# ---- design 1 ----
design_1/class_map.png
Scale: 3 px per um. Fill, decap, tap and diode cells in grey.
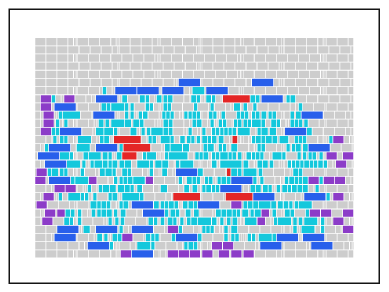
design_1/sizing.png
Scale: 3 px per um.
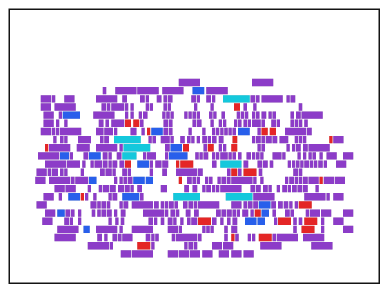
<file path="src/rtl/te_pkg.sv">
// Shared types and defaults for the timing-engine receive-enable generator.
package te_pkg;

    typedef enum logic [1:0] {
        IDLE   = 2'd0,
        DELAY  = 2'd1,
        ACTIVE = 2'd2
    } te_state_e;

    localparam int TE_CNT_W_DEF = 16;

endpackage

</file>
<file path="src/rtl/te_sync.sv">
// Generic N-flop synchroniser with synchronous active-high reset.
module te_sync #(
    parameter int STAGES = 2
) (
    input  logic ck,
    input  logic rst,
    input  logic d,
    output logic q
);

    logic [STAGES-1:0] sync_q;
    logic [STAGES-1:0] sync_d;

    always_comb begin
        sync_d    = sync_q << 1;
        sync_d[0] = d;
    end

    always_ff @(posedge ck) begin
        if (rst) begin
            sync_q <= '0;
        end else begin
            sync_q <= sync_d;
        end
    end

    assign q = sync_q[STAGES-1];

endmodule

</file>
<file path="src/rtl/te_rx_en_gen.sv">
// Turns an rx request edge into a delayed, fixed-length radioRxEnSynced window.
// Optional TE_TRIG_SYNC_EN inserts a SYNC_STAGES synchroniser ahead of edge detect.
module te_rx_en_gen
    import te_pkg::*;
#(
    parameter int CNT_W       = TE_CNT_W_DEF,
    parameter int SYNC_STAGES = 2
) (
    input  logic             ck,
    input  logic             rst,
    input  logic             isolateM1M3,
    input  logic             trig,
    input  logic             abort,
    input  logic [CNT_W-1:0] cfg_delay,
    input  logic [CNT_W-1:0] cfg_window,
    output logic             radioRxEnSynced,
    output logic             busy,
    output logic             done,
    output logic             err_overlap
);

    logic trig_eff;

`ifdef TE_TRIG_SYNC_EN
    te_sync #(.STAGES(SYNC_STAGES)) u_trig_sync (
        .ck  (ck),
        .rst (rst),
        .d   (trig),
        .q   (trig_eff)
    );
`else
    assign trig_eff = trig;
`endif

    te_state_e        state_q, state_d;
    logic [CNT_W-1:0] cnt_q, cnt_d;
    logic [CNT_W-1:0] win_q, win_d;
    logic             trig_q;
    logic             en_q, en_d;
    logic             done_q, done_d;
    logic             err_q, err_d;
    logic             rise;
    logic             stop;

    always_comb begin
        rise    = trig_eff & ~trig_q;
        stop    = abort | isolateM1M3;
        state_d = state_q;
        cnt_d   = cnt_q;
        win_d   = win_q;
        done_d  = 1'b0;
        err_d   = 1'b0;

        case (state_q)
            IDLE: begin
                if (rise && !isolateM1M3) begin
                    win_d = cfg_window;
                    if (cfg_window == '0) begin
                        done_d = 1'b1;
                    end else if (cfg_delay == '0) begin
                        state_d = ACTIVE;
                        cnt_d   = cfg_window;
                    end else begin
                        state_d = DELAY;
                        cnt_d   = cfg_delay;
                    end
                end
            end
            DELAY: begin
                err_d = rise & ~isolateM1M3;
                if (stop) begin
                    state_d = IDLE;
                    cnt_d   = '0;
                end else if (cnt_q == CNT_W'(1)) begin
                    state_d = ACTIVE;
                    cnt_d   = win_q;
                end else begin
                    cnt_d = cnt_q - CNT_W'(1);
                end
            end
            ACTIVE: begin
                err_d = rise & ~isolateM1M3;
                // Abort beats a normal end landing on the same edge: no done.
                if (stop) begin
                    state_d = IDLE;
                    cnt_d   = '0;
                end else if (cnt_q == CNT_W'(1)) begin
                    state_d = IDLE;
                    cnt_d   = '0;
                    done_d  = 1'b1;
                end else begin
                    cnt_d = cnt_q - CNT_W'(1);
                end
            end
            default: begin
                state_d = IDLE;
                cnt_d   = '0;
            end
        endcase

        en_d = (state_d == ACTIVE);
    end

    always_ff @(posedge ck) begin
        if (rst) begin
            state_q <= IDLE;
            cnt_q   <= '0;
            win_q   <= '0;
            trig_q  <= 1'b0;
            en_q    <= 1'b0;
            done_q  <= 1'b0;
            err_q   <= 1'b0;
        end else begin
            state_q <= state_d;
            cnt_q   <= cnt_d;
            win_q   <= win_d;
            trig_q  <= trig_eff;
            en_q    <= en_d;
            done_q  <= done_d;
            err_q   <= err_d;
        end
    end

    // Isolation clamps the outputs immediately, without waiting for the FSM.
    assign radioRxEnSynced = en_q & ~isolateM1M3;
    assign done            = done_q & ~isolateM1M3;
    assign err_overlap     = err_q & ~isolateM1M3;
    assign busy            = (state_q != IDLE);

endmodule

</file>
<file path="config.mk">
export PLATFORM = sky130hd
export DESIGN_NAME = te_rx_en_gen
export DESIGN_NICKNAME = d
export VERILOG_FILES = /design/src/rtl/te_pkg.sv /design/src/rtl/te_sync.sv /design/src/rtl/te_rx_en_gen.sv
export SDC_FILE = /design/constraint.sdc
export NUM_CORES = 1
export LEC_CHECK = 0
export ABC_AREA = 1
export CORE_ASPECT_RATIO = 0.7
export CORE_MARGIN = 8
export CORE_UTILIZATION = 36
export DETAILED_ROUTE_END_ITERATION = 16
export MAX_ROUTING_LAYER = met4
export PLACE_DENSITY = 0.68
export SLEW_MARGIN = 0
export SYNTH_ARGS = -nofsm -noshare
export SYNTH_HDL_FRONTEND = slang
export SYNTH_SLANG_ARGS = --single-unit
</file>
<file path="constraint.sdc">
create_clock -name ck -period 2.6 [get_ports ck]
set_input_delay 0.52 -clock ck [delete_from_list [all_inputs] [get_ports ck]]
set_output_delay 0.52 -clock ck [all_outputs]
set_load 0.01 [all_outputs]
</file>
==> flow_summary.yaml <==
# synthesis and place-and-route metrics
finish:
  buf_share_pct: 12.6
  layout-drive-gt1-share_pct: 11.3
  antennaDiodeCount: 0
  n_clock_buffer: 7
  area.growth.synth_to_final_pct: 20.9
floorplan:
  floorplan.die.width_um: 123
  nWellTaps: 101
  io-pin-count: 41
power_and_ir_drop:
  clock_power_uw: 622
  power_top_consumer: "sequential cells"
grt:
  first_pass_grt_wire_length_um: 14100
  grt_util_met1_pct: 21.7
  grt_pass1_vias: 2941
final_timing:
  drv_slew: 0
  tightest_slew_ns: 0.455
  finalSetupViolations: 0
synth:
  yosysWarnings: 0
  netlist_instances: 454
  synth-seq-cells: 38
  synth_dominant_cell_count: "sky130_fd_sc_hd__nand2_1"
outcome:
  run_status: "finished, final reports clean"
flow_run:
  number_of_logged_tool_warnings: 30
min_path:
  min_to: "win_q[4]$_SDFFE_PP0P_"
  hold_start: "win_q[4]$_SDFFE_PP0P_"
clock_tree:
  cts.htree.levels: 2
Notes on design_1/class_map.png above:
legend:
  remaining logic cells:
    colour: cyan
    cells: 403
  registers:
    colour: blue
    cells: 38
  clock drivers and dummy loads:
    colour: red
    cells: 8
  remaining buffers and delay cells:
    colour: purple
    cells: 45

Notes on design_1/sizing.png above:
legend:
  x3 and x4:
    colour: blue
    cells: 20
    share: 4.0%
  x2:
    colour: red
    cells: 29
    share: 5.9%
  x6 and larger:
    colour: cyan
    cells: 7
    share: 1.4%
  x1 and smaller:
    colour: purple
    cells: 438
    share: 89%

[logic make-up after synthesis]
| group | count (synthesis) | synth area share, % |
|---|---|---|
| xor+xnor | 5 | 1.52 |
| buf+inv | 80 | 12.7 |
| fa+ha+maj | 6 | 2.61 |
| flops | 38 | 26.4 |
| simple gates | 280 | 46.3 |
| compound gates | 45 | 10.4 |
[sequential cells by signal, indices dropped and copies added, names as in the netlist]
name / cells
en_q: 1
win_q: 16
cnt_q: 16
done_q: 1
err_q: 1
trig_q: 1
state_q: 2
[cells in the final DEF, fill, tap and decap left out, drive strengths merged, types with 5 or more instances in the layout]
master	n
clkbuf	7
nand4	13
ha	6
nand3	62
o21ai	10
clkdlybuf4s50	40
a211oi	8
nand2	139
dfxtp	38
buf	5
a21oi	26
nor2	58
inv	66
[worst max-delay path by stage]
stage	to	slack (ns)	depth (start not counted)
floorplan	cnt_q[2]$_SDFFE_PP0P_	0.99	9
global placement	win_q[11]$_SDFFE_PP0P_	0.28	7
detailed placement	win_q[11]$_SDFFE_PP0P_	0.29	7
CTS	done	0.32	3
global route	busy	0.26	4
finish	busy	0.32	4

# ---- design 2 ----
**src/rtl/mem_arb_pkg.sv**
```systemverilog
// Shared constants for the unified-memory port arbiter.
//   - FSM state encoding (legacy localparam style)
//   - owner encoding for the two requesters
//   - helper sizing the wait/timeout counter
package mem_arb_pkg;

  typedef logic [1:0] arb_state_t;

  localparam arb_state_t IDLE   = 2'd0;
  localparam arb_state_t ACCESS = 2'd1;
  localparam arb_state_t RESP   = 2'd2;

  localparam logic OWN_IF = 1'b0;
  localparam logic OWN_DM = 1'b1;

  // Bits needed to count 0 .. timeout-1 (at least one bit).
  function automatic int unsigned cnt_width(input int unsigned timeout);
    return (timeout <= 2) ? 1 : $clog2(timeout);
  endfunction

endpackage

```
**src/rtl/arb_wait_timer.sv**
```systemverilog
// Wait-state counter for the arbiter's ACCESS state.
// Ports:
//   CLK, RST  - clock (rising edge), asynchronous active-high reset
//   clear     - synchronous clear to zero (takes priority over enable)
//   enable    - count up by one per cycle
//   terminal  - high while the count equals TIMEOUT-1
module arb_wait_timer
  import mem_arb_pkg::*;
#(
  parameter int unsigned TIMEOUT = 16
) (
  input  logic CLK,
  input  logic RST,
  input  logic clear,
  input  logic enable,
  output logic terminal
);

  localparam int unsigned W = cnt_width(TIMEOUT);

  logic [W-1:0] count_q;
  logic [W-1:0] count_d;

  assign terminal = (count_q == W'(TIMEOUT - 1));

  always_comb begin
    count_d = count_q;
    if (clear) begin
      count_d = '0;
    end else if (enable && !terminal) begin
      // Holds at terminal so the count can never wrap.
      count_d = count_q + W'(1);
    end
  end

  always_ff @(posedge CLK or posedge RST) begin
    if (RST) begin
      count_q <= '0;
    end else begin
      count_q <= count_d;
    end
  end

endmodule

```
**src/rtl/mem_port_arbiter.sv**
```systemverilog
// Arbiter sharing one single-ported memory between instruction fetch
// (port 0, read-only) and data access (port 1, read/write).
// Ports:
//   CLK, RST                         - clock, asynchronous active-high reset
//   if_req/if_addr                   - fetch request, held until if_done
//   if_done/if_rdata/if_err          - fetch completion pulse, data, timeout flag
//   dm_req/dm_we/dm_addr/dm_wdata    - data request, held until dm_done
//   dm_done/dm_rdata/dm_err          - data completion pulse, data, timeout flag
//   mem_en/mem_we/mem_addr/mem_wdata - memory strobe and command
//   mem_rdata/mem_ready              - memory read data, access-complete flag
//   busy                             - arbiter not idle
module mem_port_arbiter
  import mem_arb_pkg::*;
#(
  parameter int unsigned ADDR_W      = 32,
  parameter int unsigned DATA_W      = 32,
  parameter int unsigned TIMEOUT     = 16,
  parameter int unsigned ROUND_ROBIN = 0
) (
  input  logic              CLK,
  input  logic              RST,
  input  logic              if_req,
  input  logic [ADDR_W-1:0] if_addr,
  output logic              if_done,
  output logic [DATA_W-1:0] if_rdata,
  output logic              if_err,
  input  logic              dm_req,
  input  logic              dm_we,
  input  logic [ADDR_W-1:0] dm_addr,
  input  logic [DATA_W-1:0] dm_wdata,
  output logic              dm_done,
  output logic [DATA_W-1:0] dm_rdata,
  output logic              dm_err,
  output logic              mem_en,
  output logic              mem_we,
  output logic [ADDR_W-1:0] mem_addr,
  output logic [DATA_W-1:0] mem_wdata,
  input  logic [DATA_W-1:0] mem_rdata,
  input  logic              mem_ready,
  output logic              busy
);

  arb_state_t        state_q, state_d;
  logic              owner_q, last_owner_q;
  logic              we_q, err_q;
  logic [ADDR_W-1:0] addr_q;
  logic [DATA_W-1:0] wdata_q;
  logic [DATA_W-1:0] if_rdata_q, dm_rdata_q;
  logic              grant_dm;
  logic              timeout_hit;

  arb_wait_timer #(
    .TIMEOUT (TIMEOUT)
  ) u_timer (
    .CLK      (CLK),
    .RST      (RST),
    .clear    (state_q != ACCESS),
    .enable   (state_q == ACCESS),
    .terminal (timeout_hit)
  );

  // Data wins unless fetch is alone, or round-robin says it is fetch's turn.
  always_comb begin
    grant_dm = dm_req;
    if (dm_req && if_req && (ROUND_ROBIN != 0) && (last_owner_q == OWN_DM)) begin
      grant_dm = 1'b0;
    end
  end

  always_comb begin
    state_d = state_q;
    unique case (state_q)
      IDLE:    if (if_req || dm_req) state_d = ACCESS;
      ACCESS:  if (mem_ready || timeout_hit) state_d = RESP;
      RESP:    state_d = IDLE;
      default: state_d = IDLE;
    endcase
  end

  always_ff @(posedge CLK or posedge RST) begin
    if (RST) begin
      state_q      <= IDLE;
      owner_q      <= OWN_IF;
      last_owner_q <= OWN_DM;
      we_q         <= 1'b0;
      err_q        <= 1'b0;
      addr_q       <= '0;
      wdata_q      <= '0;
      if_rdata_q   <= '0;
      dm_rdata_q   <= '0;
    end else begin
      state_q <= state_d;
      unique case (state_q)
        IDLE: begin
          if (if_req || dm_req) begin
            err_q <= 1'b0;
            if (grant_dm) begin
              owner_q <= OWN_DM;
              we_q    <= dm_we;
              addr_q  <= dm_addr;
              wdata_q <= dm_wdata;
            end else begin
              owner_q <= OWN_IF;
              we_q    <= 1'b0;
              addr_q  <= if_addr;
              wdata_q <= '0;
            end
          end
        end
        ACCESS: begin
          // A ready arriving on the terminal cycle still counts as success.
          if (mem_ready) begin
            if (!we_q) begin
              if (owner_q == OWN_DM) dm_rdata_q <= mem_rdata;
              else                   if_rdata_q <= mem_rdata;
            end
          end else if (timeout_hit) begin
            err_q <= 1'b1;
            if (owner_q == OWN_DM) dm_rdata_q <= '0;
            else                   if_rdata_q <= '0;
          end
        end
        RESP: begin
          last_owner_q <= owner_q;
        end
        default: ;
      endcase
    end
  end

  // Outputs decode straight from state so an async reset clears them at once.
  always_comb begin
    mem_en    = (state_q == ACCESS);
    mem_we    = mem_en & we_q;
    mem_addr  = mem_en ? addr_q  : '0;
    mem_wdata = mem_en ? wdata_q : '0;
    if_done   = (state_q == RESP) && (owner_q == OWN_IF);
    dm_done   = (state_q == RESP) && (owner_q == OWN_DM);
    if_err    = if_done & err_q;
    dm_err    = dm_done & err_q;
    busy      = (state_q != IDLE);
  end

  assign if_rdata = if_rdata_q;
  assign dm_rdata = dm_rdata_q;

endmodule
```
**config.mk**
```make
export PLATFORM = sky130hd
export DESIGN_NAME = mem_port_arbiter
export DESIGN_NICKNAME = d
export VERILOG_FILES = /design/src/rtl/mem_arb_pkg.sv /design/src/rtl/arb_wait_timer.sv /design/src/rtl/mem_port_arbiter.sv
export SDC_FILE = /design/constraint.sdc
export NUM_CORES = 1
export LEC_CHECK = 0
export CAP_MARGIN = 0
export CORE_AREA = 4 4 125 127
export DETAILED_ROUTE_END_ITERATION = 10
export DIE_AREA = 0 0 129 131
export HOLD_SLACK_MARGIN = 0.15
export PLACE_DENSITY = 0.93
export SLEW_MARGIN = 20
export SYNTH_ARGS = -nofsm -noshare
export SYNTH_HDL_FRONTEND = slang
export SYNTH_HIERARCHICAL = 1
export SYNTH_SLANG_ARGS = --single-unit
```
**constraint.sdc**
```tcl
create_clock -name CLK -period 13.7 [get_ports CLK]
set_clock_uncertainty 0.05 [all_clocks]
set_input_delay 2.74 -clock CLK [delete_from_list [all_inputs] [get_ports CLK]]
set_output_delay 2.74 -clock CLK [all_outputs]
set_load 0.02 [all_outputs]
```
==> flow_summary.yaml <==
# synthesis and place-and-route metrics
synth:
  synth.avg_cell_area_sq_um: 14.0
  yosysTopAreaCell: "sky130_fd_sc_hd__dfrtp_1"
  yosys-stat-area_sq_um: 6480
  yosysWarnings: 6
  synth.yosys.num_cells: 464
  main_flop_type_after_synthesis: "sky130_fd_sc_hd__dfrtp_1"
floorplan:
  floorplan.die.width_um: 129
min_path:
  min_path_cells: 1
  min_to: "addr_q[17]$_DFFE_PP0P_"
worst_setup_path:
  arrival_ns: 2.66
  ff2ff_setup_slack_ns: 10.96
  reg2reg_path_depth: 4
  crit_end: "mem_addr[6]"
flow_run:
  drv.max_cap_violation_count: 0
clock_tree:
  cts-hold-fix-buffers: 0
  cts_tree: "built"
  numClockSinks: 137
final_timing:
  max_slew_margin_pct: 29.9
  drv_slew: 0
grt:
  globalRoute.busiestLayer: "met2"
power_and_ir_drop:
  vdd_ir_drop_max_mv: 0.106
outcome:
  run_status: "finished, final reports clean"
placement:
  dp_slack_ns: 8.03
finish:
  logic_area_sq_um: 2850
route:
  route.antenna.remaining_nets: 0
[kinds of logic (layout without fill, tap and decap cells)]
| kind of cell | after synthesis | after routing | share of synthesized area (%) |
|---|---|---|---|
| adders and majority gates | 1 | 1 | 0.193 |
| buffers and inverters | 36 | 308 | 3.21 |
| muxes | 130 | 130 | 26.1 |
| DFF | 137 | 137 | 52.9 |
| and+or+nand+nor | 120 | 120 | 12.4 |
| AOI/OAI and AO/OA | 40 | 40 | 5.12 |
[final cells by class]
cell class                 count  area share, %
sequential                   137           34.9
multi-input combinational    291           29.0
timing repair buffer         271           27.5
clock buffer                  19           4.61
tap                          184           2.34
clock inverter                13           1.45
inverter                       5          0.229
[per-layer routing]
layer / wire (um) / share of wire, %
met1: 6640 / 39
met2: 8640 / 51
met3: 1430 / 8.5
met4: 219 / 1.3
met5: 0 / 0
[report_power, final]
group | leakage, nW | internal [mW] | switching, mW | total [mW]
Sequential | 1.73 | 0.592 | 0.116 | 0.709
Combinational | 2.39 | 0.590 | 0.485 | 1.08
Clock | 0.290 | 0.279 | 0.174 | 0.454
Total | 4.40 | 1.46 | 0.776 | 2.24
design_2/gates.png
Scale: 3 px per um.
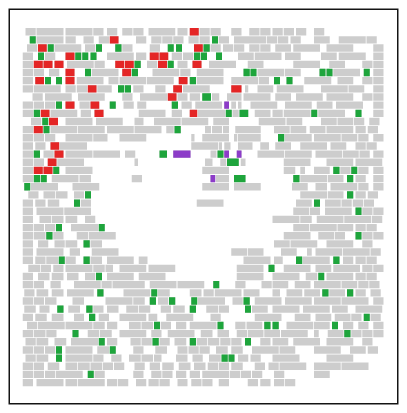
legend:
  aoi and oai cells:
    colour: purple
    cells: 5
  and/or cells:
    colour: green
    cells: 106
    most_used: and2_1
    where: all over the die
  non-inverting ao/oa cells:
    colour: red
    cells: 35
    most_used: a22o_1

design_2/class_map.png
Scale: 3 px per um. Fill, decap, tap and diode cells in grey.
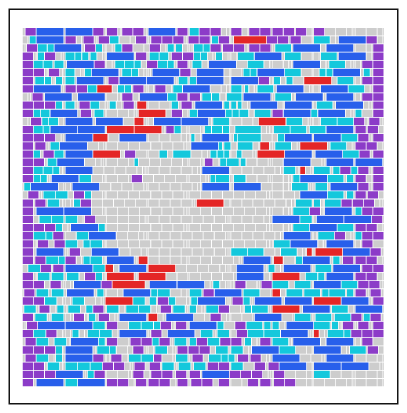
legend:
  registers:
    colour: blue
    cells: 137
  remaining logic cells:
    colour: cyan
    cells: 296
  clock drivers and dummy loads:
    colour: red
    cells: 32
  remaining buffers and delay cells:
    colour: purple
    cells: 271


# ---- design 3 ----
design_3/sizing.png
Scale: 4 px per um.
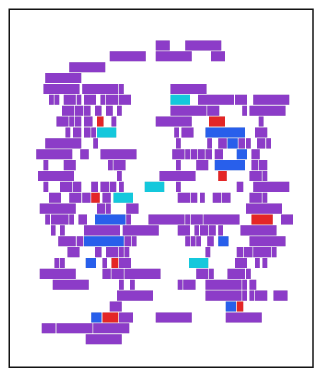
design_3/congestion_map.png
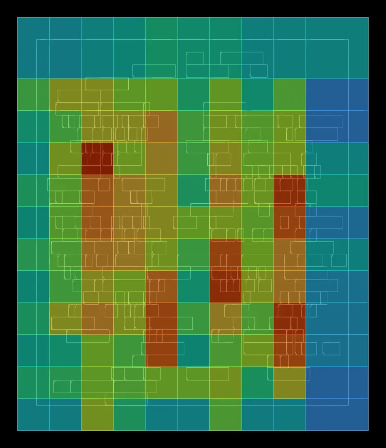
design_3/gates.png
Scale: 4 px per um.
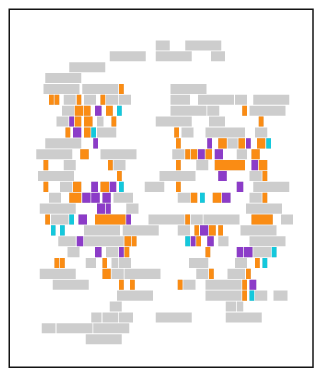
$ cat src/rtl/input_debouncer.sv
// input_debouncer: per-channel synchronizer plus stability counter for raw
// board inputs. Each channel is one input_debouncer_lane instance.
// Optional feature: define DEBOUNCE_EDGE_EN to add the rise_pulse/fall_pulse
// one-cycle strobes on clean_out transitions.

module input_debouncer_lane #(
  parameter int   SYNC_STAGES = 2,
  parameter int   STABLE_CNT  = 50000,
  parameter int   CNT_W       = 16,
  parameter logic RESET_VAL   = 1'b0
) (
  input  logic clk,
  input  logic rst_n,
  input  logic raw,
`ifdef DEBOUNCE_EDGE_EN
  output logic rise_pulse,
  output logic fall_pulse,
`endif
  output logic clean,
  output logic busy
);
  localparam logic [CNT_W-1:0] LAST = CNT_W'(STABLE_CNT - 1);

  logic [SYNC_STAGES-1:0] sync_q;
  logic [CNT_W-1:0]       cnt_q;
  logic                   s;

  // Plain flop chain: no logic between stages so metastability can settle.
  always_ff @(posedge clk or negedge rst_n) begin
    if (!rst_n) sync_q <= {SYNC_STAGES{RESET_VAL}};
    else        sync_q <= {sync_q[SYNC_STAGES-2:0], raw};
  end

  assign s = sync_q[SYNC_STAGES-1];

  // Qualify a differing level for STABLE_CNT cycles; any agreement restarts.
  always_ff @(posedge clk or negedge rst_n) begin
    if (!rst_n) begin
      cnt_q <= '0;
      clean <= RESET_VAL;
    end else if (s == clean) begin
      cnt_q <= '0;
    end else if (cnt_q == LAST) begin
      cnt_q <= '0;
      clean <= s;
    end else begin
      cnt_q <= cnt_q + 1'b1;
    end
  end

  assign busy = (cnt_q != '0);

`ifdef DEBOUNCE_EDGE_EN
  logic clean_d;

  // Compare against a delayed copy that resets to the same level, so reset
  // release never produces a strobe.
  always_ff @(posedge clk or negedge rst_n) begin
    if (!rst_n) begin
      clean_d    <= RESET_VAL;
      rise_pulse <= 1'b0;
      fall_pulse <= 1'b0;
    end else begin
      clean_d    <= clean;
      rise_pulse <= clean & ~clean_d;
      fall_pulse <= ~clean & clean_d;
    end
  end
`endif
endmodule

module input_debouncer #(
  parameter int   N           = 2,
  parameter int   SYNC_STAGES = 2,
  parameter int   STABLE_CNT  = 50000,
  parameter int   CNT_W       = 16,
  parameter logic RESET_VAL   = 1'b0
) (
  input  logic         clk,
  input  logic         rst_n,
  input  logic [N-1:0] raw_in,
`ifdef DEBOUNCE_EDGE_EN
  output logic [N-1:0] rise_pulse,
  output logic [N-1:0] fall_pulse,
`endif
  output logic [N-1:0] clean_out,
  output logic [N-1:0] busy
);
  // Reject configurations the counter or synchronizer cannot support.
  if (STABLE_CNT == 0 || STABLE_CNT >= (1 << CNT_W) || SYNC_STAGES < 2) begin : g_bad_cfg
    $error("input_debouncer: illegal STABLE_CNT/CNT_W/SYNC_STAGES");
  end

  // One fully independent lane per channel.
  for (genvar i = 0; i < N; i++) begin : g_lane
    input_debouncer_lane #(
      .SYNC_STAGES(SYNC_STAGES),
      .STABLE_CNT (STABLE_CNT),
      .CNT_W      (CNT_W),
      .RESET_VAL  (RESET_VAL)
    ) u_lane (
      .clk       (clk),
      .rst_n     (rst_n),
      .raw       (raw_in[i]),
`ifdef DEBOUNCE_EDGE_EN
      .rise_pulse(rise_pulse[i]),
      .fall_pulse(fall_pulse[i]),
`endif
      .clean     (clean_out[i]),
      .busy      (busy[i])
    );
  end
endmodule

$ cat config.mk
export PLATFORM = sky130hd
export DESIGN_NAME = input_debouncer
export DESIGN_NICKNAME = d
export VERILOG_FILES = /design/src/rtl/input_debouncer.sv
export SDC_FILE = /design/constraint.sdc
export NUM_CORES = 1
export LEC_CHECK = 0
export CAP_MARGIN = 15
export CELL_PAD_IN_SITES_DETAIL_PLACEMENT = 0
export CELL_PAD_IN_SITES_GLOBAL_PLACEMENT = 2
export CORE_ASPECT_RATIO = 1.2
export CORE_MARGIN = 4
export CORE_UTILIZATION = 35
export CTS_CLUSTER_SIZE = 12
export DETAILED_ROUTE_END_ITERATION = 12
export PLACE_DENSITY = 0.76
export SLEW_MARGIN = 25
export SYNTH_ARGS = -nofsm -noshare
export SYNTH_HDL_FRONTEND = slang
export SYNTH_SLANG_ARGS = --single-unit
$ cat constraint.sdc
create_clock -name clk -period 2.1 [get_ports clk]
set_input_delay 0.315 -clock clk [delete_from_list [all_inputs] [get_ports clk]]
set_output_delay 0.315 -clock clk [all_outputs]
set_load 0.01 [all_outputs]
==> flow_summary.yaml <==
# synthesis and place-and-route metrics
power_and_ir_drop:
  power_top_consumer: "sequential cells"
  clock_power_uw: 474
  clock_network_fraction_of_design_power_pct: 36.0
  pwr-share-seq_pct: 57.6
synth:
  synth_dominant_cell_count: "sky130_fd_sc_hd__nor2_1"
  syn-num-nets: 196
  synth.yosys.num_cells: 188
  yosysWarnings: 0
clock_tree:
  numClockSinks: 38
  post-cts-setup-buffer-count: 0
  cts_tree: "built"
  clk_latency_ns: 0.29
  path_clk_slew_ns: 0.08
placement:
  hpwlAfterDp_um: 2710
  dpl.cell_count: 257
outcome:
  run_status: "finished, final reports clean"
worst_setup_path:
  critPathTopFamily: "flip-flops"
  timing.critical_path.to_type: "primary output"
finish:
  logic_gate_count: 132
  combAreaFraction_pct: 40.8
  num-nonclk-inverters: 12
grt:
  grt_use_met2_pct: 23.1
  globalRoute.totalOverflow: 0
route:
  drt-pass1-iter-count: 4
  post_route_met1_wirelength_um: 1430
  vias_per_cell: 5.16
final_timing:
  post-route-worst-setup-slack_ns: 0.202
floorplan:
  nWellTaps: 62
About design_3/sizing.png:
legend:
  x1 and smaller:
    colour: purple
    cells: 180
    share: 89%
  x2:
    colour: red
    cells: 8
    share: 3.9%
  x6 and larger:
    colour: cyan
    cells: 5
    share: 2.5%
  x3 and x4:
    colour: blue
    cells: 10
    share: 4.9%

About design_3/congestion_map.png:
met1 GRT Util: 14.3%
overall track demand over capacity in global routing: 13.0%
most congested layer reported by global routing: met2
wire length per cell: 13.6 um

About design_3/gates.png:
legend:
  inv cells:
    colour: cyan
    cells: 12
    most_used: inv_1
  nor cells:
    colour: orange
    cells: 64
    most_used: nor2_1
  nand cells:
    colour: purple
    cells: 30
    most_used: nand3_1

[kinds of logic (layout without fill, tap and decap cells)]
group                    count (synthesis)  after routing  share of synthesized area, %
XOR/XNOR                                30             30                          13.7
buffers and inverters                   18             33                          5.09
AND/OR/NAND/NOR                         94             94                          25.0
adder cells (fa/ha/maj)                  4              4                          2.61
multiplexers                             2              2                          1.17
AND-OR/OR-AND                            2              2                          2.87
flip-flops                              38             38                          49.6
[repair_timing]
action / 4_1_cts / 5_1_grt
hold buffers: 1 / 0
endpoints found under the setup margin: 2 / 0
gates resized: 3 / 0
endpoints found under the hold margin: 13 / 0
[path summary, 6_finish.rpt]
kind	endpoint	cells past startpoint
max in group asynchronous	g_lane[0].u_lane.cnt_q[15]$_DFF_PN0_	3
worst max-delay path	busy[0]	5
worst max register to register	g_lane[0].u_lane.clean$_DFFE_PN0P_	4
min in group asynchronous	g_lane[1].u_lane.cnt_q[6]$_DFF_PN0_	2
worst min register to register	g_lane[1].u_lane.sync_q[1]$_DFF_PN0_	0
worst min-delay path	g_lane[1].u_lane.sync_q[1]$_DFF_PN0_	0
[worst register-to-register path, delay by kind of cell, from the launching register on]
family	cells	cell delay, ns
simple gates	3	0.79
flops	1	0.46
mux	1	0.37

# ---- design 4 ----
**src/rtl/fft_pkg.sv**
```systemverilog
// Shared types and constants for the radix-2 SDF FFT stages.
// Holds the stage state encoding, datapath widths and the delay-line sample type.
package fft_pkg;

  localparam int unsigned DATA_W  = 14;
  localparam int unsigned SR_W    = 15;
  localparam int unsigned WN_W    = 8;
  localparam int unsigned WN_FRAC = 6;

  typedef enum logic [1:0] {
    IDLE    = 2'b00,
    FIRST   = 2'b01,
    SECOND  = 2'b10,
    WAITING = 2'b11
  } state_t;

  typedef struct packed {
    logic signed [SR_W-1:0] r;
    logic signed [SR_W-1:0] i;
  } cplx_t;

  // Round half away from zero, then saturate to the signed twiddle range.
  function automatic int tw_quant(input real x);
    int v;
    if (x >= 0.0) v = int'($floor(x + 0.5));
    else          v = -int'($floor(-x + 0.5));
    if (v > 127)  v = 127;
    if (v < -128) v = -128;
    return v;
  endfunction

endpackage

```
**src/rtl/twiddle_rom.sv**
```systemverilog
// Twiddle factor table W^k = exp(-j*2*pi*k/2^LOG2N), signed 2.6, built at elaboration.
// Lookup is purely combinational from idx.
module twiddle_rom
  import fft_pkg::*;
#(
  parameter int unsigned LOG2N = 5
) (
  input  logic        [LOG2N-1:0] idx,
  output logic signed [WN_W-1:0]  wn_r,
  output logic signed [WN_W-1:0]  wn_i
);

  localparam int unsigned SIZE  = 1 << LOG2N;
  localparam real         PI    = 3.14159265358979323846;
  localparam real         SCALE = real'(1 << WN_FRAC);

  logic signed [WN_W-1:0] rom_r [SIZE];
  logic signed [WN_W-1:0] rom_i [SIZE];

  for (genvar k = 0; k < SIZE; k++) begin : g_rom
    localparam real ANG = 2.0 * PI * real'(k) / real'(SIZE);
    localparam int  VR  = tw_quant(SCALE * $cos(ANG));
    localparam int  VI  = tw_quant(-SCALE * $sin(ANG));
    assign rom_r[k] = WN_W'(VR);
    assign rom_i[k] = WN_W'(VI);
  end

  assign wn_r = rom_r[idx];
  assign wn_i = rom_i[idx];

endmodule

```
**src/rtl/sdf_r2_stage.sv**
```systemverilog
// Radix-2 SDF FFT stage shell: N/2 delay line, four-state sequencer, twiddle ROM, output register.
// Optional macro SDF_FRAME_CNT_EN adds an 8-bit completed-frame counter output.
module sdf_r2_stage
  import fft_pkg::*;
#(
  parameter int unsigned DEPTH     = 16,
  parameter int unsigned TW_STRIDE = 1,
  parameter int unsigned LOG2N     = 5
) (
  input  logic                     clk,
  input  logic                     rst,
  input  logic                     en,
  input  logic                     in_valid,
  output logic                     in_ready,
  input  logic signed [DATA_W-1:0] in_r,
  input  logic signed [DATA_W-1:0] in_i,
  output logic        [1:0]        bf_state,
  output logic signed [DATA_W-1:0] bf_A_r,
  output logic signed [DATA_W-1:0] bf_A_i,
  output logic signed [SR_W-1:0]   bf_B_r,
  output logic signed [SR_W-1:0]   bf_B_i,
  output logic signed [WN_W-1:0]   bf_WN_r,
  output logic signed [WN_W-1:0]   bf_WN_i,
  input  logic signed [SR_W-1:0]   bf_out_r,
  input  logic signed [SR_W-1:0]   bf_out_i,
  input  logic signed [SR_W-1:0]   bf_SR_r,
  input  logic signed [SR_W-1:0]   bf_SR_i,
`ifdef SDF_FRAME_CNT_EN
  output logic        [7:0]        frame_cnt,
`endif
  output logic                     out_valid,
  output logic signed [SR_W-1:0]   out_r,
  output logic signed [SR_W-1:0]   out_i
);

  localparam int unsigned CNT_W = $clog2(DEPTH);
  localparam logic [CNT_W-1:0] CNT_LAST = CNT_W'(DEPTH - 1);

  state_t           state_q, state_d;
  logic [CNT_W-1:0] cnt_q, cnt_d;
  logic             accept;
  logic             shift;
  logic             out_load;
  logic             frame_done;
  logic [LOG2N-1:0] tw_idx;
  cplx_t            line_q [DEPTH];

  assign in_ready = (state_q == WAITING) || (state_q == FIRST);
  assign accept   = in_valid && in_ready;
  assign bf_state = state_q;
  assign bf_A_r   = in_r;
  assign bf_A_i   = in_i;
  assign bf_B_r   = line_q[0].r;
  assign bf_B_i   = line_q[0].i;

  // Sequencer next state; SECOND free-runs, WAITING/FIRST advance only on accepted samples.
  always_comb begin
    state_d    = state_q;
    cnt_d      = cnt_q;
    shift      = 1'b0;
    out_load   = 1'b0;
    frame_done = 1'b0;
    case (state_q)
      IDLE: begin
        if (en) begin
          state_d = WAITING;
          cnt_d   = '0;
        end
      end
      WAITING, FIRST: begin
        if (accept) begin
          shift    = 1'b1;
          out_load = (state_q == FIRST);
          if (cnt_q == CNT_LAST) begin
            state_d = (state_q == FIRST) ? SECOND : FIRST;
            cnt_d   = '0;
          end else begin
            cnt_d = cnt_q + CNT_W'(1);
          end
        end
      end
      SECOND: begin
        shift    = 1'b1;
        out_load = 1'b1;
        if (cnt_q == CNT_LAST) begin
          state_d    = en ? WAITING : IDLE;
          cnt_d      = '0;
          frame_done = 1'b1;
        end else begin
          cnt_d = cnt_q + CNT_W'(1);
        end
      end
      default: begin
        state_d = IDLE;
        cnt_d   = '0;
      end
    endcase
  end

  always_ff @(posedge clk or posedge rst) begin
    if (rst) begin
      state_q <= IDLE;
      cnt_q   <= '0;
    end else begin
      state_q <= state_d;
      cnt_q   <= cnt_d;
    end
  end

  // Delay line: push at the tail, head (index 0) is the oldest entry.
  always_ff @(posedge clk or posedge rst) begin
    if (rst) begin
      for (int k = 0; k < DEPTH; k++) line_q[k] <= '0;
    end else if (shift) begin
      for (int k = 0; k < DEPTH - 1; k++) line_q[k] <= line_q[k+1];
      line_q[DEPTH-1] <= '{r: bf_SR_r, i: bf_SR_i};
    end
  end

  always_ff @(posedge clk or posedge rst) begin
    if (rst) begin
      out_valid <= 1'b0;
      out_r     <= '0;
      out_i     <= '0;
    end else begin
      out_valid <= out_load;
      if (out_load) begin
        out_r <= bf_out_r;
        out_i <= bf_out_i;
      end
    end
  end

  // Twiddle index only walks during SECOND; elsewhere W^0.
  always_comb begin
    tw_idx = '0;
    if (state_q == SECOND) tw_idx = LOG2N'(32'(cnt_q) * TW_STRIDE);
  end

  twiddle_rom #(.LOG2N(LOG2N)) u_twiddle_rom (
    .idx  (tw_idx),
    .wn_r (bf_WN_r),
    .wn_i (bf_WN_i)
  );

`ifdef SDF_FRAME_CNT_EN
  always_ff @(posedge clk or posedge rst) begin
    if (rst)             frame_cnt <= '0;
    else if (frame_done) frame_cnt <= frame_cnt + 8'd1;
  end
`endif

endmodule

```
**config.mk**
```make
export PLATFORM = sky130hd
export DESIGN_NAME = sdf_r2_stage
export DESIGN_NICKNAME = d
export VERILOG_FILES = /design/src/rtl/fft_pkg.sv /design/src/rtl/twiddle_rom.sv /design/src/rtl/sdf_r2_stage.sv
export SDC_FILE = /design/constraint.sdc
export NUM_CORES = 1
export LEC_CHECK = 0
export CORE_MARGIN = 2
export CORE_UTILIZATION = 50
export CTS_CLUSTER_SIZE = 24
export DETAILED_ROUTE_END_ITERATION = 7
export GPL_ROUTABILITY_DRIVEN = 0
export HOLD_SLACK_MARGIN = 0.15
export PLACE_DENSITY = 0.73
export SLEW_MARGIN = 0
export SYNTH_ARGS = -nofsm -noshare
export SYNTH_HDL_FRONTEND = slang
export SYNTH_SLANG_ARGS = --single-unit
```
**constraint.sdc**
```tcl
create_clock -name clk -period 50.7 [get_ports clk]
set_input_delay 7.605 -clock clk [delete_from_list [all_inputs] [get_ports clk]]
set_output_delay 7.605 -clock clk [all_outputs]
set_load 0.01 [all_outputs]
```
design_4/congestion_map.png
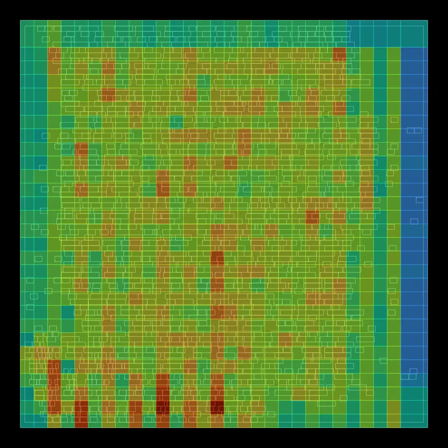
fraction of the core area covered by cells at the end of the flow: 56.8%
overall track demand over capacity in global routing: 13.8%

==> flow_summary.yaml <==
# synthesis and place-and-route metrics
power_and_ir_drop:
  p_comb_share_pct: 31.7
  pwr-share-seq_pct: 46.0
  switching_power_uw: 455
synth:
  synth.cell_area_sq_um: 20600
  synth.yosys.num_cells: 1249
  synthArstFlopShare_pct: 100
  yosys-stat-area_sq_um: 20600
  main_flop_type_after_synthesis: "sky130_fd_sc_hd__dfrtp_1"
finish:
  largest_register_ffs: 450
  n_clock_buffer: 75
  antennaDiodeCount: 0
  n_fill_cell: 3209
worst_setup_path:
  arrival_ns: 7.61
  worstPathRequired_ns: 43.10
  worst_setup_path_start_kind: "input pin"
grt:
  initial_antenna_violation_count: 0
  first_pass_grt_wire_length_um: 49400
min_path:
  min_to: "line_q[283]$_DFFE_PP0P_"
route:
  dr_total_vias: 9504
final_timing:
  finalSetupViolations: 0
  fmaxAchievable_mhz: 65.7
  final.min_clock_period_ns: 15.21
clock_tree:
  clk_latency_ns: 0.56
  cts_tree: "built"
  cts-hold-fix-buffers: 0
outcome:
  run_status: "finished, final reports clean"
[metal layers]
layer  track usage, %  vias up  part of all wire [%]
li1                 -     4498                     -
met4             4.51        0                   2.1
met5                0        -                     0
met2             20.1      158                    43
met3             3.39       53                   4.9
met1             20.5     4795                    50
[logic make-up after synthesis]
group           after synthesis  synth area share [%]
simple gates                 39                 0.930
mux                         514                  28.1
xor+xnor                      1                0.0426
buf+inv                     132                  6.32
fa+ha+maj                     8                 0.486
compound gates               38                  1.23
flops                       517                  62.9
[per-stage QoR]
step	area [sq um]	power, mW	worst slack (ns)	hold WS (ns)	std cells
4_1_cts	23100	1.64	35.49	0.480	1899
6_report	23100	1.61	35.49	0.477	1899
5_1_grt	23100	1.72	35.49	0.494	1899
2_1_floorplan	20600	1.19	28.65	0.452	1249
3_5_place_dp	21500	1.27	35.49	0.468	1808
3_3_place_gp	21500	1.24	35.49	0.463	1808
[power by group through the flow]
stage,Combinational (mW),Sequential [mW],Clock (mW)
finish,0.510,0.740,0.357
global route,0.563,0.773,0.387
CTS,0.522,0.745,0.369
detailed placement,0.518,0.752,0
global placement,0.496,0.740,0
floorplan,0.475,0.713,0

# ---- design 5 ----
design_5/gates.png
Scale: 6 px per um.
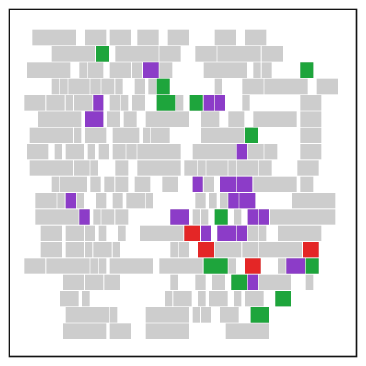
**config.mk**
```make
export PLATFORM = sky130hd
export DESIGN_NAME = soc_clock_gate_ctrl
export DESIGN_NICKNAME = d
export VERILOG_FILES = /design/src/rtl/soc_clock_gate_ctrl.sv
export SDC_FILE = /design/constraint.sdc
export NUM_CORES = 1
export LEC_CHECK = 0
export CAP_MARGIN = 40
export CORE_MARGIN = 2
export CORE_UTILIZATION = 51
export CTS_CLUSTER_DIAMETER = 50
export DETAILED_ROUTE_END_ITERATION = 8
export PLACE_DENSITY = 0.77
export SYNTH_ARGS = -nofsm -noshare
export SYNTH_HDL_FRONTEND = slang
export SYNTH_SLANG_ARGS = --single-unit
```
**constraint.sdc**
```tcl
create_clock -name clk_i -period 2.6 [get_ports clk_i]
set_input_delay 0.39 -clock clk_i [delete_from_list [all_inputs] [get_ports clk_i]]
set_output_delay 0.39 -clock clk_i [all_outputs]
set_load 0.02 [all_outputs]
```
**src/rtl/soc_clock_gate_ctrl.sv**
```systemverilog
// rtl/soc_clock_gate_ctrl.sv - enable-side controller for the core clock gate
// Idle hysteresis before gating, settle window after wake, saturating wake-event counter.
module soc_clock_gate_ctrl #(
  parameter int unsigned IDLE_CYCLES = 4,
  parameter int unsigned WAKE_CYCLES = 2,
  parameter int unsigned CNT_W       = 16
) (
  input  logic             clk_i,
  input  logic             rst_i,
  input  logic             sleep_req_i,
  input  logic             wake_irq_i,
  input  logic             debug_req_i,
  input  logic             force_on_i,
  input  logic             test_mode_i,
  output logic             clk_en_o,
  output logic             scan_cg_en_o,
  output logic             gated_o,
  output logic [CNT_W-1:0] wake_cnt_o
);

  if (IDLE_CYCLES < 1 || IDLE_CYCLES > 255) begin : g_bad_idle
    $error("IDLE_CYCLES must be in 1..255");
  end
  if (WAKE_CYCLES < 1 || WAKE_CYCLES > 255) begin : g_bad_wake
    $error("WAKE_CYCLES must be in 1..255");
  end

  typedef enum logic [1:0] {
    ST_RUN,
    ST_IDLE_WAIT,
    ST_GATED,
    ST_WAKE
  } state_t;

  localparam logic [7:0] IDLE_LOAD = 8'(IDLE_CYCLES - 1);
  localparam logic [7:0] WAKE_LOAD = 8'(WAKE_CYCLES - 1);

  state_t           state_q, state_d;
  logic [7:0]       cnt_q, cnt_d;
  logic             en_q;
  logic             gated_q;
  logic [CNT_W-1:0] wake_cnt_q;
  logic             sleep_q;
  logic             wake_q;
  logic             qualify;
  logic             wake_evt;

  // Inputs are captured once; the FSM acts on the sampled copy one edge later.
  always_comb begin
    state_d  = state_q;
    cnt_d    = cnt_q;
    wake_evt = 1'b0;
    qualify  = sleep_q & ~wake_q;
    case (state_q)
      ST_RUN: begin
        if (qualify) begin
          state_d = ST_IDLE_WAIT;
          cnt_d   = IDLE_LOAD;
        end
      end
      ST_IDLE_WAIT: begin
        if (!qualify) begin
          state_d = ST_RUN;
          cnt_d   = 8'd0;
        end else if (cnt_q == 8'd0) begin
          state_d = ST_GATED;
        end else begin
          cnt_d = cnt_q - 8'd1;
        end
      end
      ST_GATED: begin
        if (wake_q || !sleep_q) begin
          state_d  = ST_WAKE;
          cnt_d    = WAKE_LOAD;
          wake_evt = 1'b1;
        end
      end
      ST_WAKE: begin
        if (cnt_q == 8'd0) begin
          state_d = ST_RUN;
        end else begin
          cnt_d = cnt_q - 8'd1;
        end
      end
      default: begin
        state_d = ST_RUN;
        cnt_d   = 8'd0;
      end
    endcase
  end

  always_ff @(posedge clk_i) begin
    if (rst_i) begin
      state_q    <= ST_RUN;
      cnt_q      <= 8'd0;
      en_q       <= 1'b1;
      gated_q    <= 1'b0;
      wake_cnt_q <= '0;
      sleep_q    <= 1'b0;
      wake_q     <= 1'b0;
    end else begin
      state_q <= state_d;
      cnt_q   <= cnt_d;
      en_q    <= (state_d != ST_GATED);
      gated_q <= (state_d == ST_GATED);
      sleep_q <= sleep_req_i;
      wake_q  <= wake_irq_i | debug_req_i | force_on_i;
      if (wake_evt && (wake_cnt_q != '1)) begin
        wake_cnt_q <= wake_cnt_q + CNT_W'(1);
      end
    end
  end

  assign clk_en_o     = en_q | test_mode_i;
  assign scan_cg_en_o = test_mode_i;
  assign gated_o      = gated_q;
  assign wake_cnt_o   = wake_cnt_q;

endmodule

```
==> flow_summary.yaml <==
# synthesis and place-and-route metrics
outcome:
  run_status: "finished, final reports clean"
grt:
  maximum_number_of_pins_on_one_net_before_global_route_repair: 15
  initial_antenna_violation_count: 0
worst_setup_path:
  worstSetupPathDepth: 6
  critPathTopFamily: "simple AND/OR/NAND/NOR gates"
  crit_buf_inv: 0
  reg2reg_path_depth: 6
route:
  drcViolationCount: 0
  drt-pass1-iter-count: 4
finish:
  clock_area_share_pct: 4.15
  buffers_non_clock: 26
  combAreaFraction_pct: 45.2
  sequential_cell_total: 30
power_and_ir_drop:
  pwr.group.sequential_uw: 484
synth:
  ys_sh_xor_pct: 8.36
  yosys-stat-area_sq_um: 1470
final_timing:
  hold_ws_ns: 0.507
clock_tree:
  max-clock-path-buffers: 2
min_path:
  hold_class: "flop to flop"
  min_to: "cnt_q[7]$_SDFFE_PP0P_"
## Picture notes: design_5/gates.png
legend:
  aoi and oai cells:
    colour: purple
    cells: 21
  non-inverting ao/oa cells:
    colour: red
    cells: 4
    most_used: a21o_1
  and/or cells:
    colour: green
    cells: 12

-- tightest hold or removal path: stages, from the launching register on --
cell and delay (ns):
sky130_fd_sc_hd__dfxtp_1 0.34, sky130_fd_sc_hd__nand2_1 0.08, sky130_fd_sc_hd__a21oi_2 0.05
-- cells in the final DEF, fill, tap and decap left out, types with 3 or more instances in the layout --
cell / count
sky130_fd_sc_hd__dfxtp_1: 30
sky130_fd_sc_hd__nor2_1: 27
sky130_fd_sc_hd__clkdlybuf4s50_1: 25
sky130_fd_sc_hd__nand2_1: 12
sky130_fd_sc_hd__nand3_1: 10
sky130_fd_sc_hd__nand4_1: 8
sky130_fd_sc_hd__nor3_1: 8
sky130_fd_sc_hd__xnor2_1: 7
sky130_fd_sc_hd__xor2_1: 7
sky130_fd_sc_hd__o21ai_0: 6
sky130_fd_sc_hd__a21oi_1: 6
sky130_fd_sc_hd__inv_1: 5
sky130_fd_sc_hd__clkbuf_4: 5
sky130_fd_sc_hd__a21o_1: 4
sky130_fd_sc_hd__mux2i_1: 3
sky130_fd_sc_hd__a211oi_1: 3
sky130_fd_sc_hd__nor4_1: 3

# ---- design 6 ----
**config.mk**
```make
export PLATFORM = sky130hd
export DESIGN_NAME = time_disp_sel
export DESIGN_NICKNAME = d
export VERILOG_FILES = /design/src/rtl/time_disp_pkg.sv /design/src/rtl/hour_fmt.sv /design/src/rtl/time_disp_sel.sv
export SDC_FILE = /design/constraint.sdc
export NUM_CORES = 1
export LEC_CHECK = 0
export CAP_MARGIN = 5
export CORE_ASPECT_RATIO = 0.75
export CORE_MARGIN = 4
export CORE_UTILIZATION = 25
export CTS_BUF_LIST = sky130_fd_sc_hd__clkbuf_16
export CTS_CLUSTER_SIZE = 14
export DETAILED_ROUTE_END_ITERATION = 16
export GPL_TIMING_DRIVEN = 0
export PLACE_DENSITY = 0.54
export SKIP_LAST_GASP = 1
export SLEW_MARGIN = 20
export SYNTH_ARGS = -nofsm -noshare
export SYNTH_HDL_FRONTEND = slang
export SYNTH_SLANG_ARGS = --single-unit
export TNS_END_PERCENT = 5
```
**constraint.sdc**
```tcl
create_clock -name clk -period 9.9 [get_ports clk]
set_input_delay 1.485 -clock clk [delete_from_list [all_inputs] [get_ports clk]]
set_output_delay 1.485 -clock clk [all_outputs]
set_load 0.02 [all_outputs]
```
**src/rtl/time_disp_pkg.sv**
```systemverilog
// Shared field widths, the display time record and hour arithmetic helpers
// for the display-source selector.
package time_disp_pkg;

    localparam int MSEC_W        = 7;
    localparam int SEC_W         = 6;
    localparam int MIN_W         = 6;
    localparam int HOUR_W        = 5;
    localparam int HOURS_PER_DAY = 24;

    typedef struct packed {
        logic [MSEC_W-1:0] msec;
        logic [SEC_W-1:0]  sec;
        logic [MIN_W-1:0]  min;
        logic [HOUR_W-1:0] hour;
    } time_t;

    // Both operands are below 24, so one conditional subtract is a full mod-24.
    function automatic logic [HOUR_W-1:0] hour_wrap_add(input logic [HOUR_W-1:0] h,
                                                        input logic [HOUR_W-1:0] off);
        logic [HOUR_W:0] sum;
        sum = {1'b0, h} + {1'b0, off};
        if (sum >= (HOUR_W+1)'(HOURS_PER_DAY)) begin
            sum = sum - (HOUR_W+1)'(HOURS_PER_DAY);
        end
        return sum[HOUR_W-1:0];
    endfunction

    // Returns {pm, hour} with hour in 1..12.
    function automatic logic [HOUR_W:0] to_12h(input logic [HOUR_W-1:0] h);
        logic            pm;
        logic [HOUR_W-1:0] hr;
        pm = (h >= HOUR_W'(12));
        hr = pm ? h - HOUR_W'(12) : h;
        if (hr == '0) begin
            hr = HOUR_W'(12);
        end
        return {pm, hr};
    endfunction

endpackage

```
**src/rtl/hour_fmt.sv**
```systemverilog
// Combinational hour formatter: sanitises out-of-range hours, applies the
// channel hour offset with mod-24 wrap, then optionally converts to 12-hour.
module hour_fmt
    import time_disp_pkg::*;
#(
    parameter int HOUR_OFFSET = 12
) (
    input  logic [HOUR_W-1:0] i_hour,
    input  logic              i_off_en,
    input  logic              i_fmt_12h,
    output logic [HOUR_W-1:0] o_hour,
    output logic              o_pm
);

    logic [HOUR_W-1:0] h_clean;
    logic [HOUR_W-1:0] h_off;
    logic [HOUR_W:0]   h12;

    always_comb begin
        h_clean = (i_hour > HOUR_W'(HOURS_PER_DAY - 1)) ? '0 : i_hour;
        h_off   = i_off_en ? hour_wrap_add(h_clean, HOUR_W'(HOUR_OFFSET)) : h_clean;
        h12     = to_12h(h_off);
        o_hour  = h_off;
        o_pm    = 1'b0;
        if (i_fmt_12h) begin
            o_hour = h12[HOUR_W-1:0];
            o_pm   = h12[HOUR_W];
        end
    end

endmodule

```
**src/rtl/time_disp_sel.sv**
```systemverilog
// Registered display-source selector: picks one of NUM_CH time channels,
// formats its hour, and blanks the display for BLANK_CYC cycles per channel change.
module time_disp_sel
    import time_disp_pkg::*;
#(
    parameter int NUM_CH      = 3,
    parameter int OFFSET_CH   = 1,
    parameter int HOUR_OFFSET = 12,
    parameter int BLANK_CYC   = 4,
    parameter int CH_W        = $clog2(NUM_CH)
) (
    input  logic                     clk,
    input  logic                     reset,
    input  logic                     i_mode_next,
    input  logic                     i_mode_load,
    input  logic [CH_W-1:0]          i_mode_ch,
    input  logic                     i_fmt_12h,
    input  logic [NUM_CH*MSEC_W-1:0] i_msec,
    input  logic [NUM_CH*SEC_W-1:0]  i_sec,
    input  logic [NUM_CH*MIN_W-1:0]  i_min,
    input  logic [NUM_CH*HOUR_W-1:0] i_hour,
    output logic [MSEC_W-1:0]        o_msec,
    output logic [SEC_W-1:0]         o_sec,
    output logic [MIN_W-1:0]         o_min,
    output logic [HOUR_W-1:0]        o_hour,
    output logic                     o_pm,
    output logic [CH_W-1:0]          o_ch,
    output logic                     o_switch,
    output logic                     o_blank
);

    localparam int CNT_W = (BLANK_CYC > 0) ? $clog2(BLANK_CYC + 1) : 1;

    logic [CH_W-1:0]  ch_q, ch_d;
    time_t            tm_q, tm_d;
    logic             pm_q, pm_d;
    logic             switch_q, switch_d;
    logic             blank_q, blank_d;
    logic [CNT_W-1:0] cnt_q, cnt_d;

    time_t             sel;
    logic              off_en;
    logic [HOUR_W-1:0] fmt_hour;
    logic              fmt_pm;
    logic              load_ok;
    logic              change;

    always_comb begin
        sel = '0;
        for (int k = 0; k < NUM_CH; k++) begin
            if (ch_q == CH_W'(k)) begin
                sel.msec = i_msec[k*MSEC_W +: MSEC_W];
                sel.sec  = i_sec[k*SEC_W +: SEC_W];
                sel.min  = i_min[k*MIN_W +: MIN_W];
                sel.hour = i_hour[k*HOUR_W +: HOUR_W];
            end
        end
        off_en = (ch_q == CH_W'(OFFSET_CH));
    end

    hour_fmt #(
        .HOUR_OFFSET (HOUR_OFFSET)
    ) u_hour_fmt (
        .i_hour    (sel.hour),
        .i_off_en  (off_en),
        .i_fmt_12h (i_fmt_12h),
        .o_hour    (fmt_hour),
        .o_pm      (fmt_pm)
    );

    always_comb begin
        load_ok = i_mode_load && ({1'b0, i_mode_ch} < (CH_W+1)'(NUM_CH));
        ch_d    = ch_q;
        // An out-of-range load swallows a coincident step as well.
        if (i_mode_load) begin
            if (load_ok) begin
                ch_d = i_mode_ch;
            end
        end else if (i_mode_next) begin
            ch_d = (ch_q == CH_W'(NUM_CH - 1)) ? '0 : ch_q + CH_W'(1);
        end
        change   = (ch_d != ch_q);
        switch_d = change;

        cnt_d = cnt_q;
        if (change) begin
            cnt_d = CNT_W'(BLANK_CYC);
        end else if (cnt_q != '0) begin
            cnt_d = cnt_q - CNT_W'(1);
        end
        blank_d = (cnt_d != '0);

        tm_d      = sel;
        tm_d.hour = fmt_hour;
        pm_d      = fmt_pm;
    end

    always_ff @(posedge clk or posedge reset) begin
        if (reset) begin
            ch_q     <= '0;
            tm_q     <= '0;
            pm_q     <= 1'b0;
            switch_q <= 1'b0;
            blank_q  <= 1'b0;
            cnt_q    <= '0;
        end else begin
            ch_q     <= ch_d;
            tm_q     <= tm_d;
            pm_q     <= pm_d;
            switch_q <= switch_d;
            blank_q  <= blank_d;
            cnt_q    <= cnt_d;
        end
    end

    assign o_msec   = tm_q.msec;
    assign o_sec    = tm_q.sec;
    assign o_min    = tm_q.min;
    assign o_hour   = tm_q.hour;
    assign o_pm     = pm_q;
    assign o_ch     = ch_q;
    assign o_switch = switch_q;
    assign o_blank  = blank_q;

endmodule

```
design_6/congestion_map.png
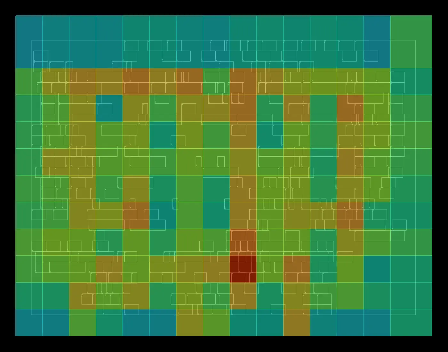
met2 track utilization from global routing: 19.4%
most congested layer reported by global routing: met2
met3 usage in global routing: 5.83%
wire length per cell: 13.7 um
met1 GRT Util: 15.9%

==> flow_summary.yaml <==
# synthesis and place-and-route metrics
synth:
  synthArstFlopShare_pct: 100
  synth-seq-cells: 32
  ys_sh_xor_pct: 1.89
  postSynthSeqShare_pct: 43.3
finish:
  footprint_of_the_flip_flops_and_latches_sq_um: 801
  num-nonclk-inverters: 13
  area.growth.synth_to_final_pct: 71.9
  final_cell_area_sq_um: 3180
  buf_share_pct: 35.3
  fin_util_pct: 45.5
worst_setup_path:
  arrival_ns: 4.94
  reg2reg_path_depth: 14
  worst_setup_path_start_kind: "input pin"
outcome:
  run_status: "finished, final reports clean"
floorplan:
  die.size.y_um: 82.5
route:
  routed_wl_um: 5530
final_timing:
  setup_tns_ns: 0
  post-route-worst-setup-slack_ns: 5.11
power_and_ir_drop:
  vdd_ir_drop_max_mv: 0.0785
clock_tree:
  cts.htree.levels: 2
worst max-delay path: stages:
cell	delay [ns]
sky130_fd_sc_hd__clkdlybuf4s50_1	0.42
sky130_fd_sc_hd__mux2i_1	0.20
sky130_fd_sc_hd__a2bb2oi_1	0.31
sky130_fd_sc_hd__and2_1	0.24
sky130_fd_sc_hd__inv_1	0.06
sky130_fd_sc_hd__ha_1	0.34
sky130_fd_sc_hd__nor2b_1	0.16
sky130_fd_sc_hd__nand4_1	0.10
sky130_fd_sc_hd__nand2_1	0.10
sky130_fd_sc_hd__a221oi_4	0.47
sky130_fd_sc_hd__inv_1	0.09
sky130_fd_sc_hd__ha_1	0.28
sky130_fd_sc_hd__a21boi_1	0.23
sky130_fd_sc_hd__o211ai_1	0.13
sky130_fd_sc_hd__a222oi_1	0.32
per-layer routing:
metal	up-vias	part of all wire [%]	track usage (%)
li1	894	-	-
met1	799	45	15.9
met2	70	44	19.4
met3	4	11	5.83
met4	0	0.43	3.19
met5	-	0	0
kinds of logic after synthesis:
kind of cell             Yosys count
AND/OR/NAND/NOR                   51
adder cells (fa/ha/maj)            5
buffers and inverters             23
flip-flops                        32
multiplexers                      25
XOR/XNOR                           4
AND-OR/OR-AND                     51

# ---- design 7 ----
===== config.mk =====
export PLATFORM = sky130hd
export DESIGN_NAME = id_ex_pipe_reg
export DESIGN_NICKNAME = d
export VERILOG_FILES = /design/src/rtl/id_ex_pipe_reg.sv
export SDC_FILE = /design/constraint.sdc
export NUM_CORES = 1
export LEC_CHECK = 0
export ABC_AREA = 1
export CAP_MARGIN = 15
export CORE_MARGIN = 2
export CORE_UTILIZATION = 36
export CTS_CLUSTER_SIZE = 16
export DETAILED_ROUTE_END_ITERATION = 16
export PLACE_DENSITY_LB_ADDON = 0.08
export SYNTH_ARGS = -nofsm -noshare
export SYNTH_HDL_FRONTEND = slang
export SYNTH_SLANG_ARGS = --single-unit

===== constraint.sdc =====
create_clock -name clk -period 5.9 [get_ports clk]
set_clock_uncertainty 0.05 [all_clocks]
set_input_delay 0.885 -clock clk [delete_from_list [all_inputs] [get_ports clk]]
set_output_delay 0.885 -clock clk [all_outputs]
set_load 0.05 [all_outputs]

===== src/rtl/id_ex_pipe_reg.sv =====
// rtl/id_ex_pipe_reg.sv - ID/EX pipeline register with load-use stall detection and bubble counter
module id_ex_pipe_reg #(
  parameter int XLEN = 32,
  parameter int REGW = 5,
  parameter int CNTW = 16
) (
  input  logic            clk,
  input  logic            reset,
  input  logic            id_valid,
  input  logic            id_ALUSrc,
  input  logic            id_MemtoReg,
  input  logic            id_RegWrite,
  input  logic            id_MemRead,
  input  logic            id_MemWrite,
  input  logic            id_Branch,
  input  logic            id_jump,
  input  logic [1:0]      id_Aluop,
  input  logic [3:0]      id_funct,
  input  logic [XLEN-1:0] id_pc,
  input  logic [XLEN-1:0] id_rs1_data,
  input  logic [XLEN-1:0] id_rs2_data,
  input  logic [XLEN-1:0] id_imm,
  input  logic [REGW-1:0] id_rs1,
  input  logic [REGW-1:0] id_rs2,
  input  logic [REGW-1:0] id_rd,
  input  logic            id_uses_rs1,
  input  logic            id_uses_rs2,
  input  logic            flush,
  output logic            stall_out,
  output logic            ex_valid,
  output logic            ex_ALUSrc,
  output logic            ex_MemtoReg,
  output logic            ex_RegWrite,
  output logic            ex_MemRead,
  output logic            ex_MemWrite,
  output logic            ex_Branch,
  output logic            ex_jump,
  output logic [1:0]      ex_Aluop,
  output logic [3:0]      ex_funct,
  output logic [XLEN-1:0] ex_pc,
  output logic [XLEN-1:0] ex_rs1_data,
  output logic [XLEN-1:0] ex_rs2_data,
  output logic [XLEN-1:0] ex_imm,
  output logic [REGW-1:0] ex_rs1,
  output logic [REGW-1:0] ex_rs2,
  output logic [REGW-1:0] ex_rd,
  output logic [CNTW-1:0] bubble_cnt
);

  logic            valid_q,    valid_d;
  logic            alusrc_q,   alusrc_d;
  logic            memtoreg_q, memtoreg_d;
  logic            regwrite_q, regwrite_d;
  logic            memread_q,  memread_d;
  logic            memwrite_q, memwrite_d;
  logic            branch_q,   branch_d;
  logic            jump_q,     jump_d;
  logic [1:0]      aluop_q,    aluop_d;
  logic [3:0]      funct_q,    funct_d;
  logic [XLEN-1:0] pc_q,       pc_d;
  logic [XLEN-1:0] rs1_data_q, rs1_data_d;
  logic [XLEN-1:0] rs2_data_q, rs2_data_d;
  logic [XLEN-1:0] imm_q,      imm_d;
  logic [REGW-1:0] rs1_q,      rs1_d;
  logic [REGW-1:0] rs2_q,      rs2_d;
  logic [REGW-1:0] rd_q,       rd_d;
  logic [CNTW-1:0] cnt_q,      cnt_d;

  logic hz;
  logic bub;
  logic cnt_inc;

  // A load in EX whose destination is read by the ID instruction; x0 never conflicts.
  always_comb begin
    hz = valid_q & memread_q & (rd_q != '0) &
         ((id_uses_rs1 & (id_rs1 == rd_q)) | (id_uses_rs2 & (id_rs2 == rd_q)));
    stall_out = ~reset & id_valid & hz & ~flush;
    bub       = flush | stall_out | ~id_valid;
    cnt_inc   = id_valid & (flush | stall_out);
  end

  // Bubbles load constant zeros so X on wrong-path controller outputs cannot propagate.
  always_comb begin
    valid_d    = 1'b0;
    alusrc_d   = 1'b0;
    memtoreg_d = 1'b0;
    regwrite_d = 1'b0;
    memread_d  = 1'b0;
    memwrite_d = 1'b0;
    branch_d   = 1'b0;
    jump_d     = 1'b0;
    aluop_d    = '0;
    funct_d    = '0;
    pc_d       = '0;
    rs1_data_d = '0;
    rs2_data_d = '0;
    imm_d      = '0;
    rs1_d      = '0;
    rs2_d      = '0;
    rd_d       = '0;
    if (!bub) begin
      valid_d    = 1'b1;
      alusrc_d   = id_ALUSrc;
      memtoreg_d = id_MemtoReg;
      regwrite_d = id_RegWrite;
      memread_d  = id_MemRead;
      memwrite_d = id_MemWrite;
      branch_d   = id_Branch;
      jump_d     = id_jump;
      aluop_d    = id_Aluop;
      funct_d    = id_funct;
      pc_d       = id_pc;
      rs1_data_d = id_rs1_data;
      rs2_data_d = id_rs2_data;
      imm_d      = id_imm;
      rs1_d      = id_rs1;
      rs2_d      = id_rs2;
      rd_d       = id_rd;
    end
  end

  always_comb begin
    cnt_d = cnt_q;
    if (cnt_inc && (cnt_q != {CNTW{1'b1}})) begin
      cnt_d = cnt_q + 1'b1;
    end
  end

  always_ff @(posedge clk or posedge reset) begin
    if (reset) begin
      valid_q    <= 1'b0;
      alusrc_q   <= 1'b0;
      memtoreg_q <= 1'b0;
      regwrite_q <= 1'b0;
      memread_q  <= 1'b0;
      memwrite_q <= 1'b0;
      branch_q   <= 1'b0;
      jump_q     <= 1'b0;
      aluop_q    <= '0;
      funct_q    <= '0;
      pc_q       <= '0;
      rs1_data_q <= '0;
      rs2_data_q <= '0;
      imm_q      <= '0;
      rs1_q      <= '0;
      rs2_q      <= '0;
      rd_q       <= '0;
      cnt_q      <= '0;
    end else begin
      valid_q    <= valid_d;
      alusrc_q   <= alusrc_d;
      memtoreg_q <= memtoreg_d;
      regwrite_q <= regwrite_d;
      memread_q  <= memread_d;
      memwrite_q <= memwrite_d;
      branch_q   <= branch_d;
      jump_q     <= jump_d;
      aluop_q    <= aluop_d;
      funct_q    <= funct_d;
      pc_q       <= pc_d;
      rs1_data_q <= rs1_data_d;
      rs2_data_q <= rs2_data_d;
      imm_q      <= imm_d;
      rs1_q      <= rs1_d;
      rs2_q      <= rs2_d;
      rd_q       <= rd_d;
      cnt_q      <= cnt_d;
    end
  end

  always_comb begin
    ex_valid    = valid_q;
    ex_ALUSrc   = alusrc_q;
    ex_MemtoReg = memtoreg_q;
    ex_RegWrite = regwrite_q;
    ex_MemRead  = memread_q;
    ex_MemWrite = memwrite_q;
    ex_Branch   = branch_q;
    ex_jump     = jump_q;
    ex_Aluop    = aluop_q;
    ex_funct    = funct_q;
    ex_pc       = pc_q;
    ex_rs1_data = rs1_data_q;
    ex_rs2_data = rs2_data_q;
    ex_imm      = imm_q;
    ex_rs1      = rs1_q;
    ex_rs2      = rs2_q;
    ex_rd       = rd_q;
    bubble_cnt  = cnt_q;
  end

endmodule


design_7/class_map.png
Scale: 3 px per um. Fill, decap, tap and diode cells in grey.
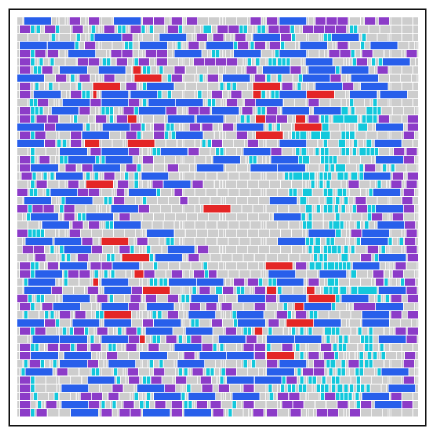
legend:
  clock drivers and dummy loads:
    colour: red
    cells: 31
  registers:
    colour: blue
    cells: 173
  remaining buffers and delay cells:
    colour: purple
    cells: 341
  remaining logic cells:
    colour: cyan
    cells: 491

design_7/gates.png
Scale: 3 px per um.
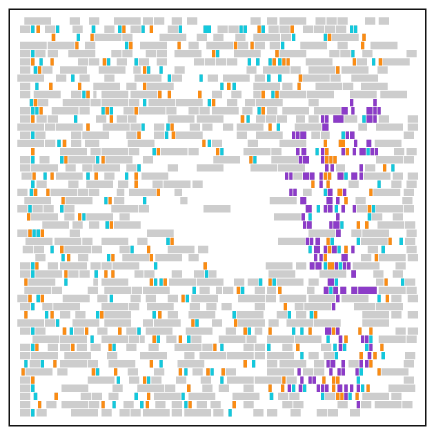
legend:
  inv cells:
    colour: cyan
    cells: 181
    most_used: inv_1
    where: all over the die
  nand cells:
    colour: purple
    cells: 118
    most_used: nand2_1
    where: a column on the right
  nor cells:
    colour: orange
    cells: 184
    most_used: nor2_1
    where: all over the die

design_7/m3.png
Scale: 3 px per um.
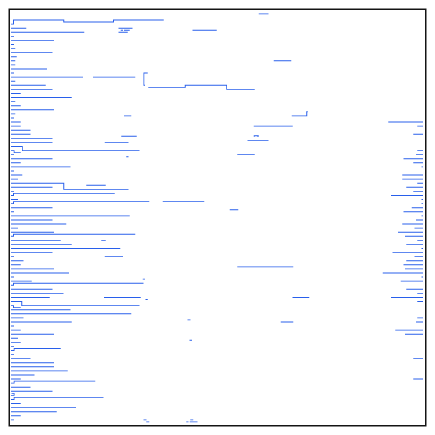
longest straight run: 45.1 um
main direction: horizontal
wire length on this layer: 1,630 um
nets with wire on the layer: 156

==> flow_summary.yaml <==
# synthesis and place-and-route metrics
outcome:
  run_status: "finished, final reports clean"
placement:
  dpl.cell_count: 1234
  io_buffers: 335
synth:
  yosys-top-cells-area: "sky130_fd_sc_hd__dfrtp_1, sky130_fd_sc_hd__nor2_1, sky130_fd_sc_hd__inv_1"
  yosysTopAreaCell: "sky130_fd_sc_hd__dfrtp_1"
  synthArstFlopShare_pct: 100
  top_cell_area_share_pct: 66.7
clock_tree:
  clk_latency_ns: 0.42
  cts.htree.levels: 4
  ctsResizeCount: 0
finish:
  layout-drive-gt1-share_pct: 4.63
  buffers_non_clock: 341
  n_clock_buffer: 19
  nets: 1187
  num-nonclk-inverters: 181
  logic_gate_count: 310
power_and_ir_drop:
  p_comb_share_pct: 19.2
  clock_network_fraction_of_design_power_pct: 36.1
worst_setup_path:
  worst_setup_path_start_kind: "input pin"
grt:
  initial_antenna_violation_count: 0
  grt_use_met2_pct: 33.8
final_timing:
  drv_slew: 0
floorplan:
  fp_util_pct: 36.4
power groups by stage:
stage                     Combinational, mW  Clock (mW)  Sequential [mW]
after floorplan                       0.113           0             1.48
after global placement                0.547           0             1.29
after detailed placement              0.550           0             1.29
after CTS                             0.551        1.05             1.27
after global routing                  0.582        1.10             1.28
final                                 0.544        1.02             1.27
critical path, cell delays in order:
cell and delay, ns:
sky130_fd_sc_hd__clkdlybuf4s50_1 0.47, sky130_fd_sc_hd__buf_4 0.29, sky130_fd_sc_hd__nand3_1 0.11, sky130_fd_sc_hd__inv_1 0.08, sky130_fd_sc_hd__nand2_2 0.09, sky130_fd_sc_hd__nor2_1 0.10, sky130_fd_sc_hd__clkdlybuf4s50_1 0.80
state kept, by name, indices dropped and copies added, names as in the netlist, 5 cells and up:
signal       count
ex_imm          32
ex_rs1           5
ex_pc           32
bubble_cnt      16
ex_rd            5
ex_rs2           5
ex_rs2_data     32
ex_rs1_data     32
kinds of logic (layout without fill, tap and decap cells):
kind of cell / Yosys count / after routing / synth area share [%]
xor+xnor: 6 / 6 / 0.809
fa+ha+maj: 1 / 1 / 0.193
buf+inv: 204 / 553 / 13.4
flops: 173 / 173 / 66.7
simple gates: 303 / 303 / 19.0

# ---- design 8 ----
design_8/sizing.png
Scale: 4 px per um.
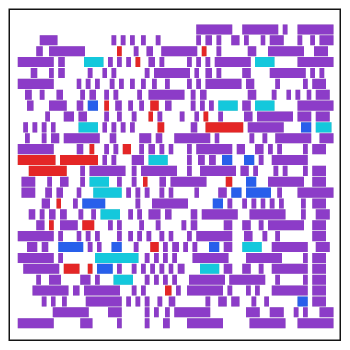
design_8/m3.png
Scale: 6 px per um.
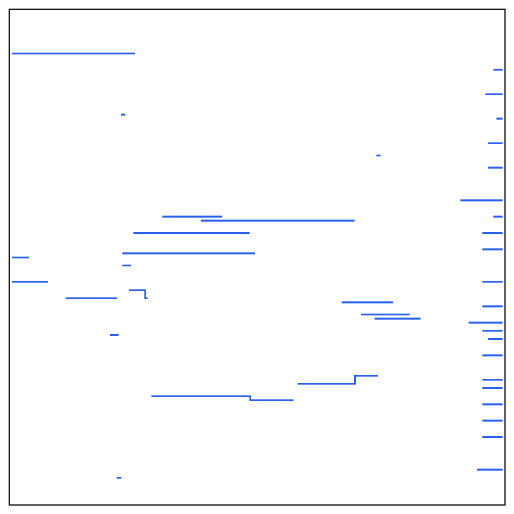
$ cat src/rtl/event_link_pkg.sv
// Shared definitions for the event-timestamp serial link: field widths,
// frame length, receiver state encoding and the frame parity rule.
package event_link_pkg;

  localparam int DEF_CH_W   = 2;
  localparam int DEF_TS_W   = 16;
  localparam int FRAME_BITS = DEF_CH_W + DEF_TS_W + 4;

  // Widest payload the parity helper accepts; narrower payloads are zero-extended.
  localparam int PAR_MAX_W  = 64;

  typedef enum logic [2:0] {
    IDLE,
    START,
    DATA,
    PARITY,
    STOP,
    WAIT_IDLE
  } rx_state_t;

  // Even parity bit for a payload: makes the total count of ones even.
  function automatic logic even_parity(input logic [PAR_MAX_W-1:0] data);
    return ^data;
  endfunction

endpackage

$ cat src/rtl/event_rx_sampler.sv
// Line front end: 2-flop synchronizer, falling-edge detect and the bit-period
// counter that produces one sample strobe per serial bit.
module event_rx_sampler
  import event_link_pkg::*;
#(
  parameter int CLKS_PER_BIT = 16
) (
  input  logic clk,
  input  logic rst_n,
  input  logic serial_in,
  input  logic i_run,
  input  logic i_half,
  output logic o_fall,
  output logic o_sample_stb,
  output logic o_bit
);

  localparam int SYNC_STAGES = 2;
  localparam int CNT_W       = $clog2(CLKS_PER_BIT);
  localparam logic [CNT_W-1:0] HALF_CNT = CNT_W'(CLKS_PER_BIT / 2);
  localparam logic [CNT_W-1:0] FULL_CNT = CNT_W'(CLKS_PER_BIT - 1);

  logic [SYNC_STAGES-1:0] r_sync;
  logic [SYNC_STAGES-1:0] w_sync_d;
  logic                   r_prev;
  logic [CNT_W-1:0]       r_cnt;
  logic                   w_sync;
  logic                   w_stb;

  genvar gi;
  generate
    for (gi = 0; gi < SYNC_STAGES; gi++) begin : g_sync
      if (gi == 0) begin : g_first
        assign w_sync_d[gi] = serial_in;
      end else begin : g_chain
        assign w_sync_d[gi] = r_sync[gi-1];
      end
    end
  endgenerate

  assign w_sync = r_sync[SYNC_STAGES-1];

  // Synchronizer and edge-detect history reset to the idle (high) line level.
  always_ff @(posedge clk or negedge rst_n) begin
    if (!rst_n) begin
      r_sync <= '1;
      r_prev <= 1'b1;
    end else begin
      r_sync <= w_sync_d;
      r_prev <= w_sync;
    end
  end

  // Start bit is sampled half a bit in, every later bit one full period after.
  assign w_stb = i_run && (r_cnt == (i_half ? HALF_CNT : FULL_CNT));

  always_ff @(posedge clk or negedge rst_n) begin
    if (!rst_n) begin
      r_cnt <= '0;
    end else if (!i_run || w_stb) begin
      r_cnt <= '0;
    end else begin
      r_cnt <= r_cnt + 1'b1;
    end
  end

  assign o_fall       = r_prev & ~w_sync;
  assign o_sample_stb = w_stb;
  assign o_bit        = w_sync;

endmodule

$ cat src/rtl/event_frame_rx.sv
// Event-timestamp frame receiver: decodes start/channel/ovf/timestamp/parity/stop
// frames into records held in a single-entry valid/ready buffer.
module event_frame_rx
  import event_link_pkg::*;
#(
  parameter int CLKS_PER_BIT = 16,
  parameter int TS_W         = DEF_TS_W,
  parameter int CH_W         = DEF_CH_W
) (
  input  logic            clk,
  input  logic            rst_n,
  input  logic            serial_in,
  output logic            rec_valid,
  input  logic            rec_ready,
  output logic [CH_W-1:0] rec_channel,
  output logic            rec_ovf,
  output logic [TS_W-1:0] rec_timestamp,
  output logic            parity_err,
  output logic            framing_err,
  output logic            drop,
  output logic            busy
);

  localparam int DATA_W    = CH_W + 1 + TS_W;
  localparam int BIT_CNT_W = $clog2(DATA_W + 1);
  localparam logic [BIT_CNT_W-1:0] LAST_BIT = BIT_CNT_W'(DATA_W - 1);

  rx_state_t             r_state;
  rx_state_t             w_state_next;
  logic [DATA_W-1:0]     r_shift;
  logic [BIT_CNT_W-1:0]  r_bit_cnt;
  logic                  r_par_bit;

  logic                  r_rec_valid;
  logic [CH_W-1:0]       r_rec_channel;
  logic                  r_rec_ovf;
  logic [TS_W-1:0]       r_rec_ts;
  logic                  r_parity_err;
  logic                  r_framing_err;
  logic                  r_drop;

  logic w_fall;
  logic w_stb;
  logic w_bit;
  logic w_run;
  logic w_half;
  logic w_cnt_clr;
  logic w_shift_en;
  logic w_par_en;
  logic w_par_ok;
  logic w_deliver;
  logic w_perr;
  logic w_ferr;
  logic w_load;

  assign w_run  = (r_state == START) || (r_state == DATA) ||
                  (r_state == PARITY) || (r_state == STOP);
  assign w_half = (r_state == START);

  event_rx_sampler #(
    .CLKS_PER_BIT (CLKS_PER_BIT)
  ) u_sampler (
    .clk          (clk),
    .rst_n        (rst_n),
    .serial_in    (serial_in),
    .i_run        (w_run),
    .i_half       (w_half),
    .o_fall       (w_fall),
    .o_sample_stb (w_stb),
    .o_bit        (w_bit)
  );

  always_ff @(posedge clk or negedge rst_n) begin
    if (!rst_n) begin
      r_state <= IDLE;
    end else begin
      r_state <= w_state_next;
    end
  end

  always_comb begin
    w_state_next = r_state;
    w_cnt_clr    = 1'b0;
    w_shift_en   = 1'b0;
    w_par_en     = 1'b0;
    w_deliver    = 1'b0;
    w_perr       = 1'b0;
    w_ferr       = 1'b0;
    w_par_ok     = (even_parity(PAR_MAX_W'(r_shift)) == r_par_bit);
    case (r_state)
      IDLE: begin
        if (w_fall) begin
          w_state_next = START;
          w_cnt_clr    = 1'b1;
        end
      end
      START: begin
        // A line that is high again at mid-bit was only a glitch.
        if (w_stb) begin
          w_state_next = w_bit ? IDLE : DATA;
        end
      end
      DATA: begin
        if (w_stb) begin
          w_shift_en = 1'b1;
          if (r_bit_cnt == LAST_BIT) begin
            w_state_next = PARITY;
          end
        end
      end
      PARITY: begin
        if (w_stb) begin
          w_par_en     = 1'b1;
          w_state_next = STOP;
        end
      end
      STOP: begin
        if (w_stb) begin
          if (!w_bit) begin
            w_ferr       = 1'b1;
            w_state_next = WAIT_IDLE;
          end else begin
            w_deliver    = w_par_ok;
            w_perr       = ~w_par_ok;
            w_state_next = IDLE;
          end
        end
      end
      WAIT_IDLE: begin
        if (w_bit) begin
          w_state_next = IDLE;
        end
      end
      default: begin
        w_state_next = IDLE;
      end
    endcase
  end

  always_ff @(posedge clk or negedge rst_n) begin
    if (!rst_n) begin
      r_shift   <= '0;
      r_bit_cnt <= '0;
      r_par_bit <= 1'b0;
    end else begin
      if (w_cnt_clr) begin
        r_bit_cnt <= '0;
      end else if (w_shift_en) begin
        r_shift   <= {r_shift[DATA_W-2:0], w_bit};
        r_bit_cnt <= r_bit_cnt + 1'b1;
      end
      if (w_par_en) begin
        r_par_bit <= w_bit;
      end
    end
  end

  // A held record may be replaced only in the cycle the consumer takes it.
  assign w_load = w_deliver & (~r_rec_valid | rec_ready);

  always_ff @(posedge clk or negedge rst_n) begin
    if (!rst_n) begin
      r_rec_valid   <= 1'b0;
      r_rec_channel <= '0;
      r_rec_ovf     <= 1'b0;
      r_rec_ts      <= '0;
      r_parity_err  <= 1'b0;
      r_framing_err <= 1'b0;
      r_drop        <= 1'b0;
    end else begin
      if (w_load) begin
        r_rec_valid   <= 1'b1;
        r_rec_channel <= r_shift[DATA_W-1 -: CH_W];
        r_rec_ovf     <= r_shift[TS_W];
        r_rec_ts      <= r_shift[TS_W-1:0];
      end else if (rec_ready) begin
        r_rec_valid   <= 1'b0;
      end
      r_parity_err  <= w_perr;
      r_framing_err <= w_ferr;
      r_drop        <= w_deliver & ~w_load;
    end
  end

  assign rec_valid     = r_rec_valid;
  assign rec_channel   = r_rec_channel;
  assign rec_ovf       = r_rec_ovf;
  assign rec_timestamp = r_rec_ts;
  assign parity_err    = r_parity_err;
  assign framing_err   = r_framing_err;
  assign drop          = r_drop;
  assign busy          = (r_state != IDLE);

endmodule

$ cat config.mk
export PLATFORM = sky130hd
export DESIGN_NAME = event_frame_rx
export DESIGN_NICKNAME = d
export VERILOG_FILES = /design/src/rtl/event_link_pkg.sv /design/src/rtl/event_rx_sampler.sv /design/src/rtl/event_frame_rx.sv
export SDC_FILE = /design/constraint.sdc
export NUM_CORES = 1
export LEC_CHECK = 0
export ABC_AREA = 1
export CAP_MARGIN = 20
export CELL_PAD_IN_SITES_DETAIL_PLACEMENT = 1
export CELL_PAD_IN_SITES_GLOBAL_PLACEMENT = 1
export CORE_UTILIZATION = 44
export CTS_BUF_LIST = sky130_fd_sc_hd__clkbuf_2 sky130_fd_sc_hd__clkbuf_4 sky130_fd_sc_hd__clkbuf_8
export CTS_CLUSTER_DIAMETER = 30
export DETAILED_ROUTE_END_ITERATION = 8
export GPL_TIMING_DRIVEN = 0
export PLACE_DENSITY_LB_ADDON = 0.1
export SLEW_MARGIN = 20
export SYNTH_ARGS = -nofsm -noshare
export SYNTH_HDL_FRONTEND = slang
export SYNTH_SLANG_ARGS = --single-unit
$ cat constraint.sdc
create_clock -name clk -period 2.1 [get_ports clk]
set_input_delay 0.21 -clock clk [delete_from_list [all_inputs] [get_ports clk]]
set_output_delay 0.21 -clock clk [all_outputs]
set_load 0.05 [all_outputs]
==> flow_summary.yaml <==
# synthesis and place-and-route metrics
worst_setup_path:
  timing.rr.start: "r_shift[13]$_DFFE_PN0P_"
  ff2ff_setup_slack_ns: 0.19
  worst_setup_path_start_kind: "flop"
  critPathTopFamily: "buffers and inverters"
synth:
  netlist_instances: 354
  synthArstFlopShare_pct: 100
  yosys.cell_types.count: 33
  compound_cell_area_share_of_the_yosys_netlist_pct: 6.60
clock_tree:
  numClockSinks: 58
finish:
  n_fill_cell: 725
  buf_share_pct: 10.3
  buffers_non_clock: 40
  final_layout_top_logic_cells: "sky130_fd_sc_hd__nand2_1, sky130_fd_sc_hd__dfrtp_1, sky130_fd_sc_hd__clkdlybuf4s50_1, sky130_fd_sc_hd__inv_1, sky130_fd_sc_hd__o21ai_0"
  final_cell_area_sq_um: 3440
grt:
  globalRoute.totalOverflow: 0
outcome:
  run_status: "finished, final reports clean"
final_timing:
  max_slew_margin_pct: 50.7
  fmaxAchievable_mhz: 503
  finClkSkew_ns: 0.00641
power_and_ir_drop:
  pwr.group.combinational_uw: 430
  clock_network_fraction_of_design_power_pct: 39.9
placement:
  dpl.cell_count: 456
flow_run:
  number_of_logged_tool_warnings: 27
route:
  routed.top_layer: "met4"
min_path:
  min_path_cells: 1
Notes on design_8/sizing.png above:
legend:
  x1 and smaller:
    colour: purple
    cells: 349
    share: 87%
  x3 and x4:
    colour: blue
    cells: 14
    share: 3.5%
  x6 and larger:
    colour: cyan
    cells: 14
    share: 3.5%
  x2:
    colour: red
    cells: 23
    share: 5.8%

Notes on design_8/m3.png above:
nets with wire on the layer: 32
main direction: horizontal
share of all routed wire: 3.6%

cell families (layout without fill, tap and decap cells):
group | Yosys count | in the layout
buf+inv | 44 | 90
flops | 58 | 58
fa+ha+maj | 3 | 3
xor+xnor | 5 | 5
simple gates | 210 | 210
compound gates | 34 | 34
synthesized netlist by cell type, types with 3 or more instances:
cell	count	area, sq um
sky130_fd_sc_hd__nand2_1	154	578
sky130_fd_sc_hd__dfrtp_1	55	1380
sky130_fd_sc_hd__inv_1	24	90.1
sky130_fd_sc_hd__o21ai_0	23	115
sky130_fd_sc_hd__nand4_1	20	125
sky130_fd_sc_hd__nor2_1	15	56.3
sky130_fd_sc_hd__inv_2	10	37.5
sky130_fd_sc_hd__nand3_1	7	35.0
sky130_fd_sc_hd__a21oi_1	5	25.0
sky130_fd_sc_hd__buf_2	3	15.0
sky130_fd_sc_hd__buf_4	3	22.5
sky130_fd_sc_hd__clkbuf_1	3	11.3
sky130_fd_sc_hd__dfstp_2	3	78.8
sky130_fd_sc_hd__ha_1	3	37.5
sky130_fd_sc_hd__nor3_1	3	15.0
sky130_fd_sc_hd__xnor2_1	3	26.3

# ---- design 9 ----
design_9/class_map.png
Scale: 6 px per um. Fill, decap, tap and diode cells in grey.
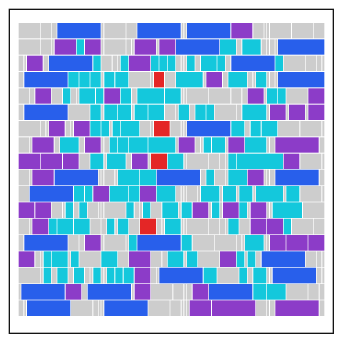
design_9/m3.png
Scale: 10 px per um.
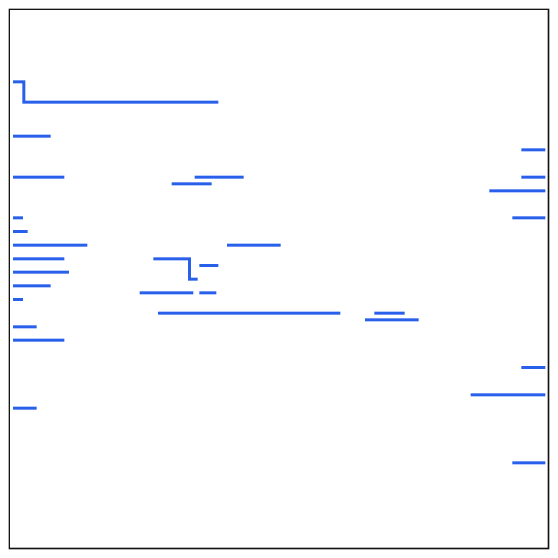
## config.mk

```make
export PLATFORM = sky130hd
export DESIGN_NAME = sextium_ctrl_gen
export DESIGN_NICKNAME = d
export VERILOG_FILES = /design/src/rtl/sextium_ctrl_gen.sv
export SDC_FILE = /design/constraint.sdc
export NUM_CORES = 1
export LEC_CHECK = 0
export CORE_UTILIZATION = 45
export CTS_CLUSTER_DIAMETER = 200
export DETAILED_ROUTE_END_ITERATION = 7
export PLACE_DENSITY_LB_ADDON = 0.1
export SKIP_CTS_REPAIR_TIMING = 1
export SYNTH_ARGS = -nofsm -noshare
export SYNTH_HDL_FRONTEND = slang
export SYNTH_SLANG_ARGS = --single-unit
```

## constraint.sdc

```tcl
create_clock -name clock -period 1.7 [get_ports clock]
set_input_delay 0.255 -clock clock [delete_from_list [all_inputs] [get_ports clock]]
set_output_delay 0.255 -clock clock [all_outputs]
set_load 0.05 [all_outputs]
```

## src/rtl/sextium_ctrl_gen.sv

```systemverilog
// Sextium III next-generation control unit: fetches a word of SLOTS packed opcodes
// and sequences them slot by slot with memory/IO ready handshakes and early refetch.
module sextium_ctrl_gen #(
    parameter int unsigned SLOTS  = 4,
    parameter int unsigned SLOT_W = $clog2(SLOTS),
    parameter int unsigned INSN_W = 4
) (
    input  logic              clock,
    input  logic              reset,
    input  logic [INSN_W-1:0] insn,
    input  logic              accz,
    input  logic              accn,
    input  logic [1:0]        acc_sys,
    input  logic              mem_ready,
    input  logic              io_ready,
    output logic              mem_read,
    output logic              mem_write,
    output logic              io_read,
    output logic              io_write,
    output logic              ir_write,
    output logic              ip_write,
    output logic              acc_write,
    output logic              seladdr,
    output logic [1:0]        selacc,
    output logic              selswap,
    output logic              doswap,
    output logic              selip1,
    output logic              selip2,
    output logic [1:0]        aluinsn,
    output logic [SLOT_W-1:0] curinsn,
    output logic              halted,
    output logic              illegal
);

    localparam logic [INSN_W-1:0] OP_NOP     = INSN_W'(0);
    localparam logic [INSN_W-1:0] OP_SYSCALL = INSN_W'(1);
    localparam logic [INSN_W-1:0] OP_LOAD    = INSN_W'(2);
    localparam logic [INSN_W-1:0] OP_STORE   = INSN_W'(3);
    localparam logic [INSN_W-1:0] OP_SWAPA   = INSN_W'(4);
    localparam logic [INSN_W-1:0] OP_SWAPD   = INSN_W'(5);
    localparam logic [INSN_W-1:0] OP_BRANCHZ = INSN_W'(6);
    localparam logic [INSN_W-1:0] OP_BRANCHN = INSN_W'(7);
    localparam logic [INSN_W-1:0] OP_JUMP    = INSN_W'(8);
    localparam logic [INSN_W-1:0] OP_CONST   = INSN_W'(9);
    localparam logic [INSN_W-1:0] OP_ADD     = INSN_W'(10);
    localparam logic [INSN_W-1:0] OP_SUB     = INSN_W'(11);
    localparam logic [INSN_W-1:0] OP_MUL     = INSN_W'(12);
    localparam logic [INSN_W-1:0] OP_DIV     = INSN_W'(13);

    typedef enum logic [1:0] {S_FETCH, S_DECODE, S_EXEC, S_HALTED} state_t;

    state_t              r_state, w_state_nx;
    logic                r_mem_read, r_mem_write, r_io_read, r_io_write;
    logic                r_ir_we, r_ip_we, r_acc_we;
    logic                r_seladdr, r_selswap, r_doswap, r_selip1, r_selip2;
    logic [1:0]          r_selacc, r_aluinsn;
    logic [SLOT_W-1:0]   r_curinsn;
    logic                r_halted, r_illegal;
    logic                r_wait_mem, r_wait_io, r_xfer, r_halt_req;

    logic                w_mem_read_nx, w_mem_write_nx, w_io_read_nx, w_io_write_nx;
    logic                w_ir_we_nx, w_ip_we_nx, w_acc_we_nx;
    logic                w_seladdr_nx, w_selswap_nx, w_doswap_nx, w_selip1_nx, w_selip2_nx;
    logic [1:0]          w_selacc_nx, w_aluinsn_nx;
    logic [SLOT_W-1:0]   w_curinsn_nx;
    logic                w_halted_nx, w_illegal_nx;
    logic                w_wait_mem_nx, w_wait_io_nx, w_xfer_nx, w_halt_req_nx;
    logic                w_go;

    // The pending access (if any) completes this cycle; enables fire only then.
    assign w_go = (!r_wait_mem || mem_ready) && (!r_wait_io || io_ready);

    always_ff @(posedge clock) begin
        if (!reset) begin
            r_state     <= S_FETCH;
            r_mem_read  <= 1'b0;
            r_mem_write <= 1'b0;
            r_io_read   <= 1'b0;
            r_io_write  <= 1'b0;
            r_ir_we     <= 1'b0;
            r_ip_we     <= 1'b0;
            r_acc_we    <= 1'b0;
            r_seladdr   <= 1'b0;
            r_selacc    <= 2'd0;
            r_selswap   <= 1'b0;
            r_doswap    <= 1'b0;
            r_selip1    <= 1'b0;
            r_selip2    <= 1'b0;
            r_aluinsn   <= 2'd0;
            r_curinsn   <= '0;
            r_halted    <= 1'b0;
            r_illegal   <= 1'b0;
            r_wait_mem  <= 1'b0;
            r_wait_io   <= 1'b0;
            r_xfer      <= 1'b0;
            r_halt_req  <= 1'b0;
        end else begin
            r_state     <= w_state_nx;
            r_mem_read  <= w_mem_read_nx;
            r_mem_write <= w_mem_write_nx;
            r_io_read   <= w_io_read_nx;
            r_io_write  <= w_io_write_nx;
            r_ir_we     <= w_ir_we_nx;
            r_ip_we     <= w_ip_we_nx;
            r_acc_we    <= w_acc_we_nx;
            r_seladdr   <= w_seladdr_nx;
            r_selacc    <= w_selacc_nx;
            r_selswap   <= w_selswap_nx;
            r_doswap    <= w_doswap_nx;
            r_selip1    <= w_selip1_nx;
            r_selip2    <= w_selip2_nx;
            r_aluinsn   <= w_aluinsn_nx;
            r_curinsn   <= w_curinsn_nx;
            r_halted    <= w_halted_nx;
            r_illegal   <= w_illegal_nx;
            r_wait_mem  <= w_wait_mem_nx;
            r_wait_io   <= w_wait_io_nx;
            r_xfer      <= w_xfer_nx;
            r_halt_req  <= w_halt_req_nx;
        end
    end

    always_comb begin
        w_state_nx = r_state;
        case (r_state)
            S_FETCH:  if (r_wait_mem && mem_ready) w_state_nx = S_DECODE;
            S_DECODE: w_state_nx = S_EXEC;
            S_EXEC: begin
                if (w_go) begin
                    if (r_halt_req)
                        w_state_nx = S_HALTED;
                    else if (r_xfer || r_curinsn == SLOT_W'(SLOTS - 1))
                        w_state_nx = S_FETCH;
                    else
                        w_state_nx = S_DECODE;
                end
            end
            default:  w_state_nx = S_HALTED;
        endcase
    end

    // Controls are computed for the state being entered and registered on the edge.
    always_comb begin
        w_mem_read_nx  = 1'b0;
        w_mem_write_nx = 1'b0;
        w_io_read_nx   = 1'b0;
        w_io_write_nx  = 1'b0;
        w_ir_we_nx     = 1'b0;
        w_ip_we_nx     = 1'b0;
        w_acc_we_nx    = 1'b0;
        w_seladdr_nx   = 1'b0;
        w_selacc_nx    = 2'd0;
        w_selswap_nx   = 1'b0;
        w_doswap_nx    = 1'b0;
        w_selip1_nx    = 1'b0;
        w_selip2_nx    = 1'b0;
        w_aluinsn_nx   = 2'd0;
        w_curinsn_nx   = r_curinsn;
        w_halted_nx    = 1'b0;
        w_illegal_nx   = 1'b0;
        w_wait_mem_nx  = 1'b0;
        w_wait_io_nx   = 1'b0;
        w_xfer_nx      = 1'b0;
        w_halt_req_nx  = 1'b0;
        case (w_state_nx)
            S_FETCH: begin
                w_mem_read_nx = 1'b1;
                w_ir_we_nx    = 1'b1;
                w_ip_we_nx    = 1'b1;
                w_wait_mem_nx = 1'b1;
                w_curinsn_nx  = '0;
            end
            S_DECODE: begin
                w_curinsn_nx = (r_state == S_FETCH) ? '0 : r_curinsn + SLOT_W'(1);
            end
            S_EXEC: begin
                if (r_state == S_EXEC) begin
                    w_mem_read_nx  = r_mem_read;
                    w_mem_write_nx = r_mem_write;
                    w_io_read_nx   = r_io_read;
                    w_io_write_nx  = r_io_write;
                    w_ip_we_nx     = r_ip_we;
                    w_acc_we_nx    = r_acc_we;
                    w_seladdr_nx   = r_seladdr;
                    w_selacc_nx    = r_selacc;
                    w_selswap_nx   = r_selswap;
                    w_doswap_nx    = r_doswap;
                    w_selip1_nx    = r_selip1;
                    w_selip2_nx    = r_selip2;
                    w_aluinsn_nx   = r_aluinsn;
                    w_wait_mem_nx  = r_wait_mem;
                    w_wait_io_nx   = r_wait_io;
                    w_xfer_nx      = r_xfer;
                    w_halt_req_nx  = r_halt_req;
                end else begin
                    case (insn)
                        OP_NOP: ;
                        OP_SYSCALL: begin
                            case (acc_sys)
                                2'd0: w_halt_req_nx = 1'b1;
                                2'd1: begin
                                    w_io_read_nx = 1'b1;
                                    w_selacc_nx  = 2'd1;
                                    w_acc_we_nx  = 1'b1;
                                    w_wait_io_nx = 1'b1;
                                end
                                2'd2: begin
                                    w_io_write_nx = 1'b1;
                                    w_wait_io_nx  = 1'b1;
                                end
                                default: ;
                            endcase
                        end
                        OP_LOAD, OP_STORE: begin
                            w_mem_read_nx  = (insn == OP_LOAD);
                            w_mem_write_nx = (insn == OP_STORE);
                            w_acc_we_nx    = (insn == OP_LOAD);
                            w_seladdr_nx   = 1'b1;
                            w_wait_mem_nx  = 1'b1;
                        end
                        OP_SWAPA, OP_SWAPD: begin
                            w_selacc_nx  = 2'd2;
                            w_acc_we_nx  = 1'b1;
                            w_doswap_nx  = 1'b1;
                            w_selswap_nx = (insn == OP_SWAPD);
                        end
                        OP_BRANCHZ, OP_BRANCHN: begin
                            if ((insn == OP_BRANCHZ) ? accz : accn) begin
                                w_ip_we_nx  = 1'b1;
                                w_selip1_nx = 1'b1;
                                w_xfer_nx   = 1'b1;
                            end
                        end
                        OP_JUMP: begin
                            w_ip_we_nx  = 1'b1;
                            w_selip1_nx = 1'b1;
                            w_selip2_nx = 1'b1;
                            w_xfer_nx   = 1'b1;
                        end
                        OP_CONST: begin
                            w_mem_read_nx = 1'b1;
                            w_acc_we_nx   = 1'b1;
                            w_ip_we_nx    = 1'b1;
                            w_wait_mem_nx = 1'b1;
                        end
                        OP_ADD, OP_SUB, OP_MUL, OP_DIV: begin
                            w_selacc_nx  = 2'd3;
                            w_acc_we_nx  = 1'b1;
                            w_aluinsn_nx = 2'(insn - OP_ADD);
                        end
                        default: w_illegal_nx = 1'b1;
                    endcase
                end
            end
            default: w_halted_nx = 1'b1;
        endcase
    end

    assign mem_read  = r_mem_read;
    assign mem_write = r_mem_write;
    assign io_read   = r_io_read;
    assign io_write  = r_io_write;
    assign ir_write  = r_ir_we  && w_go;
    assign ip_write  = r_ip_we  && w_go;
    assign acc_write = r_acc_we && w_go;
    assign seladdr   = r_seladdr;
    assign selacc    = r_selacc;
    assign selswap   = r_selswap;
    assign doswap    = r_doswap;
    assign selip1    = r_selip1;
    assign selip2    = r_selip2;
    assign aluinsn   = r_aluinsn;
    assign curinsn   = r_curinsn;
    assign halted    = r_halted;
    assign illegal   = r_illegal;

endmodule

```

==> flow_summary.yaml <==
# synthesis and place-and-route metrics
final_timing:
  hold_viol: 0
  setup_tns_ns: 0
worst_setup_path:
  reg2reg_to: "curinsn[1]$_SDFFE_PN0P_"
outcome:
  run_status: "finished, final reports clean"
clock_tree:
  cts_tree: "built"
  path_clk_slew_ns: 0.14
synth:
  compound_cell_area_share_of_the_yosys_netlist_pct: 22.0
  syn-num-nets: 160
  top_cell_area_share_pct: 41.5
power_and_ir_drop:
  pwr.group.sequential_uw: 607
  pwr.group.combinational_uw: 218
route:
  routed_wl_um: 3050
  dr_total_vias: 1229
placement:
  dpl.cell_count: 219
floorplan:
  design.core.area_sq_um: 2500
grt:
  globalRoute.totalOverflow: 0
min_path:
  hold_start: "selacc[1]$_SDFFE_PN0N_"
finish:
  final_layout_top_logic_cell: "sky130_fd_sc_hd__buf_4"
## Picture notes: design_9/class_map.png
legend:
  clock drivers and dummy loads:
    colour: red
    cells: 4
  remaining logic cells:
    colour: cyan
    cells: 111
  registers:
    colour: blue
    cells: 25
  remaining buffers and delay cells:
    colour: purple
    cells: 53

## Picture notes: design_9/m3.png
nets with wire on the layer: 28
share of all routed wire: 4.6%
longest straight run: 19.3 um
wire length on this layer: 141 um
main direction: horizontal

## sequential cells by signal, summed over array words and instances (netlist names), 2 cells and up
name	flops
aluinsn	2
curinsn	2
r_state	2
selacc	2
## per-layer routing
layer	up-vias	share of wire [%]	routed length, um	global-route usage (%)
li1	616	-	-	-
met1	570	44	1350	27.4
met2	41	50	1540	43.2
met3	2	4.6	140	3.11
met4	0	0.52	16	7.46
met5	-	0	0	0
## layout make-up
cell class / count / area (sq um)
multi-input combinational: 105 / 654
timing repair buffer: 53 / 463
inverter: 6 / 22.5
clock buffer: 3 / 22.5
sequential: 25 / 503
fill: 215 / 792
clock inverter: 1 / 5.00
tap: 30 / 37.5
## worst register-to-register path, stage by stage, from the launching register on
cell                       delay, ns
sky130_fd_sc_hd__dfxtp_2        0.36
sky130_fd_sc_hd__ha_1           0.21
sky130_fd_sc_hd__o21bai_2       0.19
sky130_fd_sc_hd__a31oi_4        0.13
sky130_fd_sc_hd__or4b_1         0.53
sky130_fd_sc_hd__a21oi_1        0.13

# ---- design 10 ----
design_10/congestion_map.png
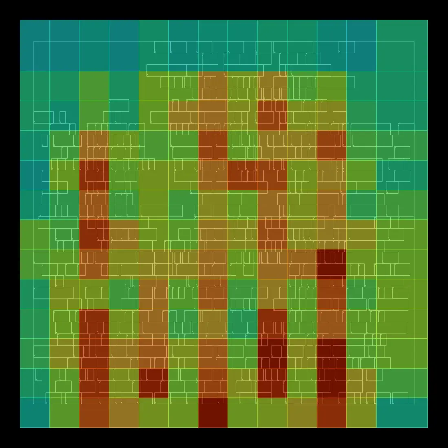
### config.mk
export PLATFORM = sky130hd
export DESIGN_NAME = bus_rr_sched
export DESIGN_NICKNAME = d
export VERILOG_FILES = /design/src/rtl/bus_rr_sched.sv
export SDC_FILE = /design/constraint.sdc
export NUM_CORES = 1
export LEC_CHECK = 0
export ABC_AREA = 1
export CAP_MARGIN = 40
export CORE_MARGIN = 3
export CORE_UTILIZATION = 35
export CTS_CLUSTER_SIZE = 24
export DETAILED_ROUTE_END_ITERATION = 12
export GPL_ROUTABILITY_DRIVEN = 0
export PLACE_DENSITY = 0.67
export REMOVE_ABC_BUFFERS = 1
export SETUP_SLACK_MARGIN = 0.4
export SLEW_MARGIN = 20
export SYNTH_ARGS = -nofsm -noshare
export SYNTH_HDL_FRONTEND = slang
export SYNTH_SLANG_ARGS = --single-unit
### constraint.sdc
create_clock -name clk -period 2.5 [get_ports clk]
set_input_delay 0.5 -clock clk [delete_from_list [all_inputs] [get_ports clk]]
set_output_delay 0.5 -clock clk [all_outputs]
set_load 0.02 [all_outputs]
### src/rtl/bus_rr_sched.sv
// Round-robin bus scheduler: pops one package at a time from the granted driver
// and delivers it as a unicast, a broadcast (all but the source), or drops it.
module bus_rr_sched #(
  parameter int         DRVRS     = 4,
  parameter int         PCKG_SZ   = 16,
  parameter logic [7:0] BROADCAST = 8'hFF
) (
  input  logic                     clk,
  input  logic                     reset,
  input  logic [DRVRS-1:0]         pndng,
  input  logic [DRVRS*PCKG_SZ-1:0] D_pop,
  output logic [DRVRS-1:0]         pop,
  output logic [DRVRS-1:0]         push,
  output logic [PCKG_SZ-1:0]       D_push,
  output logic [3:0]               gnt_id,
  output logic                     drop,
  output logic [15:0]              pkt_cnt,
  output logic [1:0]               o_state
);

  typedef enum logic [1:0] {
    IDLE = 2'd0,
    POP  = 2'd1,
    PUSH = 2'd2
  } state_t;

  state_t               r_state;
  state_t               w_next;
  logic [3:0]           r_gnt_id;
  logic [3:0]           r_last_gnt;
  logic [PCKG_SZ-1:0]   r_data;
  logic [15:0]          r_pkt_cnt;
  logic [3:0]           w_winner;
  logic [4:0]           w_idx;
  logic                 w_any;
  logic                 w_load;
  logic [PCKG_SZ-1:0]   w_cap;
  logic [7:0]           w_cap_dest;
  logic                 w_cap_ok;
  logic [7:0]           w_dest;
  logic [DRVRS-1:0]     w_gnt_oh;

  // Walk from the farthest candidate to the nearest so the nearest pending
  // driver after r_last_gnt overwrites the others and wins.
  always_comb begin
    w_any    = |pndng;
    w_winner = r_last_gnt;
    w_idx    = '0;
    for (int k = DRVRS; k >= 1; k--) begin
      w_idx = 5'(r_last_gnt) + 5'(k);
      if (w_idx >= 5'(DRVRS)) w_idx = w_idx - 5'(DRVRS);
      for (int j = 0; j < DRVRS; j++) begin
        if ((w_idx == 5'(j)) && pndng[j]) w_winner = 4'(j);
      end
    end
  end

  always_comb begin
    w_cap = '0;
    for (int j = 0; j < DRVRS; j++) begin
      if (r_gnt_id == 4'(j)) w_cap = D_pop[j*PCKG_SZ +: PCKG_SZ];
    end
    w_cap_dest = w_cap[PCKG_SZ-1 -: 8];
    w_cap_ok   = (w_cap_dest < 8'(DRVRS)) || (w_cap_dest == BROADCAST);
  end

  always_comb begin
    w_next = r_state;
    w_load = 1'b0;
    case (r_state)
      IDLE: if (w_any) begin
        w_next = POP;
        w_load = 1'b1;
      end
      POP:  w_next = PUSH;
      PUSH: begin
        w_next = w_any ? POP : IDLE;
        w_load = w_any;
      end
      default: w_next = IDLE;
    endcase
  end

  // The delivery count is committed at capture, so it is already visible
  // during the PUSH cycle of the package it counts.
  always_ff @(posedge clk or negedge reset) begin
    if (!reset) begin
      r_state    <= IDLE;
      r_gnt_id   <= '0;
      r_last_gnt <= 4'(DRVRS - 1);
      r_data     <= '0;
      r_pkt_cnt  <= '0;
    end else begin
      r_state <= w_next;
      if (w_load) begin
        r_gnt_id   <= w_winner;
        r_last_gnt <= w_winner;
      end
      if (r_state == POP) begin
        r_data <= w_cap;
        if (w_cap_ok) r_pkt_cnt <= r_pkt_cnt + 16'd1;
      end
    end
  end

  // Strobes decode only registered state, never the inputs.
  always_comb begin
    w_dest = r_data[PCKG_SZ-1 -: 8];
    pop    = '0;
    push   = '0;
    drop   = 1'b0;
    for (int j = 0; j < DRVRS; j++) w_gnt_oh[j] = (r_gnt_id == 4'(j));
    if (r_state == POP) pop = w_gnt_oh;
    if (r_state == PUSH) begin
      if (w_dest < 8'(DRVRS)) begin
        for (int j = 0; j < DRVRS; j++) push[j] = (w_dest == 8'(j));
      end else if (w_dest == BROADCAST) begin
        push = ~w_gnt_oh;
      end else begin
        drop = 1'b1;
      end
    end
  end

  assign D_push  = r_data;
  assign gnt_id  = r_gnt_id;
  assign pkt_cnt = r_pkt_cnt;
  assign o_state = r_state;

endmodule

==> flow_summary.yaml <==
# synthesis and place-and-route metrics
final_timing:
  drv_slew: 0
  rsz0062_at_grt: "yes"
  fmaxAchievable_mhz: 455
  setup_tns_ns: 0
synth:
  postSynthSeqShare_pct: 34.6
  top_cell_area_share_pct: 32.7
  synth.avg_cell_area_sq_um: 7.08
  top_logic_kind: "simple AND/OR/NAND/NOR gates"
  synth.yosys.num_cells: 389
clock_tree:
  cts.htree.levels: 2
finish:
  area_dominant_class: "logic gates"
  nets: 601
  n_fill_cell: 708
  final_layout_top_logic_cell: "sky130_fd_sc_hd__nand2_1"
  clock_area_share_pct: 2.11
  sequential_cell_total: 38
route:
  drt-initial-drc-count: 131
power_and_ir_drop:
  p_comb_share_pct: 63.5
  clock_power_uw: 438
min_path:
  hold_class: "input pin to async pin"
grt:
  maximum_number_of_pins_on_one_net_before_global_route_repair: 32
  first_pass_grt_wire_length_um: 14500
outcome:
  run_status: "finished, final reports clean"
worst_setup_path:
  arrival_ns: 1.70
  timing.critical_path.to_type: "primary output"
  crit_end: "push[3]"
floorplan:
  nWellTaps: 99
placement:
  io_buffers: 114
  postPlaceCellArea_sq_um: 4040
  dpl.cell_count: 604
Notes on design_10/congestion_map.png above:
fraction of the core area covered by cells at the end of the flow: 58.1%
wire length per cell: 14.7 um
met1 GRT Util: 26.3%
overall track demand over capacity in global routing: 20.5%
most congested layer reported by global routing: met2

==> worst max-delay path, delay by kind of cell, from the launching register on <==
kind	cells	cell delay [ns]
flip-flops	1	0.44
buffers and inverters	3	0.37
AND-OR/OR-AND	1	0.13
AND/OR/NAND/NOR	3	0.46
==> cell usage after synthesis (all sizes together) <==
library cell / instances
nand2: 135
nand3: 42
inv: 39
dfrtp: 36
o21ai: 28
nor2: 26
nand4: 10
nor3: 10
buf: 9
xnor2: 7
xor2: 7
a21oi: 6
ha: 6
a41oi: 5
o22ai: 5
clkbuf: 4
nor4: 4
a221oi: 3
conb: 2
dfstp: 2
nand3b: 2
clkinv: 1
==> layer usage <==
metal | share of wire, % | up-vias | GRT usage [%]
met3 | 4.1 | 18 | 3.19
li1 | - | 1545 | -
met4 | 2.8 | 0 | 7.33
met5 | 0 | - | 0
met2 | 51 | 85 | 34.9
met1 | 43 | 1467 | 26.3
==> flip-flops by register name (all words and copies together) (netlist names) <==
signal / flops
pkt_cnt: 16
D_push: 16
o_state: 2
gnt_id: 2
r_last_gnt: 2
==> what timing repair did <==
action	in CTS	in global routing
gates cloned	0	3
setup buffers	6	4
setup endpoints to repair	26	29
hold buffers	0	0
pin swaps	6	7
resized	40	34

# ---- design 11 ----
design_11/congestion_map.png
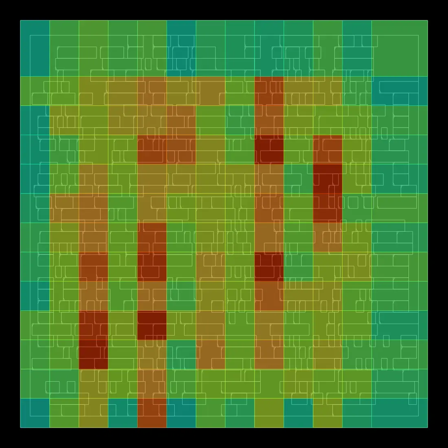
`config.mk`:
```
export PLATFORM = sky130hd
export DESIGN_NAME = otp_keystream_gen
export DESIGN_NICKNAME = d
export VERILOG_FILES = /design/src/rtl/otp_keystream_gen.sv
export SDC_FILE = /design/constraint.sdc
export NUM_CORES = 1
export LEC_CHECK = 0
export CAP_MARGIN = 0
export CELL_PAD_IN_SITES_DETAIL_PLACEMENT = 1
export CELL_PAD_IN_SITES_GLOBAL_PLACEMENT = 1
export CORE_MARGIN = 2
export CORE_UTILIZATION = 45
export CTS_CLUSTER_DIAMETER = 200
export CTS_CLUSTER_SIZE = 28
export DETAILED_ROUTE_END_ITERATION = 16
export HOLD_SLACK_MARGIN = 0.05
export PLACE_DENSITY_LB_ADDON = 0.1
export SYNTH_ARGS = -nofsm -noshare
export SYNTH_HDL_FRONTEND = slang
export SYNTH_SLANG_ARGS = --single-unit
```
`constraint.sdc`:
```
create_clock -name clk -period 3.4 [get_ports clk]
set_clock_uncertainty 0.1 [all_clocks]
set_input_delay 0.51 -clock clk [delete_from_list [all_inputs] [get_ports clk]]
set_output_delay 0.51 -clock clk [all_outputs]
set_load 0.02 [all_outputs]
```
`src/rtl/otp_keystream_gen.sv`:
```
// One-time pad source: a seeded 32-bit Galois LFSR is stepped MSG_SIZE times per request,
// and the assembled pad is presented once on a valid/ready handshake, then cleared.
module otp_keystream_gen #(
  parameter int          MSG_SIZE = 8,
  parameter logic [31:0] TAPS     = 32'hB4BCD35C,
  parameter int          CNT_W    = 16
) (
  input  logic                clk,
  input  logic                rst_n,
  input  logic                seed_load,
  input  logic [31:0]         seed,
  output logic                seed_err,
  input  logic                req,
  output logic                busy,
  output logic                otp_valid,
  input  logic                otp_ready,
  output logic [MSG_SIZE-1:0] otp,
  output logic [CNT_W-1:0]    pad_count
);

  localparam int BCW = $clog2(MSG_SIZE + 1);

  typedef enum logic [1:0] {
    IDLE    = 2'd0,
    FILL    = 2'd1,
    PRESENT = 2'd2
  } state_t;

  state_t              state_r, state_s;
  logic [31:0]         lfsr_r, lfsr_s;
  logic                seeded_r, seeded_s;
  logic [MSG_SIZE-1:0] pad_r, pad_s;
  logic [BCW-1:0]      bitcnt_r, bitcnt_s;
  logic [MSG_SIZE-1:0] otp_r, otp_s;
  logic                otp_valid_r, otp_valid_s;
  logic                busy_r, busy_s;
  logic                seed_err_r, seed_err_s;
  logic [CNT_W-1:0]    pad_count_r, pad_count_s;

  function automatic logic [31:0] lfsr_step(input logic [31:0] v);
    return (v >> 1) ^ (v[0] ? TAPS : 32'h0000_0000);
  endfunction

  // Next-state and datapath: the LFSR only advances in FILL; otp is loaded one cycle after entering PRESENT.
  always_comb begin
    state_s     = state_r;
    lfsr_s      = lfsr_r;
    seeded_s    = seeded_r;
    pad_s       = pad_r;
    bitcnt_s    = bitcnt_r;
    otp_s       = otp_r;
    otp_valid_s = otp_valid_r;
    seed_err_s  = 1'b0;
    pad_count_s = pad_count_r;
    case (state_r)
      IDLE: begin
        if (seed_load) begin
          if (seed != 32'h0000_0000) begin
            lfsr_s   = seed;
            seeded_s = 1'b1;
          end else begin
            seed_err_s = 1'b1;
          end
        end else if (req && seeded_r) begin
          state_s  = FILL;
          pad_s    = '0;
          bitcnt_s = '0;
        end else begin
          state_s = IDLE;
        end
      end
      FILL: begin
        seed_err_s = seed_load;
        lfsr_s     = lfsr_step(lfsr_r);
        pad_s      = {pad_r[MSG_SIZE-2:0], lfsr_r[0]};
        bitcnt_s   = bitcnt_r + BCW'(1);
        if (bitcnt_r == BCW'(MSG_SIZE - 1)) begin
          state_s = PRESENT;
        end else begin
          state_s = FILL;
        end
      end
      PRESENT: begin
        seed_err_s = seed_load;
        if (!otp_valid_r) begin
          otp_valid_s = 1'b1;
          otp_s       = pad_r;
        end else if (otp_ready) begin
          // Consumed pad is wiped so the same key can never be presented twice.
          otp_valid_s = 1'b0;
          otp_s       = '0;
          pad_s       = '0;
          state_s     = IDLE;
          if (pad_count_r != {CNT_W{1'b1}}) begin
            pad_count_s = pad_count_r + CNT_W'(1);
          end else begin
            pad_count_s = pad_count_r;
          end
        end else begin
          state_s = PRESENT;
        end
      end
      default: begin
        state_s     = IDLE;
        otp_valid_s = 1'b0;
        otp_s       = '0;
        pad_s       = '0;
      end
    endcase
    busy_s = (state_s != IDLE);
  end

  // State and output registers; reset discards any partial or unconsumed pad and the seed.
  always_ff @(posedge clk or negedge rst_n) begin
    if (!rst_n) begin
      state_r     <= IDLE;
      lfsr_r      <= 32'h0000_0000;
      seeded_r    <= 1'b0;
      pad_r       <= '0;
      bitcnt_r    <= '0;
      otp_r       <= '0;
      otp_valid_r <= 1'b0;
      busy_r      <= 1'b0;
      seed_err_r  <= 1'b0;
      pad_count_r <= '0;
    end else begin
      state_r     <= state_s;
      lfsr_r      <= lfsr_s;
      seeded_r    <= seeded_s;
      pad_r       <= pad_s;
      bitcnt_r    <= bitcnt_s;
      otp_r       <= otp_s;
      otp_valid_r <= otp_valid_s;
      busy_r      <= busy_s;
      seed_err_r  <= seed_err_s;
      pad_count_r <= pad_count_s;
    end
  end

  assign seed_err  = seed_err_r;
  assign busy      = busy_r;
  assign otp_valid = otp_valid_r;
  assign otp       = otp_r;
  assign pad_count = pad_count_r;

endmodule

```
==> flow_summary.yaml <==
# synthesis and place-and-route metrics
power_and_ir_drop:
  switching_power_mw: 1.38
  sw_frac_of_total_pct: 33.1
  p_comb_share_pct: 45.9
route:
  dr_total_vias: 2741
  route.antenna.remaining_nets: 0
finish:
  logic_area_sq_um: 1840
  largest-register: "lfsr_r"
  logic_gate_count: 252
  final_cell_area_sq_um: 4770
synth:
  synth.cell_area_sq_um: 3810
placement:
  io_buffers: 63
worst_setup_path:
  critPathTopFamily: "simple AND/OR/NAND/NOR gates"
  cpPeakStageDelay_ns: 0.46
floorplan:
  row_count: 33
outcome:
  run_status: "finished, final reports clean"
## Picture notes: design_11/congestion_map.png
met3 usage in global routing: 2.58%
wire length per cell: 16.0 um

## path summary, 6_finish.rpt
| check | start | to | slack [ns] | cells after the start |
|---|---|---|---|---|
| hold / removal | seeded_r$_DFFE_PN0P_ | seeded_r$_DFFE_PN0P_ | 0.39 | 1 |
| hold reg to reg | seeded_r$_DFFE_PN0P_ | seeded_r$_DFFE_PN0P_ | 0.39 | 1 |
| setup / recovery | seed[24] | lfsr_r[17]$_DFFE_PN0P_ | 0.75 | 7 |
| min in group asynchronous | rst_n | otp[4]$_DFFE_PN0P_ | 0.55 | 2 |
| setup reg to reg | state_r[0]$_DFF_PN0_ | lfsr_r[17]$_DFFE_PN0P_ | 0.76 | 6 |
| max in group asynchronous | rst_n | lfsr_r[19]$_DFFE_PN0P_ | 1.85 | 3 |
## cells in the mapped netlist (all sizes together) (6+ instances only)
cell    instances  area (sq um)
a21oi          18          90.1
buf            10          73.8
clkbuf          6          22.5
dfrtp          74          1850
ha              6          75.1
inv             8          30.0
mux2           47           642
nand2          52           195
nand3           6          30.0
nand4           8          50.1
nor2           28           108
nor4            9          62.6
o21ai          23           115
xnor2          26           228
xor2            6          52.6

# ---- design 12 ----
design_12/sizing.png
Scale: 4 px per um.
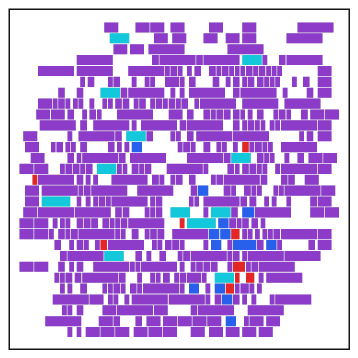
design_12/gates.png
Scale: 4 px per um.
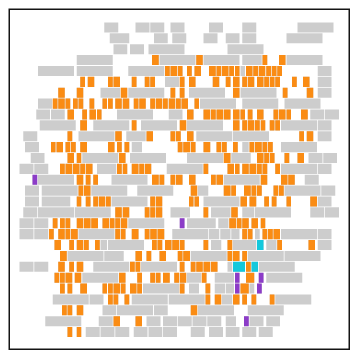
## src/rtl/pipeline_slice.sv

```systemverilog
// Ready/valid register slice: a main entry plus one skid entry, fully
// registered outputs, and a synchronous flush that squashes both entries.
module pipeline_slice #(
  parameter int unsigned      WIDTH   = 32,
  parameter logic [WIDTH-1:0] INITIAL = '0
) (
  input  logic             clock,
  input  logic             reset,
  input  logic             flush,
  input  logic             in_valid,
  output logic             in_ready,
  input  logic [WIDTH-1:0] in_data,
  output logic             out_valid,
  input  logic             out_ready,
  output logic [WIDTH-1:0] out_data,
  output logic [1:0]       count
);

  typedef enum logic [1:0] {
    S_EMPTY = 2'd0,
    S_ONE   = 2'd1,
    S_FULL  = 2'd2
  } state_t;

  state_t           r_state;
  state_t           w_next;
  logic             r_in_ready;
  logic [WIDTH-1:0] r_main;
  logic [WIDTH-1:0] r_skid;
  logic [WIDTH-1:0] w_main_next;
  logic [WIDTH-1:0] w_skid_next;
  logic             w_main_we;
  logic             w_skid_we;
  logic             w_in_xfer;
  logic             w_out_xfer;

  assign w_in_xfer  = in_valid && r_in_ready;
  assign w_out_xfer = (r_state != S_EMPTY) && out_ready;

  always_comb begin
    w_next      = r_state;
    w_main_we   = 1'b0;
    w_skid_we   = 1'b0;
    w_main_next = in_data;
    w_skid_next = in_data;
    if (flush) begin
      // Flush wins: the handshakes still complete, but no data is kept.
      w_next      = S_EMPTY;
      w_main_we   = 1'b1;
      w_skid_we   = 1'b1;
      w_main_next = INITIAL;
      w_skid_next = INITIAL;
    end else begin
      case (r_state)
        S_EMPTY: begin
          if (w_in_xfer) begin
            w_main_we = 1'b1;
            w_next    = S_ONE;
          end
        end
        S_ONE: begin
          if (w_in_xfer && w_out_xfer) begin
            w_main_we = 1'b1;
          end else if (w_in_xfer) begin
            w_skid_we = 1'b1;
            w_next    = S_FULL;
          end else if (w_out_xfer) begin
            w_next = S_EMPTY;
          end
        end
        S_FULL: begin
          if (w_out_xfer) begin
            w_main_we   = 1'b1;
            w_main_next = r_skid;
            w_next      = S_ONE;
          end
        end
        default: w_next = S_EMPTY;
      endcase
    end
  end

  always_ff @(posedge clock or posedge reset) begin
    if (reset) begin
      r_state    <= S_EMPTY;
      r_in_ready <= 1'b0;
      r_main     <= INITIAL;
      r_skid     <= INITIAL;
    end else begin
      r_state    <= w_next;
      r_in_ready <= (w_next != S_FULL);
      if (w_main_we) r_main <= w_main_next;
      if (w_skid_we) r_skid <= w_skid_next;
    end
  end

  assign in_ready  = r_in_ready;
  assign out_valid = (r_state != S_EMPTY);
  assign out_data  = r_main;
  assign count     = {r_state == S_FULL, r_state == S_ONE};

endmodule
```

## config.mk

```make
export PLATFORM = sky130hd
export DESIGN_NAME = pipeline_slice
export DESIGN_NICKNAME = d
export VERILOG_FILES = /design/src/rtl/pipeline_slice.sv
export SDC_FILE = /design/constraint.sdc
export NUM_CORES = 1
export LEC_CHECK = 0
export ABC_AREA = 1
export CORE_MARGIN = 2
export CORE_UTILIZATION = 50
export DETAILED_ROUTE_END_ITERATION = 10
export HOLD_SLACK_MARGIN = 0.02
export PLACE_DENSITY = 0.86
export SKIP_LAST_GASP = 1
export SYNTH_ARGS = -nofsm -noshare
export SYNTH_HDL_FRONTEND = slang
export SYNTH_SLANG_ARGS = --single-unit
```

## constraint.sdc

```tcl
create_clock -name clock -period 2.9 [get_ports clock]
set_clock_uncertainty 0.15 [all_clocks]
set_input_delay 0.87 -clock clock [delete_from_list [all_inputs] [get_ports clock]]
set_output_delay 0.87 -clock clock [all_outputs]
set_load 0.02 [all_outputs]
```

==> flow_summary.yaml <==
# synthesis and place-and-route metrics
worst_setup_path:
  setup.worst_path.class: "flop to primary output"
  cpPeakStageDelay_ns: 0.59
  crit_buf_inv: 3
  arrival_ns: 1.70
final_timing:
  tightest_slew_ns: 0.633
  final.min_clock_period_ns: 2.72
  rsz0062_at_grt: "no"
  fmaxAchievable_mhz: 367
  fin_crit_sh_pct: 93.9
clock_tree:
  post-cts-setup-buffer-count: 0
  clk_latency_ns: 0.35
  numClockSinks: 67
  max-clock-path-buffers: 2
route:
  drt-pass1-iter-count: 5
  vias_per_cell: 5.60
  drcViolationCount: 0
finish:
  buf_share_pct: 20.1
  antennaDiodeCount: 0
  area.growth.synth_to_final_pct: 27.8
  final_layout_top_logic_cell: "sky130_fd_sc_hd__nand2_1"
  buffers_non_clock: 84
  area_dominant_class: "flip-flops and latches"
  sequential_cell_total: 67
power_and_ir_drop:
  pwr-share-seq_pct: 49.2
  switching_power_uw: 580
outcome:
  run_status: "finished, final reports clean"
floorplan:
  die.size.y_um: 84.6
placement:
  routabilityCongestion: 0.787
About design_12/sizing.png:
legend:
  x6 and larger:
    colour: cyan
    cells: 12
    share: 2.5%
  x2:
    colour: red
    cells: 9
    share: 1.9%
  x3 and x4:
    colour: blue
    cells: 13
    share: 2.7%
  x1 and smaller:
    colour: purple
    cells: 447
    share: 93%

About design_12/gates.png:
legend:
  aoi and oai cells:
    colour: cyan
    cells: 3
  inv cells:
    colour: purple
    cells: 7
    most_used: inv_1
  nand cells:
    colour: orange
    cells: 299
    most_used: nand2_1

## path summary, 6_finish.rpt
path                                          startpoint                        to  slack (ns)  cells after the start
min in group asynchronous                          reset  out_data[12]$_DFFE_PP0P_        0.76                      3
max in group asynchronous                          reset     r_skid[0]$_DFFE_PP0P_        1.54                      3
worst min-delay path            out_data[29]$_DFFE_PP0P_  out_data[29]$_DFFE_PP0P_        0.35                      2
worst max register to register      r_state[1]$_DFF_PP0_    r_skid[15]$_DFFE_PP0P_        1.06                      6
worst min register to register  out_data[29]$_DFFE_PP0P_  out_data[29]$_DFFE_PP0P_        0.35                      2
worst max-delay path                r_state[1]$_DFF_PP0_                  count[0]        0.18                      4
## cells by family after synthesis
kind of cell	synth area share, %
simple gates	40.8
buf+inv	6.97
flops	51.6
compound gates	0.578
## metal layers
| metal | up-vias | GRT usage, % | share of wire [%] |
|---|---|---|---|
| li1 | 1474 | - | - |
| met3 | 27 | 4.03 | 6.8 |
| met1 | 1468 | 32.5 | 41 |
| met4 | 0 | 12.7 | 3.1 |
| met5 | - | 0 | 0 |
| met2 | 158 | 36.8 | 49 |


==> notes/layouts.md <==
Pictures saved along the way, in no particular order.

M3 wires.
panel A
Scale: 4 px per um.
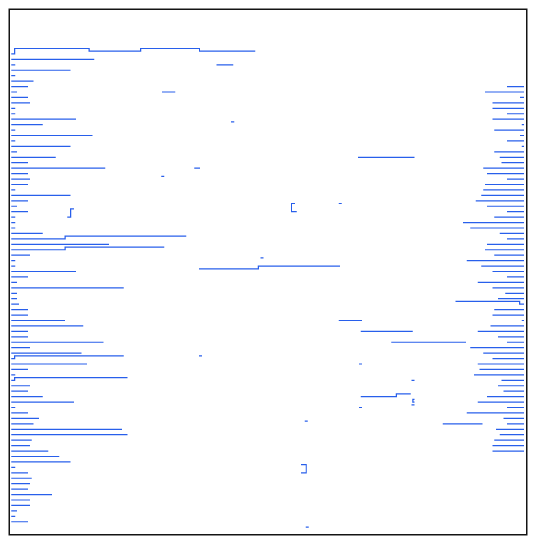
panel B
Scale: 4 px per um.
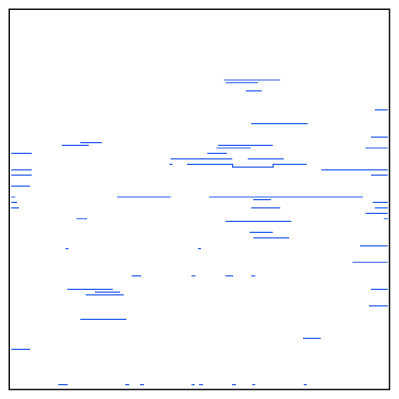
panel C
Scale: 4 px per um.
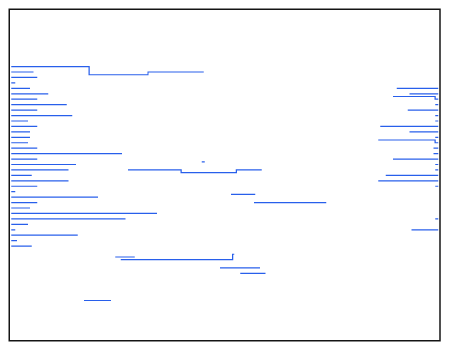
panel D
Scale: 2 px per um.
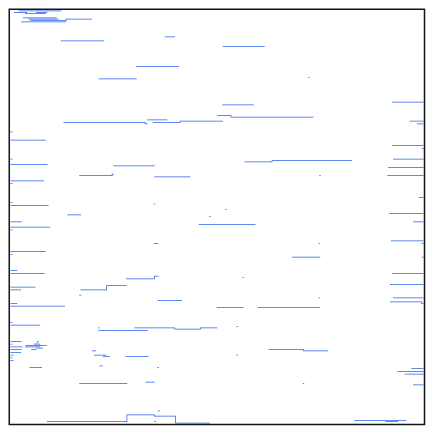
panel E
Scale: 6 px per um.
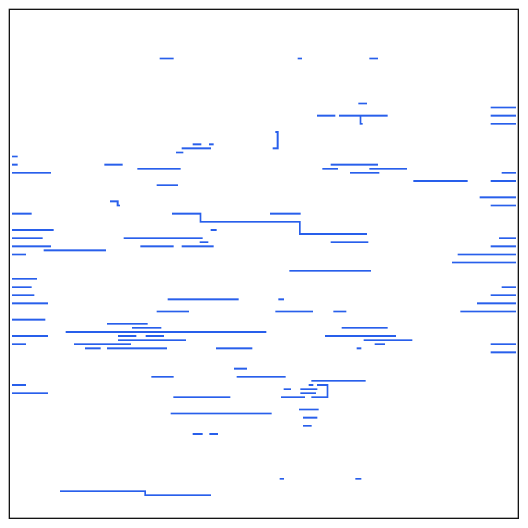
panel F
Scale: 8 px per um.
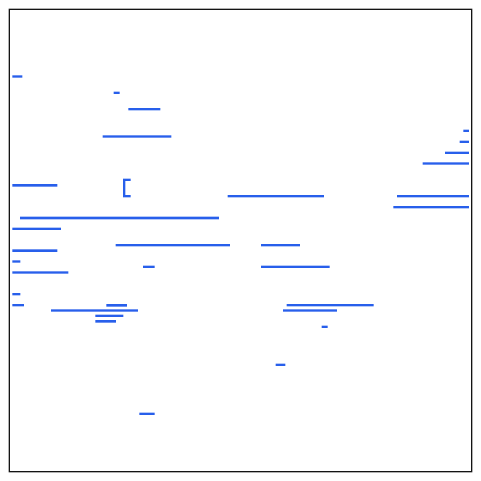
panel B: design 10
panel F: design 5
panel A: design 2
panel C: design 6
panel D: design 4
panel E: design 12
- largest die: panel D
- smallest die: panel F


==> layout pictures side by side <==
Cells by drive strength.
Plate I
Scale: 2 px per um.
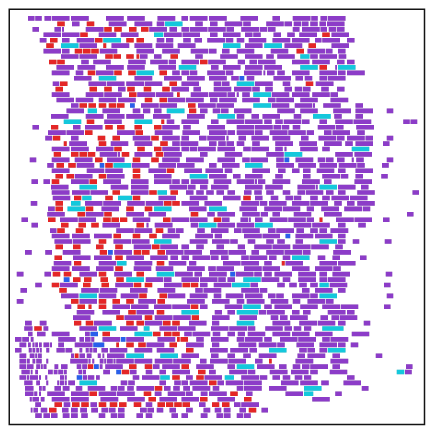
Plate II
Scale: 4 px per um.
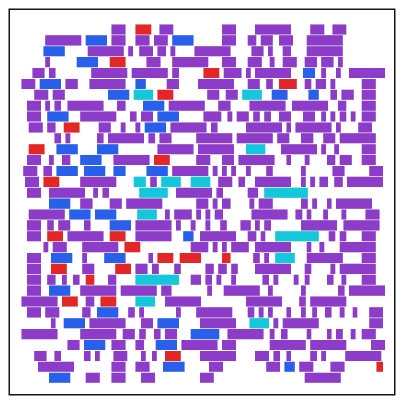
Plate III
Scale: 3 px per um.
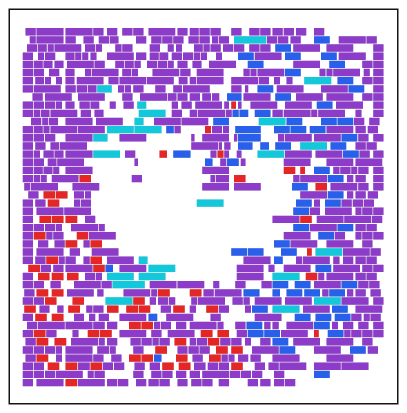
Plate IV
Scale: 6 px per um.
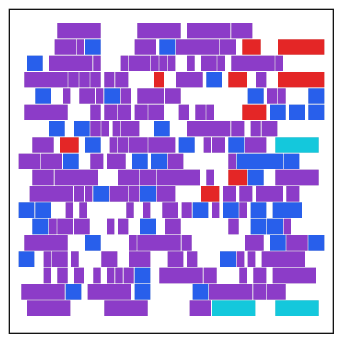
Plate V
Scale: 6 px per um.
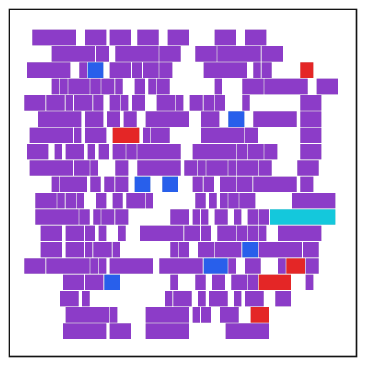
Plate VI
Scale: 3 px per um.
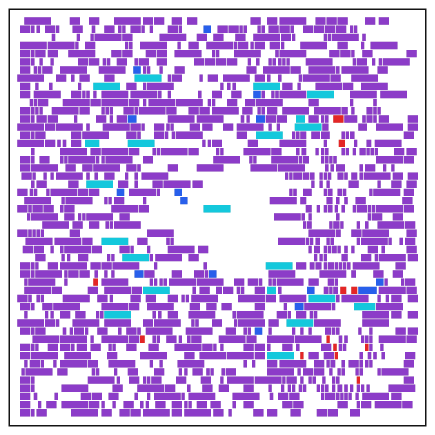
Plate I comes from design 4.
Plate V comes from design 5.
Plate II comes from design 11.
Plate IV comes from design 9.
Plate VI comes from design 7.
Plate III comes from design 2.
The one with the largest die is Plate I.
The one with the most cells is Plate I.

Key to Plate VI:
legend:
  x1 and smaller:
    colour: purple
    cells: 988
    share: 95%
  x2:
    colour: red
    cells: 12
    share: 1.2%
  x6 and larger:
    colour: cyan
    cells: 21
    share: 2.0%
  x3 and x4:
    colour: blue
    cells: 15
    share: 1.4%

No activity file was given, so power comes from the tool's default toggle rates.
